######## design 1 ########
--- config.mk ---
export PLATFORM = sky130hd
export DESIGN_NAME = multicycle_control_unit
export DESIGN_NICKNAME = d
export VERILOG_FILES = /design/src/rtl/multicycle_control_unit.sv
export SDC_FILE = /design/constraint.sdc
export NUM_CORES = 1
export LEC_CHECK = 0
export CORE_MARGIN = 3
export CORE_UTILIZATION = 28
export DETAILED_ROUTE_END_ITERATION = 7
export HOLD_SLACK_MARGIN = 0.12
export PLACE_DENSITY = 0.84
export SYNTH_ARGS = -nofsm -noshare
export SYNTH_HDL_FRONTEND = slang
export SYNTH_SLANG_ARGS = --single-unit
export TNS_END_PERCENT = 50
--- constraint.sdc ---
create_clock -name clk -period 1.95 [get_ports clk]
set_clock_uncertainty 0.1 [all_clocks]
set_input_delay 0.585 -clock clk [delete_from_list [all_inputs] [get_ports clk]]
set_output_delay 0.585 -clock clk [all_outputs]
set_load 0.01 [all_outputs]
--- src/rtl/multicycle_control_unit.sv ---
// Purpose : Moore-FSM sequencer for the ARM-subset multicycle datapath (ADD/SUB/MOV/CMP/LDR/STR/B/BL),
//           owns the NZCV flags register and evaluates the condition code of each instruction.
// Latency : outputs decode combinationally from state + Instr; 2..5 cycles per instruction.
// Backpr. : none; the sequencer never stalls and the datapath follows every cycle.
//
// Ports:
//   clk, reset (async, active-high)   - clock and reset (reset forces FETCH, clears flags, masks writes)
//   Instr[31:0], ALUFlags[3:0]        - instruction register contents, combinational {N,Z,C,V} from ALU
//   PCWrite, IRWrite, MemWrite,
//   RegWrite, LinkWrite               - write enables (forced low while reset is high)
//   AdrSrc, ResultSrc, ALUControl,
//   ALUSrcA, ALUSrcB, ImmSrc, RegSrc  - datapath mux selects
//   State[3:0]                        - current state encoding (debug)
//
// Build option: define COND_FULL_EN to evaluate all ARM condition codes; otherwise only EQ/NE/AL.

module multicycle_control_unit (
    input  logic        clk,
    input  logic        reset,
    input  logic [31:0] Instr,
    input  logic [3:0]  ALUFlags,
    output logic        PCWrite,
    output logic        AdrSrc,
    output logic        MemWrite,
    output logic        IRWrite,
    output logic [1:0]  ResultSrc,
    output logic [1:0]  ALUControl,
    output logic        ALUSrcA,
    output logic [1:0]  ALUSrcB,
    output logic [1:0]  ImmSrc,
    output logic        RegWrite,
    output logic        LinkWrite,
    output logic [1:0]  RegSrc,
    output logic [3:0]  State
);

    typedef enum logic [3:0] {
        S_FETCH    = 4'd0,
        S_DECODE   = 4'd1,
        S_MEMADR   = 4'd2,
        S_MEMREAD  = 4'd3,
        S_MEMWB    = 4'd4,
        S_MEMWRITE = 4'd5,
        S_EXECR    = 4'd6,
        S_EXECI    = 4'd7,
        S_ALUWB    = 4'd8,
        S_BRANCH   = 4'd9
    } state_t;

    state_t     r_state;
    state_t     w_next;
    logic [3:0] r_flags;

    logic [1:0] w_op;
    logic [3:0] w_funct;
    logic       w_is_add, w_is_sub, w_is_mov, w_is_cmp;
    logic       w_writes_rd;
    logic       w_flag_upd;
    logic       w_cond_ex;
    logic [1:0] w_dp_alu;
    logic       w_pc_write, w_ir_write, w_mem_write, w_reg_write, w_link_write;
    logic       w_unused;

    assign w_op     = Instr[27:26];
    assign w_funct  = Instr[24:21];
    assign w_is_add = (w_funct == 4'b0100);
    assign w_is_sub = (w_funct == 4'b0010);
    assign w_is_mov = (w_funct == 4'b1101);
    assign w_is_cmp = (w_funct == 4'b1010);
    assign w_writes_rd = w_is_add | w_is_sub | w_is_mov;

    // Flags load on the edge leaving EXEC: always for CMP, for ADD/SUB only with S set.
    assign w_flag_upd = ((r_state == S_EXECR) || (r_state == S_EXECI)) &&
                        (w_is_cmp || (Instr[20] && (w_is_add || w_is_sub)));

    // Only the fields the sequencer decodes are consumed; register numbers and immediates are datapath business.
    assign w_unused = ^{Instr[19:0], r_flags};

    always_comb begin
        w_cond_ex = 1'b0;
`ifdef COND_FULL_EN
        case (Instr[31:28])
            4'b0000: w_cond_ex = r_flags[2];
            4'b0001: w_cond_ex = ~r_flags[2];
            4'b0010: w_cond_ex = r_flags[1];
            4'b0011: w_cond_ex = ~r_flags[1];
            4'b0100: w_cond_ex = r_flags[3];
            4'b0101: w_cond_ex = ~r_flags[3];
            4'b0110: w_cond_ex = r_flags[0];
            4'b0111: w_cond_ex = ~r_flags[0];
            4'b1000: w_cond_ex = r_flags[1] & ~r_flags[2];
            4'b1001: w_cond_ex = ~r_flags[1] | r_flags[2];
            4'b1010: w_cond_ex = (r_flags[3] == r_flags[0]);
            4'b1011: w_cond_ex = (r_flags[3] != r_flags[0]);
            4'b1100: w_cond_ex = ~r_flags[2] & (r_flags[3] == r_flags[0]);
            4'b1101: w_cond_ex = r_flags[2] | (r_flags[3] != r_flags[0]);
            4'b1110: w_cond_ex = 1'b1;
            default: w_cond_ex = 1'b0;
        endcase
`else
        case (Instr[31:28])
            4'b0000: w_cond_ex = r_flags[2];
            4'b0001: w_cond_ex = ~r_flags[2];
            4'b1110: w_cond_ex = 1'b1;
            default: w_cond_ex = 1'b0;
        endcase
`endif
    end

    // Unsupported DP opcodes keep add so the ALU is quiet; they retire with no writes.
    always_comb begin
        w_dp_alu = 2'b00;
        if (w_is_sub || w_is_cmp) w_dp_alu = 2'b01;
        else if (w_is_mov)        w_dp_alu = 2'b10;
    end

    always_comb begin
        w_next = S_FETCH;
        case (r_state)
            S_FETCH:  w_next = S_DECODE;
            S_DECODE: begin
                if (w_cond_ex) begin
                    case (w_op)
                        2'b00:   w_next = Instr[25] ? S_EXECI : S_EXECR;
                        2'b01:   w_next = S_MEMADR;
                        2'b10:   w_next = S_BRANCH;
                        default: w_next = S_FETCH;
                    endcase
                end
            end
            S_EXECR, S_EXECI: w_next = w_writes_rd ? S_ALUWB : S_FETCH;
            S_MEMADR:  w_next = Instr[20] ? S_MEMREAD : S_MEMWRITE;
            S_MEMREAD: w_next = S_MEMWB;
            default:   w_next = S_FETCH;
        endcase
    end

    always_ff @(posedge clk or posedge reset) begin
        if (reset) begin
            r_state <= S_FETCH;
            r_flags <= 4'b0000;
        end else begin
            r_state <= w_next;
            if (w_flag_upd) r_flags <= ALUFlags;
        end
    end

    always_comb begin
        w_pc_write   = 1'b0;
        w_ir_write   = 1'b0;
        w_mem_write  = 1'b0;
        w_reg_write  = 1'b0;
        w_link_write = 1'b0;
        AdrSrc       = 1'b0;
        ResultSrc    = 2'b00;
        ALUControl   = 2'b00;
        ALUSrcA      = 1'b0;
        ALUSrcB      = 2'b00;
        ImmSrc       = 2'b00;
        RegSrc       = 2'b00;
        case (r_state)
            S_FETCH: begin
                w_pc_write = 1'b1;
                w_ir_write = 1'b1;
                ALUSrcA    = 1'b1;
                ALUSrcB    = 2'b10;
                ResultSrc  = 2'b10;
            end
            S_DECODE: begin
                // PC+4 again here so R15 reads see PC+8.
                ALUSrcA   = 1'b1;
                ALUSrcB   = 2'b10;
                ResultSrc = 2'b10;
                RegSrc    = {(w_op == 2'b01) && !Instr[20], (w_op == 2'b10)};
                ImmSrc    = (w_op == 2'b01) ? 2'b01 : ((w_op == 2'b10) ? 2'b10 : 2'b00);
            end
            S_EXECR: ALUControl = w_dp_alu;
            S_EXECI: begin
                ALUSrcB    = 2'b01;
                ALUControl = w_dp_alu;
            end
            S_ALUWB: w_reg_write = 1'b1;
            S_MEMADR: begin
                ALUSrcB    = 2'b01;
                ImmSrc     = 2'b01;
                ALUControl = Instr[23] ? 2'b00 : 2'b01;
            end
            S_MEMREAD: AdrSrc = 1'b1;
            S_MEMWB: begin
                ResultSrc   = 2'b01;
                w_reg_write = 1'b1;
            end
            S_MEMWRITE: begin
                AdrSrc      = 1'b1;
                w_mem_write = 1'b1;
                RegSrc      = 2'b10;
            end
            S_BRANCH: begin
                ALUSrcB      = 2'b01;
                ImmSrc       = 2'b10;
                ResultSrc    = 2'b10;
                w_pc_write   = 1'b1;
                w_link_write = Instr[24];
            end
            default: ;
        endcase
    end

    // Reset drops the state to FETCH asynchronously; masking the enables prevents any partial write.
    assign PCWrite   = w_pc_write   & ~reset;
    assign IRWrite   = w_ir_write   & ~reset;
    assign MemWrite  = w_mem_write  & ~reset;
    assign RegWrite  = w_reg_write  & ~reset;
    assign LinkWrite = w_link_write & ~reset;
    assign State     = r_state;

endmodule

######## design 2 ########
--- config.mk ---
export PLATFORM = sky130hd
export DESIGN_NAME = regfile_dbg_access
export DESIGN_NICKNAME = d
export VERILOG_FILES = /design/src/rtl/regfile_dbg_access.sv
export SDC_FILE = /design/constraint.sdc
export NUM_CORES = 1
export LEC_CHECK = 0
export ABC_AREA = 1
export ABC_CLOCK_PERIOD_IN_PS = 3100
export CORE_MARGIN = 5
export CORE_UTILIZATION = 40
export DETAILED_ROUTE_END_ITERATION = 8
export PLACE_DENSITY = 0.79
export SETUP_SLACK_MARGIN = 0.3
export SLEW_MARGIN = 20
export SYNTH_ARGS = -nofsm -noshare
export SYNTH_HDL_FRONTEND = slang
export SYNTH_SLANG_ARGS = --single-unit
--- constraint.sdc ---
create_clock -name clk -period 3.1 [get_ports clk]
set_input_delay 0.31 -clock clk [delete_from_list [all_inputs] [get_ports clk]]
set_output_delay 0.31 -clock clk [all_outputs]
set_load 0.05 [all_outputs]
--- src/rtl/regfile_dbg_access.sv ---
// Debug read/write engine for the RV32I register file: halts the core, owns the
// regfile write and rs1 ports for one cycle, then returns data/status.
//
// state     | meaning
// ----------+-----------------------------------------------------------
// IDLE      | core passthrough, ready for a command
// HALT_WAIT | halt requested, waiting for ack or timeout
// ACCESS    | one cycle of debug ownership of rf write/rs1 ports
// RESP      | response held until consumer takes it
module regfile_dbg_access #(
    parameter int unsigned HALT_TIMEOUT = 255
) (
    input  logic        clk,
    input  logic        rst,
    input  logic        cmd_valid,
    output logic        cmd_ready,
    input  logic        cmd_write,
    input  logic [4:0]  cmd_addr,
    input  logic [31:0] cmd_wdata,
    output logic        rsp_valid,
    input  logic        rsp_ready,
    output logic [31:0] rsp_rdata,
    output logic [1:0]  rsp_status,
    output logic        halt_req,
    input  logic        halt_ack,
    input  logic        core_we,
    input  logic [4:0]  core_rd,
    input  logic [31:0] core_wd,
    input  logic [4:0]  core_rs1,
    output logic        rf_we,
    output logic [4:0]  rf_rd,
    output logic [31:0] rf_wd,
    output logic [4:0]  rf_rs1,
    input  logic [31:0] rf_rd1
);

    typedef enum logic [1:0] {
        IDLE      = 2'd0,
        HALT_WAIT = 2'd1,
        ACCESS    = 2'd2,
        RESP      = 2'd3
    } state_t;

    localparam logic [7:0] CNT_LAST = 8'(HALT_TIMEOUT - 1);

    state_t      state;
    logic [7:0]  cnt;
    logic        lat_write;
    logic [4:0]  lat_addr;
    logic [31:0] lat_wdata;

    assign cmd_ready = (state == IDLE);

    // Debug owns the ports only in ACCESS; writes to x0 are suppressed.
    always_comb begin
        rf_we  = core_we;
        rf_rd  = core_rd;
        rf_wd  = core_wd;
        rf_rs1 = core_rs1;
        if (state == ACCESS) begin
            rf_we  = lat_write && (lat_addr != 5'd0);
            rf_rd  = lat_addr;
            rf_wd  = lat_wdata;
            rf_rs1 = lat_addr;
        end
    end

    always_ff @(posedge clk) begin
        if (rst) begin
            state      <= IDLE;
            cnt        <= '0;
            halt_req   <= 1'b0;
            rsp_valid  <= 1'b0;
            rsp_rdata  <= '0;
            rsp_status <= 2'b00;
            lat_write  <= 1'b0;
            lat_addr   <= '0;
            lat_wdata  <= '0;
        end else begin
            case (state)
                IDLE: begin
                    if (cmd_valid) begin
                        lat_write <= cmd_write;
                        lat_addr  <= cmd_addr;
                        lat_wdata <= cmd_wdata;
                        cnt       <= '0;
                        halt_req  <= 1'b1;
                        state     <= HALT_WAIT;
                    end
                end
                HALT_WAIT: begin
                    // An ack in the final timeout cycle still wins.
                    if (halt_ack) begin
                        state <= ACCESS;
                    end else if (cnt == CNT_LAST) begin
                        state      <= RESP;
                        halt_req   <= 1'b0;
                        rsp_valid  <= 1'b1;
                        rsp_status <= 2'b01;
                        rsp_rdata  <= '0;
                    end else begin
                        cnt <= cnt + 8'd1;
                    end
                end
                ACCESS: begin
                    state      <= RESP;
                    halt_req   <= 1'b0;
                    rsp_valid  <= 1'b1;
                    rsp_status <= core_we ? 2'b10 : 2'b00;
                    rsp_rdata  <= (!lat_write && lat_addr != 5'd0) ? rf_rd1 : 32'd0;
                end
                RESP: begin
                    if (rsp_ready) begin
                        rsp_valid <= 1'b0;
                        state     <= IDLE;
                    end
                end
                default: state <= IDLE;
            endcase
        end
    end

endmodule

######## design 3 ########
$ cat src/rtl/seq_alu_pkg.sv
// ---------------------------------------------------------------------------
// alu_pkg : shared definitions for the seq_alu datapath.
//
// Contents:
//    op_e          : 4-bit operation codes (OP_ADD .. OP_MUL)
//    state_e       : controller states (S_IDLE, S_MUL, S_DONE)
//    OP_LAST_LEGAL : highest opcode this build implements
//
// Configuration macro: SEQ_ALU_MUL_EN
//    defined     -> OP_MUL is a legal (multi-cycle) operation
//    not defined -> OP_MUL is treated like any other illegal opcode
// ---------------------------------------------------------------------------
package alu_pkg;

   typedef enum logic [3:0] {
      OP_ADD = 4'd0,
      OP_SUB = 4'd1,
      OP_NOT = 4'd2,
      OP_AND = 4'd3,
      OP_OR  = 4'd4,
      OP_XOR = 4'd5,
      OP_SLT = 4'd6,
      OP_EQ  = 4'd7,
      OP_MUL = 4'd8
   } op_e;

   typedef enum logic [1:0] {
      S_IDLE = 2'd0,
      S_MUL  = 2'd1,
      S_DONE = 2'd2
   } state_e;

   // Everything above this code raises err; the multiplier moves the limit.
`ifdef SEQ_ALU_MUL_EN
   localparam op_e OP_LAST_LEGAL = OP_MUL;
`else
   localparam op_e OP_LAST_LEGAL = OP_EQ;
`endif

endpackage

$ cat src/rtl/seq_alu_mul_iter.sv
// ---------------------------------------------------------------------------
// alu_mul_iter : iterative shift-add unsigned multiplier.
//
// Ports:
//    clk, rst_n : clock, asynchronous active-low reset
//    start      : load operands a/b and begin; one add step per later edge
//    a, b       : WIDTH-bit unsigned operands
//    done       : high during the cycle whose edge performs the last step
//    product    : 2*WIDTH-bit result, valid while done is high
//
// Takes WIDTH edges after the start edge. The final product is presented
// combinationally in the done cycle so the caller can register it on the
// same edge as the last step.
// ---------------------------------------------------------------------------
module alu_mul_iter #(
   parameter int WIDTH = 4
) (
   input  logic               clk,
   input  logic               rst_n,
   input  logic               start,
   input  logic [WIDTH-1:0]   a,
   input  logic [WIDTH-1:0]   b,
   output logic               done,
   output logic [2*WIDTH-1:0] product
);

   localparam int CW = (WIDTH > 2) ? $clog2(WIDTH) : 1;
   localparam logic [CW-1:0] CNT_LAST = CW'(WIDTH - 1);

   logic [2*WIDTH-1:0] mcand;
   logic [2*WIDTH-1:0] acc;
   logic [2*WIDTH-1:0] acc_next;
   logic [WIDTH-1:0]   mplier;
   logic [CW-1:0]      cnt;
   logic               busy;

   // The multiplicand is pre-shifted each step, so the partial sum only
   // ever needs the current multiplier LSB.
   assign acc_next = acc + (mplier[0] ? mcand : '0);
   assign done     = busy && (cnt == CNT_LAST);
   assign product  = acc_next;

   // Operand capture on start, then one shift-add per edge until the last
   // step; reset throws away any partial product.
   always_ff @(posedge clk or negedge rst_n) begin
      if (!rst_n) begin
         mcand  <= '0;
         acc    <= '0;
         mplier <= '0;
         cnt    <= '0;
         busy   <= 1'b0;
      end else if (start) begin
         mcand  <= {{WIDTH{1'b0}}, a};
         acc    <= '0;
         mplier <= b;
         cnt    <= '0;
         busy   <= 1'b1;
      end else if (busy) begin
         acc    <= acc_next;
         mcand  <= mcand << 1;
         mplier <= mplier >> 1;
         if (done) begin
            busy <= 1'b0;
            cnt  <= '0;
         end else begin
            cnt <= cnt + CW'(1);
         end
      end
   end

endmodule

$ cat src/rtl/seq_alu.sv
// ---------------------------------------------------------------------------
// seq_alu : handshaked ALU with registered result and flags.
//
// Ports:
//    clk, rst_n          : clock, asynchronous active-low reset
//    in_valid / in_ready : request channel (a, b, op captured on handshake)
//    a, b                : WIDTH-bit operands
//    op                  : 4-bit opcode (alu_pkg::op_e)
//    out_valid/out_ready : response channel; result held until consumed
//    res                 : WIDTH-bit result
//    car, of, zero, neg  : carry / signed overflow / res==0 / res MSB
//    err                 : illegal or compiled-out opcode
//
// Configuration macro: SEQ_ALU_MUL_EN enables the multi-cycle OP_MUL path.
// ---------------------------------------------------------------------------
module seq_alu
   import alu_pkg::*;
#(
   parameter int WIDTH = 4
) (
   input  logic             clk,
   input  logic             rst_n,
   input  logic             in_valid,
   output logic             in_ready,
   input  logic [WIDTH-1:0] a,
   input  logic [WIDTH-1:0] b,
   input  logic [3:0]       op,
   output logic             out_valid,
   input  logic             out_ready,
   output logic [WIDTH-1:0] res,
   output logic             car,
   output logic             of,
   output logic             zero,
   output logic             neg,
   output logic             err
);

   state_e           state;
   state_e           state_nxt;
   op_e              op_sel;
   logic             accept;
   logic             mul_start;
   logic             load_mul;
   logic             load_any;
   logic [WIDTH:0]   sum;
   logic [WIDTH:0]   diff;
   logic [WIDTH-1:0] sc_res;
   logic             sc_car;
   logic             sc_of;
   logic             sc_err;
   logic [WIDTH-1:0] wr_res;
   logic             wr_car;
   logic             wr_of;
   logic             wr_err;

   assign op_sel    = op_e'(op);
   assign in_ready  = (state == S_IDLE) || ((state == S_DONE) && out_ready);
   assign out_valid = (state == S_DONE);
   assign accept    = in_valid && in_ready;

`ifdef SEQ_ALU_MUL_EN
   logic               mul_done;
   logic [2*WIDTH-1:0] mul_product;

   assign mul_start = accept && (op_sel == OP_MUL);
   assign load_mul  = (state == S_MUL) && mul_done;

   alu_mul_iter #(.WIDTH(WIDTH)) u_mul (
      .clk     (clk),
      .rst_n   (rst_n),
      .start   (mul_start),
      .a       (a),
      .b       (b),
      .done    (mul_done),
      .product (mul_product)
   );
`else
   assign mul_start = 1'b0;
   assign load_mul  = 1'b0;
`endif

   assign sum  = {1'b0, a} + {1'b0, b};
   assign diff = {1'b0, a} + {1'b0, ~b} + (WIDTH+1)'(1);

   // Single-cycle result computed straight from the live inputs; it is only
   // registered on the acceptance edge, which is what freezes the operands.
   always_comb begin
      sc_res = '0;
      sc_car = 1'b0;
      sc_of  = 1'b0;
      sc_err = 1'b0;
      if (op_sel > OP_LAST_LEGAL) begin
         sc_err = 1'b1;
      end else begin
         case (op_sel)
            OP_ADD: begin
               sc_res = sum[WIDTH-1:0];
               sc_car = sum[WIDTH];
               sc_of  = (a[WIDTH-1] == b[WIDTH-1]) && (sum[WIDTH-1] != a[WIDTH-1]);
            end
            OP_SUB: begin
               sc_res = diff[WIDTH-1:0];
               sc_car = diff[WIDTH];
               sc_of  = (a[WIDTH-1] != b[WIDTH-1]) && (diff[WIDTH-1] != a[WIDTH-1]);
            end
            OP_NOT:  sc_res = ~a;
            OP_AND:  sc_res = a & b;
            OP_OR:   sc_res = a | b;
            OP_XOR:  sc_res = a ^ b;
            OP_SLT:  sc_res = {{(WIDTH-1){1'b0}}, ($signed(a) < $signed(b))};
            OP_EQ:   sc_res = {{(WIDTH-1){1'b0}}, (a == b)};
            default: sc_err = 1'b1;
         endcase
      end
   end

   // Pick what gets written into the output registers: a finishing multiply
   // wins, otherwise the single-cycle result of the request being accepted.
   always_comb begin
      wr_res = sc_res;
      wr_car = sc_car;
      wr_of  = sc_of;
      wr_err = sc_err;
`ifdef SEQ_ALU_MUL_EN
      if (load_mul) begin
         wr_res = mul_product[WIDTH-1:0];
         wr_car = |mul_product[2*WIDTH-1:WIDTH];
         wr_of  = 1'b0;
         wr_err = 1'b0;
      end
`endif
   end

   assign load_any = load_mul || (accept && !mul_start);

   // A request accepted from DONE with out_ready takes priority over the
   // plain DONE->IDLE return so back-to-back results lose no cycle.
   always_comb begin
      state_nxt = state;
      if (accept) begin
         state_nxt = mul_start ? S_MUL : S_DONE;
      end else if (load_mul) begin
         state_nxt = S_DONE;
      end else if ((state == S_DONE) && out_ready) begin
         state_nxt = S_IDLE;
      end
   end

   // Output registers only move when a new result is written, so they stay
   // stable under back-pressure and through a multiply in progress.
   always_ff @(posedge clk or negedge rst_n) begin
      if (!rst_n) begin
         state <= S_IDLE;
         res   <= '0;
         car   <= 1'b0;
         of    <= 1'b0;
         zero  <= 1'b1;
         neg   <= 1'b0;
         err   <= 1'b0;
      end else begin
         state <= state_nxt;
         if (load_any) begin
            res  <= wr_res;
            car  <= wr_car;
            of   <= wr_of;
            zero <= (wr_res == '0);
            neg  <= wr_res[WIDTH-1];
            err  <= wr_err;
         end
      end
   end

endmodule

$ cat config.mk
export PLATFORM = sky130hd
export DESIGN_NAME = seq_alu
export DESIGN_NICKNAME = d
export VERILOG_FILES = /design/src/rtl/seq_alu_pkg.sv /design/src/rtl/seq_alu_mul_iter.sv /design/src/rtl/seq_alu.sv
export SDC_FILE = /design/constraint.sdc
export NUM_CORES = 1
export LEC_CHECK = 0
export CAP_MARGIN = 20
export CORE_ASPECT_RATIO = 1.4
export CORE_MARGIN = 2
export CORE_UTILIZATION = 30
export CTS_BUF_LIST = sky130_fd_sc_hd__clkbuf_8 sky130_fd_sc_hd__clkbuf_16
export DETAILED_ROUTE_END_ITERATION = 10
export HOLD_SLACK_MARGIN = 0.05
export PLACE_DENSITY = 0.53
export SLEW_MARGIN = 20
export SYNTH_ARGS = -nofsm -noshare
export SYNTH_HDL_FRONTEND = slang
export SYNTH_SLANG_ARGS = --single-unit
$ cat constraint.sdc
create_clock -name clk -period 1.5 [get_ports clk]
set_clock_uncertainty 0.15 [all_clocks]
set_input_delay 0.225 -clock clk [delete_from_list [all_inputs] [get_ports clk]]
set_output_delay 0.225 -clock clk [all_outputs]
set_load 0.03 [all_outputs]

==> screenshots <==
Routing congestion map.
(a)
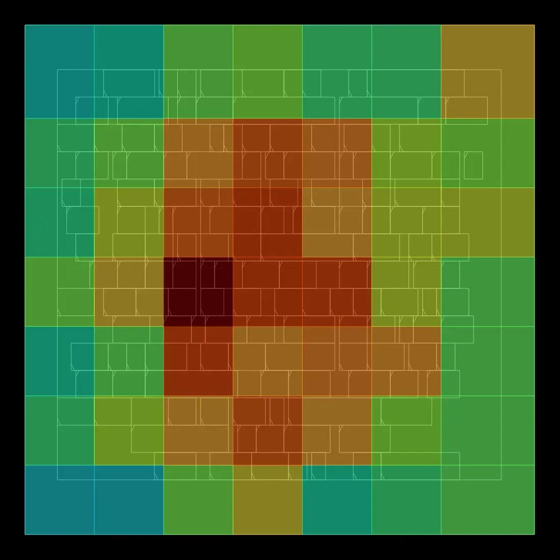
(b)
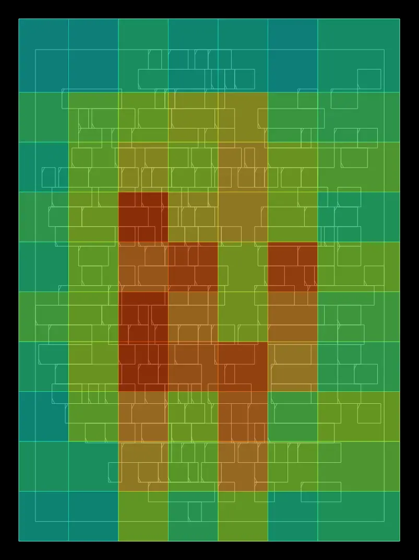
(c)
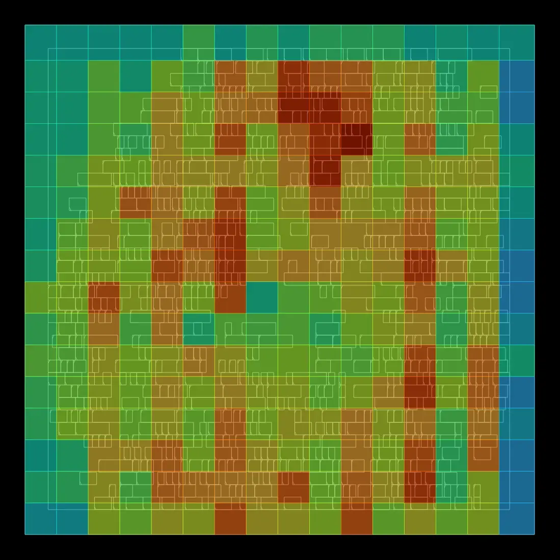
Design 2 is (c).
Design 1 is (a).
Design 3 is (b).
- lowest track usage: (b)
- highest utilization: (a)

design_3/cell_classes.png
(6 px per um) Fill, decap, tap and diode cells in gray.
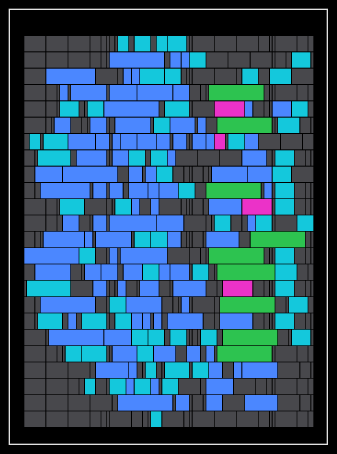
Cyan shows other buffers and delay cells, cells 64, share of their area 30%. Green shows flip-flops, cells 9, share of their area 13%. Blue shows all other logic, cells 99, share of their area 55%. Magenta shows clock drivers and dummy loads, cells 4, share of their area 2.6%.

==> run notes, design 3 <==
The full implementation flow was run.

The flow ran to the end, but the final reports show violations. The final reports fail on setup timing. Per the repair_timing log after CTS, setup buffers inserted total 2. By startpoint and endpoint, the worst setup path is classified as in2reg.

The number of buffers on the longest clock path stands at 2. The worst setup path is launched from an input port. In this run the critical register-to-register path is launched from state[1]$_DFFE_PN0P_. Per the OpenROAD floorplan log, the width of the die is 52.8 um.

The setup violation total in the final timing report stands at 7. The launch point of the critical path was reported as a[0]. The flow inserted 39 tap cells. Sorting the synthesis cell report by count puts at the top sky130_fd_sc_hd__inv_1. In this run switching power makes up 35.9% of total power. Once layout is complete, the cells apart from fillers number 215. The wire length of the first global-routing pass stands at 4960 um. The capture point of the worst register-to-register path is recorded as zero$_DFFE_PN1P_. TritonCTS built the clock tree. The number of routed nets with antenna violations stands at 0. The global routing report lists met3 layer usage as 2.06%. Among cell families on the critical path, the largest total delay comes from AND-OR/OR-AND gates.

The highest metal layer carrying signal wires in the routed design is met4. The worst IR drop on VDD stands at 0.470 mV. The smallest setup slack after layout stands at -0.290 ns.

The overall power after layout stands at 0.00120 W. Per the cell usage report, the commonest logic cells after layout are 33 x sky130_fd_sc_hd__buf_4, 12 x sky130_fd_sc_hd__dlygate4sd2_1, 9 x sky130_fd_sc_hd__nor2_1, 8 x sky130_fd_sc_hd__dfrtp_1, 8 x sky130_fd_sc_hd__buf_6. The total number of sequential cells stands at 9. In the final layout, excluding clock inverters the inverter count is 13. The chip area in the Yosys report stands at 998 um2. Setup repair after global routing could not meet its margin everywhere.

The first TritonRoute pass finished after 4 iterations. The worst slew slack as a fraction of its limit stands at 74.5%.
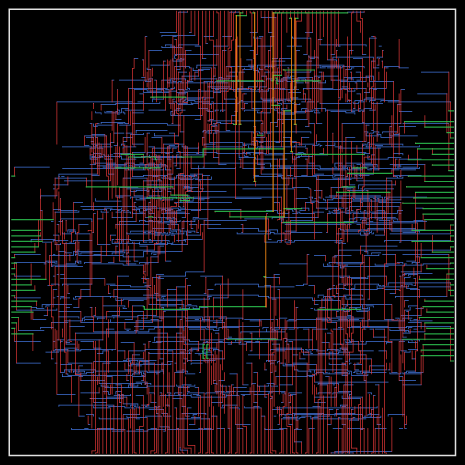
design_2/metal_stack.png
(4 px per um)
Red shows met2, wire length 6680 um. Blue shows met1, wire length 5420 um. Orange shows met4, wire length 256 um. Green shows met3, wire length 709 um.
mean routed wirelength per cell: 13.5 um
final routed wirelength across all metal layers: 13100 um
via total after detailed routing: 4636

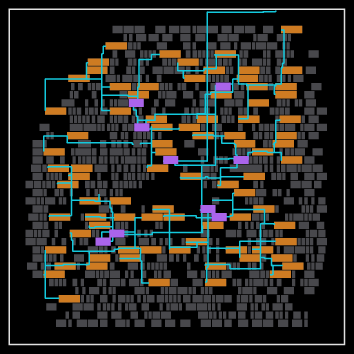
design_2/clock_map.png
(3 px per um)
Purple shows cells driving clock nets, count 9. Cyan shows clock wires, length 1040 um. Orange shows flip-flops, count 84.
There are 10 routed clock nets.

==> run notes, design 2 <==
The full implementation flow was run.

The synthesized netlist devotes 12.0% of its cell area to compound gates. The number of placed cells counting well taps stands at 951. The routed length on met2 stands at 6680 um. In the final layout, the registers with the most flip-flops are lat_wdata x32, rsp_rdata x32, cnt x8. The final sum of negative setup slack stands at 0 ns. Looking at the reg2reg group, the worst path ends at rsp_rdata[1]$_SDFFE_PP0P_. The post-route clock skew stands at 0.0114 ns. The layout report lists the clock-cell share of area as 3.20%. Looking at the clock tree report, the root buffer type is sky130_fd_sc_hd__clkbuf_8. For this design the top-level I/O count stands at 198.

Across all register-to-register paths, the minimum setup slack is 0.54 ns. The chip area in the Yosys report stands at 4100 um2. The setup fix buffers added after clock tree synthesis stands at 0. By count the netlist is led by 193 x sky130_fd_sc_hd__nand2_1, 144 x sky130_fd_sc_hd__nor2_1, 84 x sky130_fd_sc_hd__dfxtp_1. The worst IR drop on VDD stands at 0.557 mV.

The flow ran to the end, and the final reports show no timing, DRC or antenna violations. The multiplexer area fraction after synthesis stands at 0%. The biggest slice of the area belongs to logic gates.
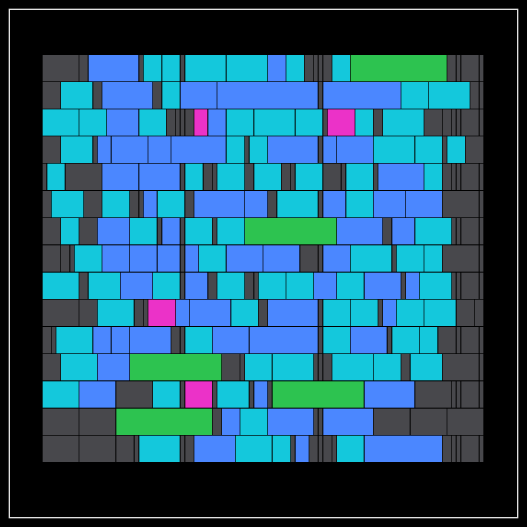
design_1/cell_classes.png
(10 px per um) Fill, decap, tap and diode cells in gray.
Magenta shows clock drivers and dummy loads, cells 4, share of their area 2.0%. Cyan shows other buffers and delay cells, cells 79, share of their area 46%. Green shows flip-flops, cells 5, share of their area 9.5%. Blue shows all other logic, cells 60, share of their area 42%.

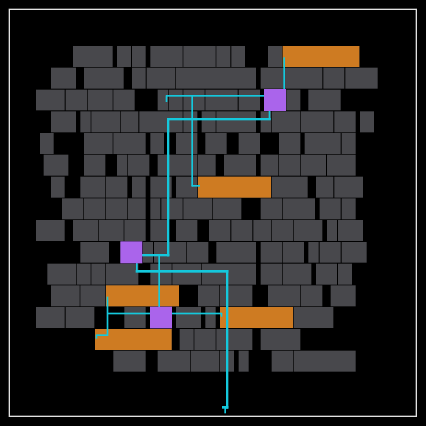
design_1/clock_map.png
(8 px per um)
Purple shows cells driving clock nets, count 3. Orange shows flip-flops, count 5. Cyan shows clock wires, length 133 um.
There are 4 routed clock nets.
clock latency on the worst-skew pair: 0.26 ns
clock network power: 0.000133 W
proportion of power drawn by the clock network: 14.1%

==> run notes, design 1 <==
The full implementation flow was run.

The setup fix buffers added after clock tree synthesis stands at 10. By startpoint and endpoint, the worst setup path is classified as reg2out. The checks that failed: setup timing. After synthesis, the mean cell area works out to 7.88 um2. The final global-route overflow total stands at 0.

In the placement report, post-DP HPWL is listed as 1680 um. Once the floorplan was initialized, standard cells occupied 31.0% of the core. The number of nets in the synthesized netlist stands at 109. The smallest setup slack after layout stands at -0.165 ns. The met3 demand-to-capacity share in global routing stands at 2.97%. The switching power share of the total stands at 40.4%.

The setup violation total in the final timing report stands at 16. Per the synthesis report, the single largest cell type by area occupies 22.4% of cell area. Summing every instance area after synthesis gives 559 um2. The critical path ends at MemWrite. The stage-log warning count stands at 52.

The flow ran to the end, but the final reports show violations.

######## design 4 ########
design_4/clock_map.png
(1.5 px per um)
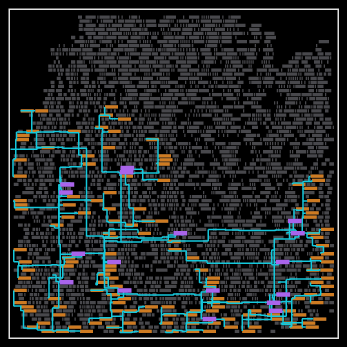

==> src/rtl/ncf_svf_if.sv <==
// Sample/control bus of the envelope-controlled state-variable filter.
// master: drives the sample strobe, input sample, coefficients and mode.
// slave : the filter; returns the filtered sample and the valid/busy/overrun flags.
//   ena     sample strobe, one clk wide
//   din     signed input sample
//   cutoff  unsigned cutoff coefficient, Q0.18
//   damp    unsigned damping (1/Q), Q1.17
//   mode    00 LP, 01 BP, 10 HP, 11 notch
//   dout    signed filtered sample
//   valid   one-cycle pulse when dout updates
//   busy    high while a sample is being computed
//   overrun sticky, strobe seen while busy
interface ncf_svf_if;
    logic               ena;
    logic signed [17:0] din;
    logic        [17:0] cutoff;
    logic        [17:0] damp;
    logic        [1:0]  mode;
    logic signed [17:0] dout;
    logic               valid;
    logic               busy;
    logic               overrun;

    modport master (
        output ena, din, cutoff, damp, mode,
        input  dout, valid, busy, overrun
    );

    modport slave (
        input  ena, din, cutoff, damp, mode,
        output dout, valid, busy, overrun
    );
endinterface

==> src/rtl/ncf_svf.sv <==
// Envelope-controlled state-variable filter (LP/BP/HP/notch).
// One sample is computed over four cycles with a single shared signed
// multiplier: S_LOW updates low, S_HIGH updates high, S_BAND updates band,
// S_OUT selects and saturates the output.
// Ports:
//   clk    system clock
//   rst_n  asynchronous active-low reset
//   bus    ncf_svf_if slave (ena/din/cutoff/damp/mode in, dout/valid/busy/overrun out)
module ncf_svf #(
    parameter logic [17:0] F_MAX = 18'h10000,
    parameter logic [17:0] Q_MIN = 18'h02000,
    parameter int unsigned ACC_W = 22
) (
    input  logic       clk,
    input  logic       rst_n,
    ncf_svf_if.slave   bus
);

    localparam int unsigned D_W    = 18;
    localparam int unsigned C_W    = 18;
    localparam int unsigned PROD_W = ACC_W + C_W + 1;
    localparam int unsigned SUM_W  = PROD_W + 1;

    localparam logic signed [SUM_W-1:0] ACC_MAX = {{(SUM_W-ACC_W+1){1'b0}}, {(ACC_W-1){1'b1}}};
    localparam logic signed [SUM_W-1:0] ACC_MIN = {{(SUM_W-ACC_W+1){1'b1}}, {(ACC_W-1){1'b0}}};
    localparam logic signed [ACC_W-1:0] OUT_MAX = {{(ACC_W-D_W+1){1'b0}}, {(D_W-1){1'b1}}};
    localparam logic signed [ACC_W-1:0] OUT_MIN = {{(ACC_W-D_W+1){1'b1}}, {(D_W-1){1'b0}}};

    typedef enum logic [2:0] {
        IDLE,
        S_LOW,
        S_HIGH,
        S_BAND,
        S_OUT
    } state_e;

    state_e                    state_q, state_d;
    logic signed [ACC_W-1:0]   x_q, x_d;
    logic        [C_W-1:0]     f_q, f_d;
    logic        [C_W-1:0]     q_q, q_d;
    logic signed [ACC_W-1:0]   low_q, low_d;
    logic signed [ACC_W-1:0]   band_q, band_d;
    logic signed [ACC_W-1:0]   high_q, high_d;
    logic signed [D_W-1:0]     dout_q, dout_d;
    logic                      valid_q, valid_d;
    logic                      busy_q, busy_d;
    logic                      overrun_q, overrun_d;

    logic signed [ACC_W-1:0]   mul_a_c;
    logic signed [C_W:0]       mul_b_c;
    logic signed [PROD_W-1:0]  prod_c;
    logic signed [PROD_W-1:0]  term_c;
    logic signed [ACC_W-1:0]   notch_c;
    logic signed [ACC_W-1:0]   sel_c;

    // Clamp a wide sum to the state-register range.
    function automatic logic signed [ACC_W-1:0] sat_acc(input logic signed [SUM_W-1:0] v);
        if (v > ACC_MAX) begin
            return ACC_MAX[ACC_W-1:0];
        end else if (v < ACC_MIN) begin
            return ACC_MIN[ACC_W-1:0];
        end
        return v[ACC_W-1:0];
    endfunction

    // Clamp a state-width value to the 18-bit output range.
    function automatic logic signed [D_W-1:0] sat_out(input logic signed [ACC_W-1:0] v);
        if (v > OUT_MAX) begin
            return OUT_MAX[D_W-1:0];
        end else if (v < OUT_MIN) begin
            return OUT_MIN[D_W-1:0];
        end
        return v[D_W-1:0];
    endfunction

    // Shared multiplier: band*f in S_LOW, band*q in S_HIGH, high_new*f in S_BAND.
    // Coefficients are zero-extended so they stay positive in the signed product.
    always_comb begin
        mul_a_c = band_q;
        mul_b_c = {1'b0, f_q};
        case (state_q)
            S_HIGH:  mul_b_c = {1'b0, q_q};
            S_BAND:  mul_a_c = high_q;
            default: ;
        endcase
        prod_c = mul_a_c * mul_b_c;
        // Damping is Q1.17, cutoff is Q0.18; arithmetic shift gives floor.
        term_c = (state_q == S_HIGH) ? (prod_c >>> 17) : (prod_c >>> 18);
    end

    // Output selection; mode is sampled here in S_OUT, not at capture.
    always_comb begin
        notch_c = sat_acc(SUM_W'(high_q) + SUM_W'(low_q));
        case (bus.mode)
            2'b00:   sel_c = low_q;
            2'b01:   sel_c = band_q;
            2'b10:   sel_c = high_q;
            default: sel_c = notch_c;
        endcase
    end

    // Next-state and datapath updates.
    always_comb begin
        state_d   = state_q;
        x_d       = x_q;
        f_d       = f_q;
        q_d       = q_q;
        low_d     = low_q;
        band_d    = band_q;
        high_d    = high_q;
        dout_d    = dout_q;
        valid_d   = 1'b0;
        busy_d    = busy_q;
        overrun_d = overrun_q;

        case (state_q)
            IDLE: begin
                if (bus.ena) begin
                    x_d     = ACC_W'(bus.din);
                    f_d     = (bus.cutoff > F_MAX) ? F_MAX : bus.cutoff;
                    q_d     = (bus.damp < Q_MIN) ? Q_MIN : bus.damp;
                    busy_d  = 1'b1;
                    state_d = S_LOW;
                end
            end
            S_LOW: begin
                low_d   = sat_acc(SUM_W'(low_q) + SUM_W'(term_c));
                state_d = S_HIGH;
            end
            S_HIGH: begin
                high_d  = sat_acc(SUM_W'(x_q) - SUM_W'(low_q) - SUM_W'(term_c));
                state_d = S_BAND;
            end
            S_BAND: begin
                band_d  = sat_acc(SUM_W'(band_q) + SUM_W'(term_c));
                state_d = S_OUT;
            end
            S_OUT: begin
                dout_d  = sat_out(sel_c);
                valid_d = 1'b1;
                busy_d  = 1'b0;
                state_d = IDLE;
            end
            default: state_d = IDLE;
        endcase

        // A strobe in any non-IDLE state (including the S_OUT return cycle) is dropped.
        if (bus.ena && (state_q != IDLE)) begin
            overrun_d = 1'b1;
        end
    end

    always_ff @(posedge clk or negedge rst_n) begin
        if (!rst_n) begin
            state_q   <= IDLE;
            x_q       <= '0;
            f_q       <= '0;
            q_q       <= '0;
            low_q     <= '0;
            band_q    <= '0;
            high_q    <= '0;
            dout_q    <= '0;
            valid_q   <= 1'b0;
            busy_q    <= 1'b0;
            overrun_q <= 1'b0;
        end else begin
            state_q   <= state_d;
            x_q       <= x_d;
            f_q       <= f_d;
            q_q       <= q_d;
            low_q     <= low_d;
            band_q    <= band_d;
            high_q    <= high_d;
            dout_q    <= dout_d;
            valid_q   <= valid_d;
            busy_q    <= busy_d;
            overrun_q <= overrun_d;
        end
    end

    assign bus.dout    = dout_q;
    assign bus.valid   = valid_q;
    assign bus.busy    = busy_q;
    assign bus.overrun = overrun_q;

endmodule

==> src/flat_wrapper.sv <==
// flat-port wrapper written by rule: the top's interface ports become plain ports
module ncf_svf_flat 
#(
    parameter logic [17:0] F_MAX = 18'h10000,
    parameter logic [17:0] Q_MIN = 18'h02000,
    parameter int unsigned ACC_W = 22
)
  (clk, rst_n, bus_ena, bus_din, bus_cutoff, bus_damp, bus_mode, bus_dout, bus_valid, bus_busy, bus_overrun);
  ncf_svf_if bus_i ();
  input  logic clk;
  input  logic rst_n;
  input wire logic [$bits(bus_i.ena)-1:0] bus_ena;
  input wire logic [$bits(bus_i.din)-1:0] bus_din;
  input wire logic [$bits(bus_i.cutoff)-1:0] bus_cutoff;
  input wire logic [$bits(bus_i.damp)-1:0] bus_damp;
  input wire logic [$bits(bus_i.mode)-1:0] bus_mode;
  output wire logic [$bits(bus_i.dout)-1:0] bus_dout;
  output wire logic [$bits(bus_i.valid)-1:0] bus_valid;
  output wire logic [$bits(bus_i.busy)-1:0] bus_busy;
  output wire logic [$bits(bus_i.overrun)-1:0] bus_overrun;
  assign bus_i.ena = bus_ena;
  assign bus_i.din = bus_din;
  assign bus_i.cutoff = bus_cutoff;
  assign bus_i.damp = bus_damp;
  assign bus_i.mode = bus_mode;
  assign bus_dout = bus_i.dout;
  assign bus_valid = bus_i.valid;
  assign bus_busy = bus_i.busy;
  assign bus_overrun = bus_i.overrun;
  ncf_svf #(.F_MAX(F_MAX), .Q_MIN(Q_MIN), .ACC_W(ACC_W)) u_core (.clk(clk), .rst_n(rst_n), .bus(bus_i));
endmodule
==> config.mk <==
export PLATFORM = sky130hd
export DESIGN_NAME = ncf_svf_flat
export DESIGN_NICKNAME = d
export VERILOG_FILES = /design/src/rtl/ncf_svf_if.sv /design/src/rtl/ncf_svf.sv /design/src/flat_wrapper.sv
export SDC_FILE = /design/constraint.sdc
export NUM_CORES = 2
export LEC_CHECK = 0
export CAP_MARGIN = 15
export CORE_MARGIN = 2
export CORE_UTILIZATION = 59
export DETAILED_ROUTE_END_ITERATION = 10
export PLACE_DENSITY = 0.8
export SYNTH_ARGS = -nofsm -noshare
export SYNTH_HDL_FRONTEND = slang
export SYNTH_SLANG_ARGS = --single-unit
==> constraint.sdc <==
create_clock -name clk -period 11.51 [get_ports clk]
set_input_delay 3.453 -clock clk [delete_from_list [all_inputs] [get_ports clk]]
set_output_delay 3.453 -clock clk [all_outputs]
set_load 0.01 [all_outputs]
######## design 5 ########
<file path="config.mk">
export PLATFORM = sky130hd
export DESIGN_NAME = ddr_ctrl_aref
export DESIGN_NICKNAME = d
export VERILOG_FILES = /design/src/rtl/ddr_ctrl_aref.sv
export SDC_FILE = /design/constraint.sdc
export NUM_CORES = 1
export LEC_CHECK = 0
export CAP_MARGIN = 20
export CORE_ASPECT_RATIO = 1.5
export CORE_MARGIN = 4
export CORE_UTILIZATION = 46
export DETAILED_ROUTE_END_ITERATION = 10
export GPL_ROUTABILITY_DRIVEN = 0
export GPL_TIMING_DRIVEN = 0
export PLACE_DENSITY_LB_ADDON = 0.25
export SLEW_MARGIN = 30
export SYNTH_ARGS = -nofsm -noshare
export SYNTH_HDL_FRONTEND = slang
export SYNTH_SLANG_ARGS = --single-unit
export TNS_END_PERCENT = 30
</file>
<file path="constraint.sdc">
create_clock -name sys_clk -period 1.6 [get_ports sys_clk]
set_input_delay 0.16 -clock sys_clk [delete_from_list [all_inputs] [get_ports sys_clk]]
set_output_delay 0.16 -clock sys_clk [all_outputs]
set_load 0.01 [all_outputs]
</file>
<file path="src/rtl/ddr_ctrl_aref.sv">
// ddr_ctrl_aref: periodic SDRAM auto-refresh generator.
// Requests the bus every CNT_REF_MAX+1 clocks, then issues PRECHARGE-all plus AREF_NUM AUTO REFRESH commands.
module ddr_ctrl_aref #(
    parameter int CNT_REF_MAX = 749,
    parameter int TRP_CLK     = 2,
    parameter int TRFC_CLK    = 7,
    parameter int AREF_NUM    = 2
) (
    input  logic        sys_clk,
    input  logic        sys_rst_n,
    input  logic        init_end_i,
    input  logic        aref_en_i,
    output logic        aref_req_o,
    output logic [3:0]  aref_cmd_o,
    output logic [1:0]  aref_ba_o,
    output logic [12:0] aref_addr_o,
    output logic        aref_end_o
);
    localparam int RW   = CNT_REF_MAX > 0 ? $clog2(CNT_REF_MAX + 1) : 1;
    localparam int DMAX = TRP_CLK > TRFC_CLK ? TRP_CLK : TRFC_CLK;
    localparam int DW   = $clog2(DMAX + 1);
    localparam int NW   = $clog2(AREF_NUM + 1);
    localparam logic [3:0] CMD_NOP  = 4'b0111;
    localparam logic [3:0] CMD_PCHG = 4'b0010;
    localparam logic [3:0] CMD_AREF = 4'b0001;

    typedef enum logic [2:0] {S_IDLE, S_PCHG, S_TRP, S_AREF, S_TRFC, S_END} state_t;

    state_t        state_q, state_d;
    logic [RW-1:0] ref_cnt_q, ref_cnt_d;
    logic [DW-1:0] dly_q, dly_d;
    logic [NW-1:0] num_q, num_d;
    logic          req_q, req_d;
    logic [3:0]    cmd_q, cmd_d;
    logic          end_q, end_d;
    logic          wrap, accept;

    assign wrap   = init_end_i && ref_cnt_q == RW'(CNT_REF_MAX);
    assign accept = state_q == S_IDLE && req_q && aref_en_i;

    always_comb begin
        state_d = state_q;
        case (state_q)
            S_IDLE: state_d = accept ? S_PCHG : S_IDLE;
            S_PCHG: state_d = S_TRP;
            S_TRP:  state_d = dly_q == DW'(TRP_CLK - 1) ? S_AREF : S_TRP;
            S_AREF: state_d = S_TRFC;
            S_TRFC: state_d = dly_q != DW'(TRFC_CLK - 1) ? S_TRFC : num_q == NW'(AREF_NUM) ? S_END : S_AREF;
            S_END:  state_d = S_IDLE;
            default: state_d = S_IDLE;
        endcase
        dly_d     = state_d != state_q ? '0 : dly_q + 1'b1;
        num_d     = state_q == S_IDLE ? '0 : num_q + NW'(state_d == S_AREF);
        ref_cnt_d = (!init_end_i || wrap) ? '0 : ref_cnt_q + 1'b1;
        // A wrap while pending leaves the request high; losing init always clears it
        req_d     = !init_end_i ? 1'b0 : wrap ? 1'b1 : accept ? 1'b0 : req_q;
        cmd_d     = state_d == S_PCHG ? CMD_PCHG : state_d == S_AREF ? CMD_AREF : CMD_NOP;
        end_d     = state_d == S_END;
    end

    always_ff @(posedge sys_clk or negedge sys_rst_n) begin
        if (!sys_rst_n) begin
            state_q   <= S_IDLE;
            ref_cnt_q <= '0;
            dly_q     <= '0;
            num_q     <= '0;
            req_q     <= 1'b0;
            cmd_q     <= CMD_NOP;
            end_q     <= 1'b0;
        end else begin
            state_q   <= state_d;
            ref_cnt_q <= ref_cnt_d;
            dly_q     <= dly_d;
            num_q     <= num_d;
            req_q     <= req_d;
            cmd_q     <= cmd_d;
            end_q     <= end_d;
        end
    end

    assign aref_req_o  = req_q;
    assign aref_cmd_o  = cmd_q;
    assign aref_end_o  = end_q;
    assign aref_ba_o   = 2'b11;
    assign aref_addr_o = 13'h1fff;
endmodule

</file>
######## design 6 ########
## src/rtl/neuron_pkg.sv

```systemverilog
// Shared constants and state encoding for the neuron timestep controller.
// Values are Q8.12 signed two's complement.
package neuron_pkg;

  localparam int unsigned W         = 21;
  localparam int unsigned FRAC_BITS = 12;

  // +30.0 in Q8.12
  localparam logic signed [W-1:0] V_TH_DEFAULT = 21'sh01E000;

  typedef enum logic [2:0] {
    StIdle,
    StInteg,
    StCheck,
    StFire,
    StRefr,
    StDone
  } state_e;

endpackage

```

## src/rtl/neuron_step_ctrl.sv

```systemverilog
// Timestep sequencer for one neuron: integrate SUBSTEPS times, threshold, fire, refractory hold.
// The state register and update datapath live in the parent; this block only steers them.
module neuron_step_ctrl
  import neuron_pkg::*;
#(
  parameter int unsigned         SUBSTEPS     = 4,
  parameter int unsigned         REFRAC_STEPS = 3,
  parameter logic signed [W-1:0] V_TH         = V_TH_DEFAULT
) (
  input  logic         clk,
  input  logic         rst_n,
  input  logic         step_valid,
  output logic         step_ready,
  input  logic [W-1:0] i_in,
  input  logic [W-1:0] v_q,
  input  logic [W-1:0] v_next,
  output logic [W-1:0] i_cur,
  output logic [W-1:0] reg_d,
  output logic         reg_set,
  output logic         spike,
  output logic         refrac,
  output logic         step_done
);

  localparam logic [3:0] SubLast = 4'(SUBSTEPS - 1);
  localparam logic [3:0] RefInit = 4'(REFRAC_STEPS);

  state_e       state_q, state_d;
  logic [W-1:0] i_cur_q, i_cur_d;
  logic [3:0]   sub_cnt_q, sub_cnt_d;
  logic [3:0]   ref_cnt_q, ref_cnt_d;
  logic         refrac_q;

  always_comb begin
    state_d    = state_q;
    i_cur_d    = i_cur_q;
    sub_cnt_d  = sub_cnt_q;
    ref_cnt_d  = ref_cnt_q;
    reg_d      = v_q;
    reg_set    = 1'b0;
    spike      = 1'b0;
    step_done  = 1'b0;
    step_ready = 1'b0;

    unique case (state_q)
      StIdle: begin
        step_ready = 1'b1;
        if (step_valid) begin
          // Current is latched even for a refractory step, though it goes unused.
          i_cur_d = i_in;
          if (ref_cnt_q != 4'd0) begin
            state_d = StRefr;
          end else begin
            state_d   = StInteg;
            sub_cnt_d = 4'd0;
          end
        end
      end
      StInteg: begin
        reg_d     = v_next;
        sub_cnt_d = sub_cnt_q + 4'd1;
        if (sub_cnt_q == SubLast) begin
          state_d = StCheck;
        end
      end
      StCheck: begin
        if ($signed(v_q) >= V_TH) begin
          state_d = StFire;
        end else begin
          state_d = StDone;
        end
      end
      StFire: begin
        reg_set   = 1'b1;
        spike     = 1'b1;
        ref_cnt_d = RefInit;
        state_d   = StDone;
      end
      StRefr: begin
        ref_cnt_d = ref_cnt_q - 4'd1;
        state_d   = StDone;
      end
      StDone: begin
        step_done = 1'b1;
        state_d   = StIdle;
      end
      default: state_d = StIdle;
    endcase
  end

  always_ff @(posedge clk or negedge rst_n) begin
    if (!rst_n) begin
      state_q   <= StIdle;
      i_cur_q   <= '0;
      sub_cnt_q <= 4'd0;
      ref_cnt_q <= 4'd0;
      refrac_q  <= 1'b0;
    end else begin
      state_q   <= state_d;
      i_cur_q   <= i_cur_d;
      sub_cnt_q <= sub_cnt_d;
      ref_cnt_q <= ref_cnt_d;
      refrac_q  <= (ref_cnt_d != 4'd0);
    end
  end

  assign i_cur  = i_cur_q;
  assign refrac = refrac_q;

endmodule

```

## config.mk

```make
export PLATFORM = sky130hd
export DESIGN_NAME = neuron_step_ctrl
export DESIGN_NICKNAME = d
export VERILOG_FILES = /design/src/rtl/neuron_pkg.sv /design/src/rtl/neuron_step_ctrl.sv
export SDC_FILE = /design/constraint.sdc
export NUM_CORES = 1
export LEC_CHECK = 0
export CAP_MARGIN = 20
export CORE_UTILIZATION = 40
export CTS_BUF_LIST = sky130_fd_sc_hd__clkbuf_4 sky130_fd_sc_hd__clkbuf_8
export DETAILED_ROUTE_END_ITERATION = 12
export HOLD_SLACK_MARGIN = 0.03
export PLACE_DENSITY_LB_ADDON = 0.25
export SYNTH_ARGS = -nofsm -noshare
export SYNTH_HDL_FRONTEND = slang
export SYNTH_SLANG_ARGS = --single-unit
```

## constraint.sdc

```tcl
create_clock -name clk -period 3.7 [get_ports clk]
set_clock_uncertainty 0.15 [all_clocks]
set_input_delay 0.555 -clock clk [delete_from_list [all_inputs] [get_ports clk]]
set_output_delay 0.555 -clock clk [all_outputs]
set_load 0.005 [all_outputs]
```

######## design 7 ########
File: src/rtl/vua_token_pkg.sv
// Token kinds, character classes and FNV-1a helpers shared by the lexer and
// the downstream expression compiler.
package vua_token_pkg;

  typedef enum logic [4:0] {
    IDENT, NUMBER, OPAREN, CPAREN, OSBRACE, CSBRACE, DOT, COMMA,
    ADD, SUB, MUL, DIV, ASSIGN, ADD_ASSIGN, SUB_ASSIGN, MUL_ASSIGN,
    DIV_ASSIGN, INC, DEC, EQ, NE, NOT, LT, GT, LE, GE, L_AND, L_OR,
    OR_UNWRAP, ERR, EOF
  } tok_kind_e;

  typedef enum logic [2:0] {
    CC_WS, CC_LF, CC_DIGIT, CC_ALPHA, CC_OP, CC_SINGLE, CC_OTHER
  } char_class_e;

  localparam logic [31:0] FNV_OFFSET = 32'h811C9DC5;
  localparam logic [31:0] FNV_PRIME  = 32'h01000193;

  function automatic char_class_e char_class(input logic [7:0] c);
    if (c == 8'h20 || c == 8'h09 || c == 8'h0D) return CC_WS;
    if (c == 8'h0A) return CC_LF;
    if (c >= "0" && c <= "9") return CC_DIGIT;
    if ((c >= "A" && c <= "Z") || (c >= "a" && c <= "z") || c == "_") return CC_ALPHA;
    case (c)
      "+", "-", "*", "/", "=", "!", "<", ">", "&", "|": return CC_OP;
      "(", ")", "[", "]", ".", ",":                    return CC_SINGLE;
      default:                                         return CC_OTHER;
    endcase
  endfunction

  function automatic logic [31:0] fnv_step(input logic [31:0] h, input logic [7:0] c);
    return (h ^ {24'h0, c}) * FNV_PRIME;
  endfunction

  function automatic tok_kind_e single_kind(input logic [7:0] c);
    case (c)
      "(":     return OPAREN;
      ")":     return CPAREN;
      "[":     return OSBRACE;
      "]":     return CSBRACE;
      ".":     return DOT;
      ",":     return COMMA;
      default: return ERR;
    endcase
  endfunction

  function automatic tok_kind_e op1_kind(input logic [7:0] c);
    case (c)
      "+":     return ADD;
      "-":     return SUB;
      "*":     return MUL;
      "/":     return DIV;
      "=":     return ASSIGN;
      "!":     return NOT;
      "<":     return LT;
      ">":     return GT;
      default: return ERR;
    endcase
  endfunction

  // EOF doubles as the "not a pair" answer; no real pair ever yields it.
  function automatic tok_kind_e op_pair(input logic [7:0] a, input logic [7:0] b);
    case ({a, b})
      "++":    return INC;
      "--":    return DEC;
      "+=":    return ADD_ASSIGN;
      "-=":    return SUB_ASSIGN;
      "*=":    return MUL_ASSIGN;
      "/=":    return DIV_ASSIGN;
      "==":    return EQ;
      "!=":    return NE;
      "<=":    return LE;
      ">=":    return GE;
      "&&":    return L_AND;
      "||":    return L_OR;
      default: return EOF;
    endcase
  endfunction

endpackage

File: src/rtl/vua_lexer_if.sv
// Byte-in / token-out handshake bundle between the source feeder, the lexer
// and the expression compiler.
interface vua_lexer_if
  import vua_token_pkg::*;
#(
  parameter int NUM_W  = 64,
  parameter int LINE_W = 16
) ();
  logic              in_valid;
  logic              in_ready;
  logic [7:0]        in_data;
  logic              in_last;
  logic              tok_valid;
  logic              tok_ready;
  tok_kind_e         tok_kind;
  logic [NUM_W-1:0]  tok_value;
  logic [LINE_W-1:0] tok_line;

  modport slave (
    input  in_valid, in_data, in_last, tok_ready,
    output in_ready, tok_valid, tok_kind, tok_value, tok_line
  );

  modport master (
    output in_valid, in_data, in_last, tok_ready,
    input  in_ready, tok_valid, tok_kind, tok_value, tok_line
  );
endinterface

File: src/rtl/vua_lex_out_reg.sv
// One-entry valid/ready token register; free_o tells the lexer it may load
// this cycle (empty, or draining right now).
module vua_lex_out_reg
  import vua_token_pkg::*;
#(
  parameter int NUM_W  = 64,
  parameter int LINE_W = 16
) (
  input  logic              clk,
  input  logic              rst,
  input  logic              load_i,
  input  tok_kind_e         kind_i,
  input  logic [NUM_W-1:0]  value_i,
  input  logic [LINE_W-1:0] line_i,
  input  logic              ready_i,
  output logic              valid_o,
  output tok_kind_e         kind_o,
  output logic [NUM_W-1:0]  value_o,
  output logic [LINE_W-1:0] line_o,
  output logic              free_o
);
  logic              valid_q;
  tok_kind_e         kind_q;
  logic [NUM_W-1:0]  value_q;
  logic [LINE_W-1:0] line_q;

  always_ff @(posedge clk) begin
    if (rst) begin
      valid_q <= 1'b0;
      kind_q  <= EOF;
      value_q <= '0;
      line_q  <= LINE_W'(1);
    end else if (load_i) begin
      valid_q <= 1'b1;
      kind_q  <= kind_i;
      value_q <= value_i;
      line_q  <= line_i;
    end else if (ready_i) begin
      valid_q <= 1'b0;
    end
  end

  assign free_o  = !valid_q || ready_i;
  assign valid_o = valid_q;
  assign kind_o  = kind_q;
  assign value_o = value_q;
  assign line_o  = line_q;
endmodule

File: src/rtl/vua_lexer.sv
// Byte-stream tokenizer: numbers, identifiers (FNV-1a hashed), operators and
// EOF, one token per handshake, tagged with the line of the token's first byte.
module vua_lexer
  import vua_token_pkg::*;
#(
  parameter int NUM_W  = 64,
  parameter int LINE_W = 16,
  parameter int ID_MAX = 32
) (
  input logic        clk,
  input logic        rst,
  vua_lexer_if.slave bus
);
  localparam int               LEN_W   = $clog2(ID_MAX + 2);
  localparam logic [LEN_W-1:0] LEN_SAT = LEN_W'(ID_MAX + 1);

  typedef enum logic [2:0] {S_IDLE, S_NUM, S_IDENT, S_OP2, S_FLUSH, S_DONE} state_e;

  state_e            state_q, state_d;
  logic [LINE_W-1:0] line_q, line_d;
  logic              eof_q, eof_d;
  logic [NUM_W-1:0]  acc_q, acc_d;
  logic [31:0]       hash_q, hash_d;
  logic [LEN_W-1:0]  len_q, len_d;
  logic              or_q, or_d;
  logic [7:0]        op_q, op_d;

  logic              rdy, fire, free, load;
  tok_kind_e         ld_kind, pair_k, op1_k, id_kind;
  logic [NUM_W-1:0]  ld_value, id_value, acc_next, op1_value;
  logic [7:0]        b;
  char_class_e       cc;

  assign b         = bus.in_data;
  assign cc        = char_class(b);
  assign fire      = bus.in_valid && rdy;
  assign pair_k    = op_pair(op_q, b);
  assign op1_k     = op1_kind(op_q);
  assign op1_value = (op1_k == ERR) ? NUM_W'(op_q) : '0;
  assign acc_next  = acc_q * NUM_W'(10) + NUM_W'(b[3:0]);
  assign bus.in_ready = rdy && !rst;

  // Identifier verdict: over-long wins over keyword match.
  always_comb begin
    id_kind  = IDENT;
    id_value = NUM_W'(hash_q);
    if (len_q == LEN_SAT) begin
      id_kind  = ERR;
      id_value = NUM_W'(ID_MAX + 1);
    end else if (or_q && len_q == LEN_W'(2)) begin
      id_kind = OR_UNWRAP;
    end
  end

  always_comb begin
    state_d  = state_q;
    line_d   = line_q;
    eof_d    = eof_q;
    acc_d    = acc_q;
    hash_d   = hash_q;
    len_d    = len_q;
    or_d     = or_q;
    op_d     = op_q;
    rdy      = 1'b0;
    load     = 1'b0;
    ld_kind  = EOF;
    ld_value = '0;
    case (state_q)
      S_IDLE: begin
        rdy = (cc inside {CC_SINGLE, CC_OTHER}) ? free : 1'b1;
        if (fire) begin
          if (bus.in_last) begin
            eof_d   = 1'b1;
            state_d = S_FLUSH;
          end
          case (cc)
            CC_LF:    line_d = line_q + 1'b1;
            CC_DIGIT: begin
              acc_d   = NUM_W'(b[3:0]);
              state_d = S_NUM;
            end
            CC_ALPHA: begin
              hash_d  = fnv_step(FNV_OFFSET, b);
              len_d   = LEN_W'(1);
              or_d    = (b == "o");
              state_d = S_IDENT;
            end
            CC_OP: begin
              op_d    = b;
              state_d = S_OP2;
            end
            CC_SINGLE: begin
              load    = 1'b1;
              ld_kind = single_kind(b);
            end
            CC_OTHER: begin
              load     = 1'b1;
              ld_kind  = ERR;
              ld_value = NUM_W'(b);
            end
            default: ;
          endcase
        end
      end
      S_NUM: begin
        if (eof_q) begin
          if (free) begin
            load     = 1'b1;
            ld_kind  = NUMBER;
            ld_value = acc_q;
            state_d  = S_FLUSH;
          end
        end else if (cc == CC_DIGIT) begin
          rdy = 1'b1;
          if (fire) begin
            acc_d = acc_next;
            eof_d = bus.in_last;
          end
        end else if (bus.in_valid && free) begin
          load     = 1'b1;
          ld_kind  = NUMBER;
          ld_value = acc_q;
          state_d  = S_IDLE;
        end
      end
      S_IDENT: begin
        if (eof_q) begin
          if (free) begin
            load     = 1'b1;
            ld_kind  = id_kind;
            ld_value = id_value;
            state_d  = S_FLUSH;
          end
        end else if (cc inside {CC_ALPHA, CC_DIGIT}) begin
          rdy = 1'b1;
          if (fire) begin
            hash_d = fnv_step(hash_q, b);
            len_d  = (len_q == LEN_SAT) ? len_q : len_q + 1'b1;
            or_d   = or_q && (len_q == LEN_W'(1)) && (b == "r");
            eof_d  = bus.in_last;
          end
        end else if (bus.in_valid && free) begin
          load     = 1'b1;
          ld_kind  = id_kind;
          ld_value = id_value;
          state_d  = S_IDLE;
        end
      end
      S_OP2: begin
        if (eof_q) begin
          if (free) begin
            load     = 1'b1;
            ld_kind  = op1_k;
            ld_value = op1_value;
            state_d  = S_FLUSH;
          end
        end else if (pair_k != EOF) begin
          rdy = free;
          if (fire) begin
            load    = 1'b1;
            ld_kind = pair_k;
            eof_d   = bus.in_last;
            state_d = bus.in_last ? S_FLUSH : S_IDLE;
          end
        end else if (bus.in_valid && free) begin
          load     = 1'b1;
          ld_kind  = op1_k;
          ld_value = op1_value;
          state_d  = S_IDLE;
        end
      end
      S_FLUSH: begin
        if (free) begin
          load    = 1'b1;
          state_d = S_DONE;
        end
      end
      default: ;
    endcase
  end

  always_ff @(posedge clk) begin
    if (rst) begin
      state_q <= S_IDLE;
      line_q  <= LINE_W'(1);
      eof_q   <= 1'b0;
    end else begin
      state_q <= state_d;
      line_q  <= line_d;
      eof_q   <= eof_d;
    end
  end

  // Token-building scratch is always re-seeded on token start, so no reset.
  always_ff @(posedge clk) begin
    acc_q  <= acc_d;
    hash_q <= hash_d;
    len_q  <= len_d;
    or_q   <= or_d;
    op_q   <= op_d;
  end

  vua_lex_out_reg #(.NUM_W(NUM_W), .LINE_W(LINE_W)) u_out (
    .clk     (clk),
    .rst     (rst),
    .load_i  (load),
    .kind_i  (ld_kind),
    .value_i (ld_value),
    .line_i  (line_q),
    .ready_i (bus.tok_ready),
    .valid_o (bus.tok_valid),
    .kind_o  (bus.tok_kind),
    .value_o (bus.tok_value),
    .line_o  (bus.tok_line),
    .free_o  (free)
  );
endmodule

File: src/flat_wrapper.sv
// flat-port wrapper written by rule: the top's interface ports become plain ports
module vua_lexer_flat import vua_token_pkg::*;
#(
  parameter int NUM_W  = 64,
  parameter int LINE_W = 16,
  parameter int ID_MAX = 32
)
  (clk, rst, bus_in_valid, bus_in_data, bus_in_last, bus_tok_ready, bus_in_ready, bus_tok_valid, bus_tok_kind, bus_tok_value, bus_tok_line);
  vua_lexer_if #(.NUM_W(NUM_W), .LINE_W(LINE_W)) bus_i ();
  input logic clk;
  input logic rst;
  input wire logic [$bits(bus_i.in_valid)-1:0] bus_in_valid;
  input wire logic [$bits(bus_i.in_data)-1:0] bus_in_data;
  input wire logic [$bits(bus_i.in_last)-1:0] bus_in_last;
  input wire logic [$bits(bus_i.tok_ready)-1:0] bus_tok_ready;
  output wire logic [$bits(bus_i.in_ready)-1:0] bus_in_ready;
  output wire logic [$bits(bus_i.tok_valid)-1:0] bus_tok_valid;
  output wire logic [$bits(bus_i.tok_kind)-1:0] bus_tok_kind;
  output wire logic [$bits(bus_i.tok_value)-1:0] bus_tok_value;
  output wire logic [$bits(bus_i.tok_line)-1:0] bus_tok_line;
  assign bus_i.in_valid = bus_in_valid;
  assign bus_i.in_data = bus_in_data;
  assign bus_i.in_last = bus_in_last;
  assign bus_i.tok_ready = bus_tok_ready;
  assign bus_in_ready = bus_i.in_ready;
  assign bus_tok_valid = bus_i.tok_valid;
  assign bus_tok_kind = bus_i.tok_kind;
  assign bus_tok_value = bus_i.tok_value;
  assign bus_tok_line = bus_i.tok_line;
  vua_lexer #(.NUM_W(NUM_W), .LINE_W(LINE_W), .ID_MAX(ID_MAX)) u_core (.clk(clk), .rst(rst), .bus(bus_i));
endmodule
File: config.mk
export PLATFORM = sky130hd
export DESIGN_NAME = vua_lexer_flat
export DESIGN_NICKNAME = d
export VERILOG_FILES = /design/src/rtl/vua_token_pkg.sv /design/src/rtl/vua_lexer_if.sv /design/src/rtl/vua_lex_out_reg.sv /design/src/rtl/vua_lexer.sv /design/src/flat_wrapper.sv
export SDC_FILE = /design/constraint.sdc
export NUM_CORES = 1
export LEC_CHECK = 0
export ABC_AREA = 1
export CELL_PAD_IN_SITES_DETAIL_PLACEMENT = 1
export CELL_PAD_IN_SITES_GLOBAL_PLACEMENT = 1
export CORE_MARGIN = 5
export CORE_UTILIZATION = 40
export CTS_CLUSTER_SIZE = 24
export DETAILED_ROUTE_END_ITERATION = 16
export PLACE_DENSITY = 0.76
export SKIP_LAST_GASP = 1
export SYNTH_ARGS = -nofsm -noshare
export SYNTH_HDL_FRONTEND = slang
export SYNTH_HIERARCHICAL = 1
export SYNTH_SLANG_ARGS = --single-unit
File: constraint.sdc
create_clock -name clk -period 8.2 [get_ports clk]
set_clock_uncertainty 0.2 [all_clocks]
set_input_delay 1.64 -clock clk [delete_from_list [all_inputs] [get_ports clk]]
set_output_delay 1.64 -clock clk [all_outputs]
set_load 0.01 [all_outputs]
design_4/pdn.png
(2 px per um) Pins as bars on the die edge. Tap cells in gray.
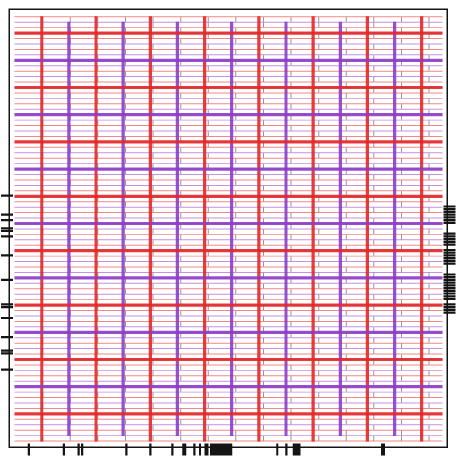
Red shows VSS. Purple shows VDD.
The core has 78 rows. 79 met1 rails follow the rows. 80 signal pins sit on the boundary. 15 straps on met5. 15 straps on met4.

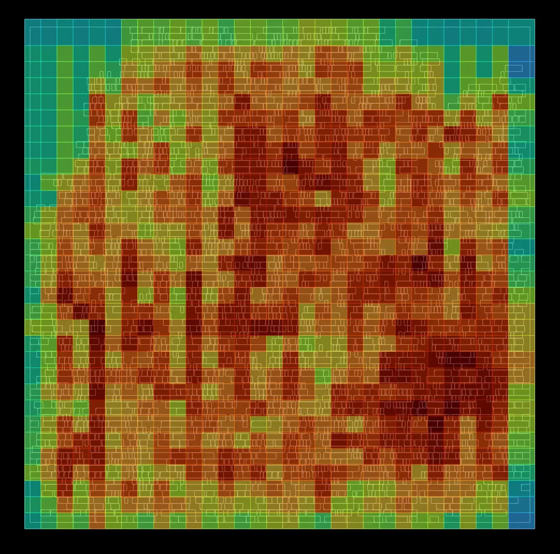
design_4/final_congestion.png
global-route total usage across every layer: 37.4%
met1 track demand over resource: 46.2%
mean routed wirelength per cell: 22.2 um
GRT Max-Usage Layer: met2

Notes on design_4/clock_map.png above:
Cyan shows clock wires, length 2570 um. Orange shows flip-flops, count 144. Purple shows cells driving clock nets, count 17.
There are 18 routed clock nets.
Max Clock Skew: 0.0151 ns

==> run notes, design 4 <==
The full implementation flow was run.

After layout, the buffer instance count without clock buffers stands at 197. The number of multi-input combinational cells stands at 2254. Summing the areas of all and, or, nand and nor instances in the mapped netlist gives 13.9% of the synthesized area.

The post-cts hold buffer count stands at 0. By area the synthesized netlist is led by sky130_fd_sc_hd__fa_1 31%, sky130_fd_sc_hd__dfrtp_1 13%, sky130_fd_sc_hd__ha_1 10%, sky130_fd_sc_hd__inv_1 8.4%, sky130_fd_sc_hd__nor2_1 4.9%. In this run, placement finished with an instance count of 3793. Before any placement, the netlist area is recorded as 27100 um2. The wire length of the first global-routing pass stands at 136000 um. The worst setup path is launched from a register.

The final hold violation count stands at 0. The horizontal die dimension reported for this design is 218 um. The worst slew slack as a fraction of its limit stands at 20.7%. The biggest slice of the area belongs to logic gates.

The first-pass iteration count of the detailed router stands at 7. The registers reported with the highest flop counts are u_core.band_q x22, u_core.high_q x22, u_core.low_q x22. The flow ran to the end, and the final reports show no timing, DRC or antenna violations.
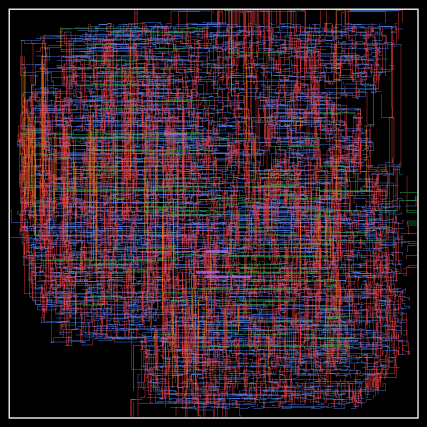
design_7/metal_stack.png
(1.5 px per um)
Blue shows met1, wire length 46.7 mm. Orange shows met4, wire length 4020 um. Green shows met3, wire length 6240 um. Purple shows met5, wire length 66.2 um. Red shows met2, wire length 48.2 mm.
via total after detailed routing: 27100
global-route total usage across every layer: 28.0%

==> run notes, design 7 <==
The full implementation flow was run.

The number of sinks on the clock net stands at 217. The synthesis report lists the most area-consuming cells as sky130_fd_sc_hd__ha_1 19%, sky130_fd_sc_hd__nand2_1 13%, sky130_fd_sc_hd__edfxtp_1 12%, sky130_fd_sc_hd__inv_1 11%, sky130_fd_sc_hd__dfxtp_1 7.8%. When the netlist entered floorplanning its net count stood at 4571.

In this run, post-CTS hold repair placed 0 buffers. The final sum of negative setup slack stands at 0 ns. Counting both buffers and inverters, the worst setup path holds a total of 7.

STA reports the tightest min-delay check as being of type reg2reg. The critical path depth stands at 26.

The placement report lists the number of port buffers as 99. The slew at the pin closest to its max-slew limit stands at 0.894 ns. Global routing used 37.3% of the available met1 tracks. Of the post-synthesis cell area, the part taken by muxes is 0%. Registers take 5460 um2. Detailed placement finished with a half-perimeter wire length of 88600 um. The met3 wirelength from detailed routing stands at 6240 um.

The final report lists the setup-violating endpoint count as 0. In this run the tightest slew margin relative to its limit is 40.4%.

The smallest setup slack after layout stands at 0.903 ns. After floorplanning, the core was sized to cover 67500 um2. Per the cell usage report, the commonest logic cell in the layout is sky130_fd_sc_hd__nand2_1. For this run, the post-layout net count is 4672. The post-placement worst setup slack stands at 0.369 ns.

Routing resource usage on met3 recorded by global route was 3.96%. Sorting the Yosys area breakdown by cell type puts at the top sky130_fd_sc_hd__ha_1. The flow ran to the end, and the final reports show no timing, DRC or antenna violations.

The area fraction in full adders, half adders and majority gates stands at 25.6%. The stat command in Yosys gives a chip area of 27400 um2. The post-layout instance count excluding filler cells stands at 5048. Among the stages of the critical path, the cell type that occurs most often is sky130_fd_sc_hd__inv_1. The per-cell routed wire length stands at 20.8 um. The via density per instance stands at 5.37. The worst setup path is of the in2reg kind.

Endpoints failing hold in the final report were tallied at 0. The number of buffers inserted during clock tree synthesis stands at 29. By instance count, the leading cell after synthesis is sky130_fd_sc_hd__nand2_1. The multi-input combinational cells in the finished layout cover a total of 18600 um2. According to the floorplan report, the die width is 272 um.
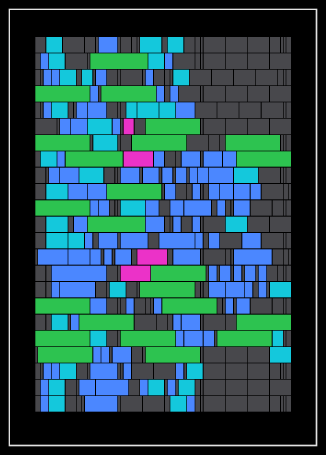
design_5/cell_classes.png
(6 px per um) Fill, decap, tap and diode cells in gray.
Green shows flip-flops, cells 23, share of their area 36%. Cyan shows other buffers and delay cells, cells 36, share of their area 19%. Blue shows all other logic, cells 103, share of their area 42%. Magenta shows clock drivers and dummy loads, cells 4, share of their area 2.9%.
CORE AREA: 2680 um2
Std-Cell Rows: 23
post-route design area: 1650 um2
fraction of area in registers: 35.2%
final core utilization: 61.6%

==> run notes, design 5 <==
The full implementation flow was run.

The run finished, with violations left. The final reports fail on setup timing. Signal nets in the final route climb as high as met4.

The iteration-0 DRC count of the detailed router stands at 18. In the Yosys report, the sequential cells make up 45.5% of the chip area. Across all setup checks in the final design, the least slack found is -0.130 ns. Across the run, the number of max-cap violations was 0.

The I/O pin count stands at 25. The routed layout has 995 vias. The area fraction in full adders, half adders and majority gates stands at 5.89%. The clock-cell share of area stands at 2.81%. The layout summary lists the proportion of cells stronger than drive strength 1 as 31.9%.

By area, logic gates come first. The synthesis run shows the most used standard cells to be 20 x sky130_fd_sc_hd__dfrtp_1, 16 x sky130_fd_sc_hd__buf_4, 12 x sky130_fd_sc_hd__nand2_1. The type recorded for the worst min-delay path is in2async. Looking at the max-slew report, the worst-margin pin has a slew of 0.519 ns. For this run, the final setup violation count is recorded as 5. In the finished layout, the clock tree contains a buffer count of 3. The diode insertion count for antenna repair stands at 0. The number of antenna violations at the first check in global routing was 0. Setup repair after global routing could not meet its margin everywhere. The post-placement worst setup slack stands at -0.191 ns. Recorded from the global router log, the overflow total was 0.
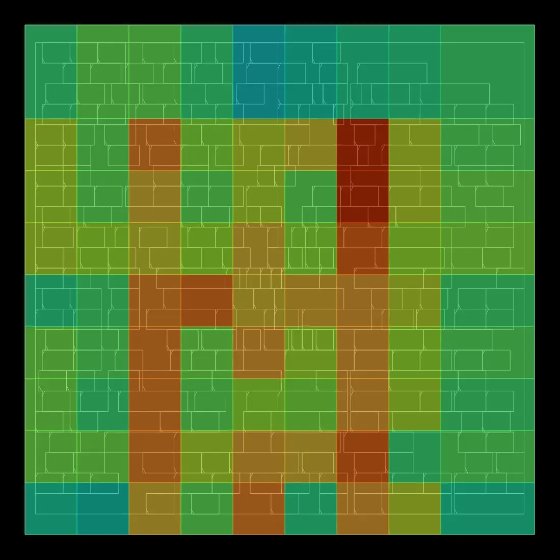
design_6/final_congestion.png
final core utilization: 73.4%
mean routed wirelength per cell: 13.6 um

==> run notes, design 6 <==
The full implementation flow was run.

The routing usage on met1 stands at 22.9%. The number of warnings printed during yosys synthesis stands at 0. Setup repair after global routing left no endpoint under its margin. Counting the inverters off the clock network in the layout gives 4. The flow ran to the end, and the final reports show no timing, DRC or antenna violations.

The number of cells reported by Yosys stat comes to 137. The data required time reported for the critical path is 2.99 ns. In the synthesized netlist, the cells that appear most often are 43 x sky130_fd_sc_hd__mux2_2, 33 x sky130_fd_sc_hd__dfrtp_1, 6 x sky130_fd_sc_hd__nor2_1.

Wires add up to 4110 um. In the final layout, multi-input gates take up 28.0% of the cell area. By area, buffers come first. The area overhead of the layout relative to synthesis stands at 72.8%.

The half-perimeter wire length after detailed placement stands at 3240 um. The number of unique standard cell types used by synthesis stands at 33.

The total of cells resized after clock tree synthesis stands at 0. The library cells used most frequently in the layout, excluding fill and tap cells, are 112 x sky130_fd_sc_hd__clkdlybuf4s50_1, 43 x sky130_fd_sc_hd__mux2_2, 33 x sky130_fd_sc_hd__dfrtp_1, 6 x sky130_fd_sc_hd__nor2_1, 6 x sky130_fd_sc_hd__clkbuf_8. In this run, synthesis produced a sequential element count of 33.

The setup path with the least slack is of type reg2out. STA reports the tightest min-delay check as being of type reg2reg. The synthesis run identifies the leading combinational cell family as multiplexers. Setup violations remaining at the end of the flow were counted as 0.

The area of all sequential standard cells stands at 826 um2. The setup fix buffers added after clock tree synthesis stands at 0. The share of the cycle needed by the critical path after routing stands at 75.7%. Looking at the global route congestion table, the highest-usage layer is met2.

After synthesis, the chip area reported by Yosys is 1720 um2. Summing every instance area after synthesis gives 1720 um2. Signal routing reaches up to met4. Per the synth stats, the flop cell with the highest instance count is sky130_fd_sc_hd__dfrtp_1. Per the final timing report, the hold violations number 0. The number of placed cells counting well taps stands at 294.

In this run the tools logged warnings totalling 26. Per the CTS log, the buffer count on the longest clock path is 2. For this run, combinational gates with multiple inputs come to 91.

Multiplexer cells account for 30.4% of the synthesized area. The number of buffer cells added on primary ports stands at 112. The number of max-slew violations in the final report stands at 0. The register with the most flip-flops in the layout has 21 of them. Across the whole layout, storage elements make up 27.7% of the cell area.

==> notes/layouts.md <==
Pictures saved along the way, in no particular order.

Clock wires, drivers and flops.
image #1
(6 px per um)
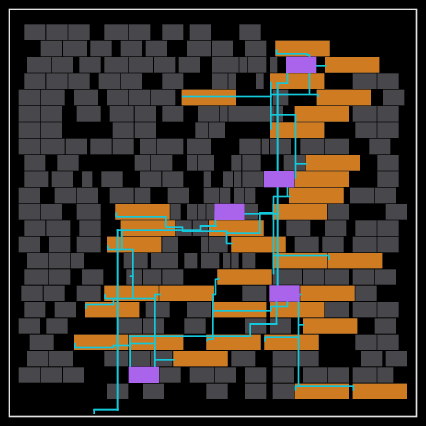
image #2
(1.5 px per um)
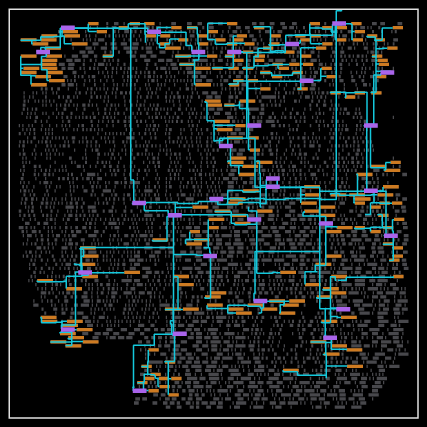
image #3
(4 px per um)
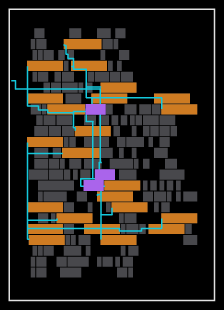
Design 7 is image #2.
Design 6 is image #1.
Design 5 is image #3.

Key to image #1:
Orange shows flip-flops, count 33. Cyan shows clock wires, length 395 um. Purple shows cells driving clock nets, count 5.
There are 6 routed clock nets.



==> gallery <==
Cell classes on the final placement.
Plate I
(1.5 px per um) Fill, decap, tap and diode cells in gray.
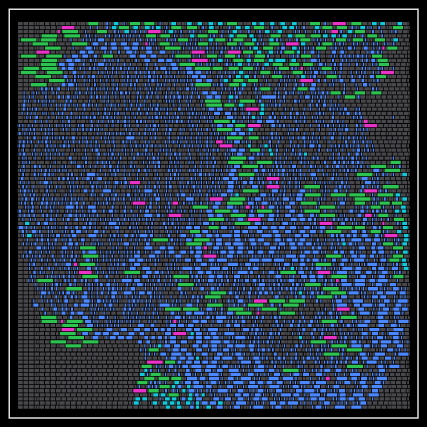
Plate II
(6 px per um) Fill, decap, tap and diode cells in gray.
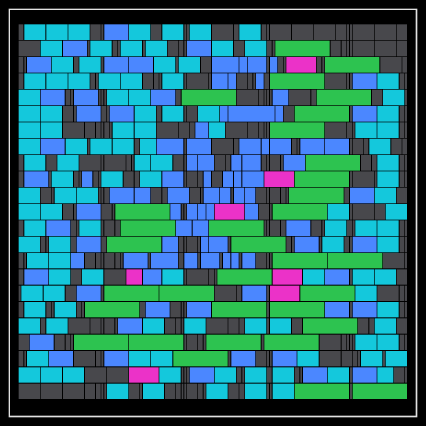
Plate III
(2 px per um) Fill, decap, tap and diode cells in gray.
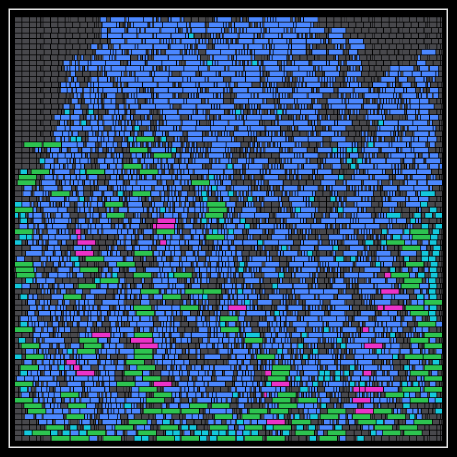
Plate IV
(4 px per um) Fill, decap, tap and diode cells in gray.
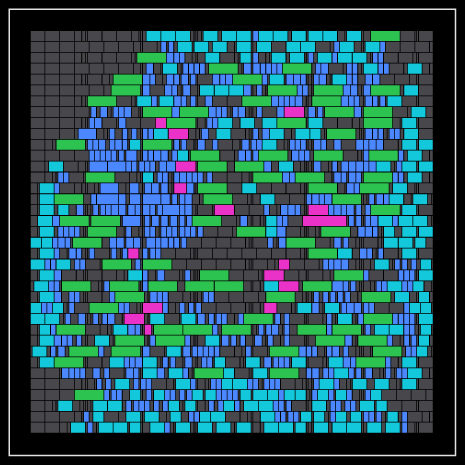
For design 2, see Plate IV.
For design 6, see Plate II.
For design 7, see Plate I.
For design 4, see Plate III.


==> screenshots <==
Metal layers overlaid.
shot_01.png
(6 px per um)
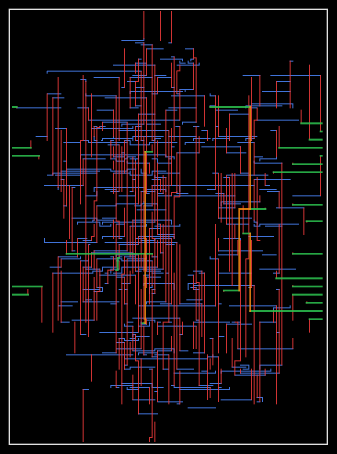
shot_02.png
(6 px per um)
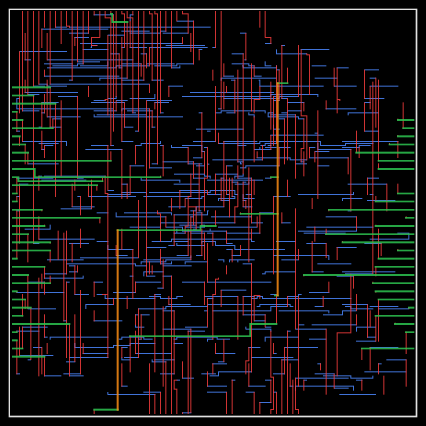
shot_03.png
(6 px per um)
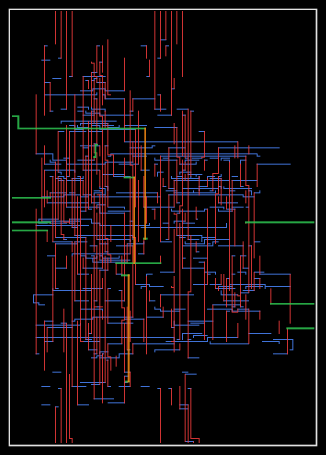
shot_04.png
(10 px per um)
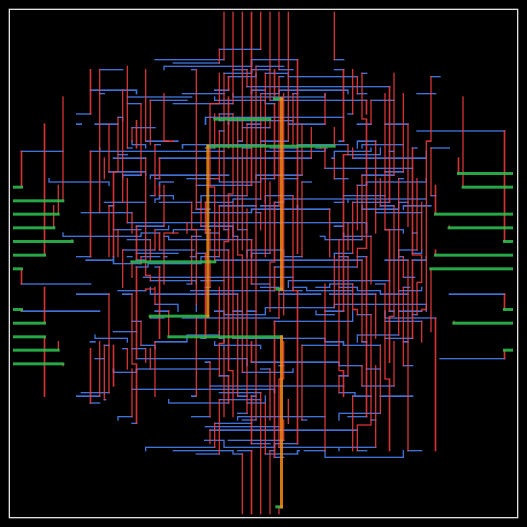
shot_05.png
(2 px per um)
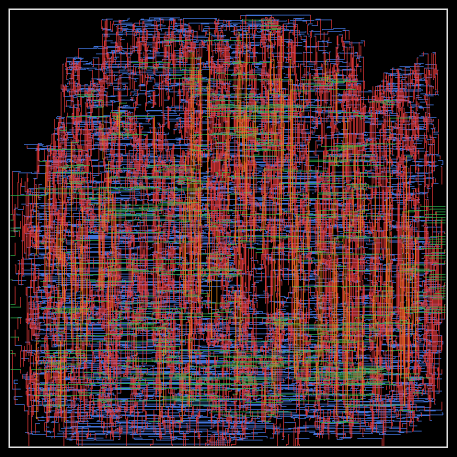
design 5: shot_03.png
design 6: shot_02.png
design 4: shot_05.png
design 1: shot_04.png
design 3: shot_01.png
Of these, most wire: shot_05.png

Key to shot_04.png:
Red shows met2, wire length 1420 um. Orange shows met4, wire length 53.0 um. Green shows met3, wire length 131 um. Blue shows met1, wire length 1080 um.

No activity file was given, so power comes from the tool's default toggle rates.
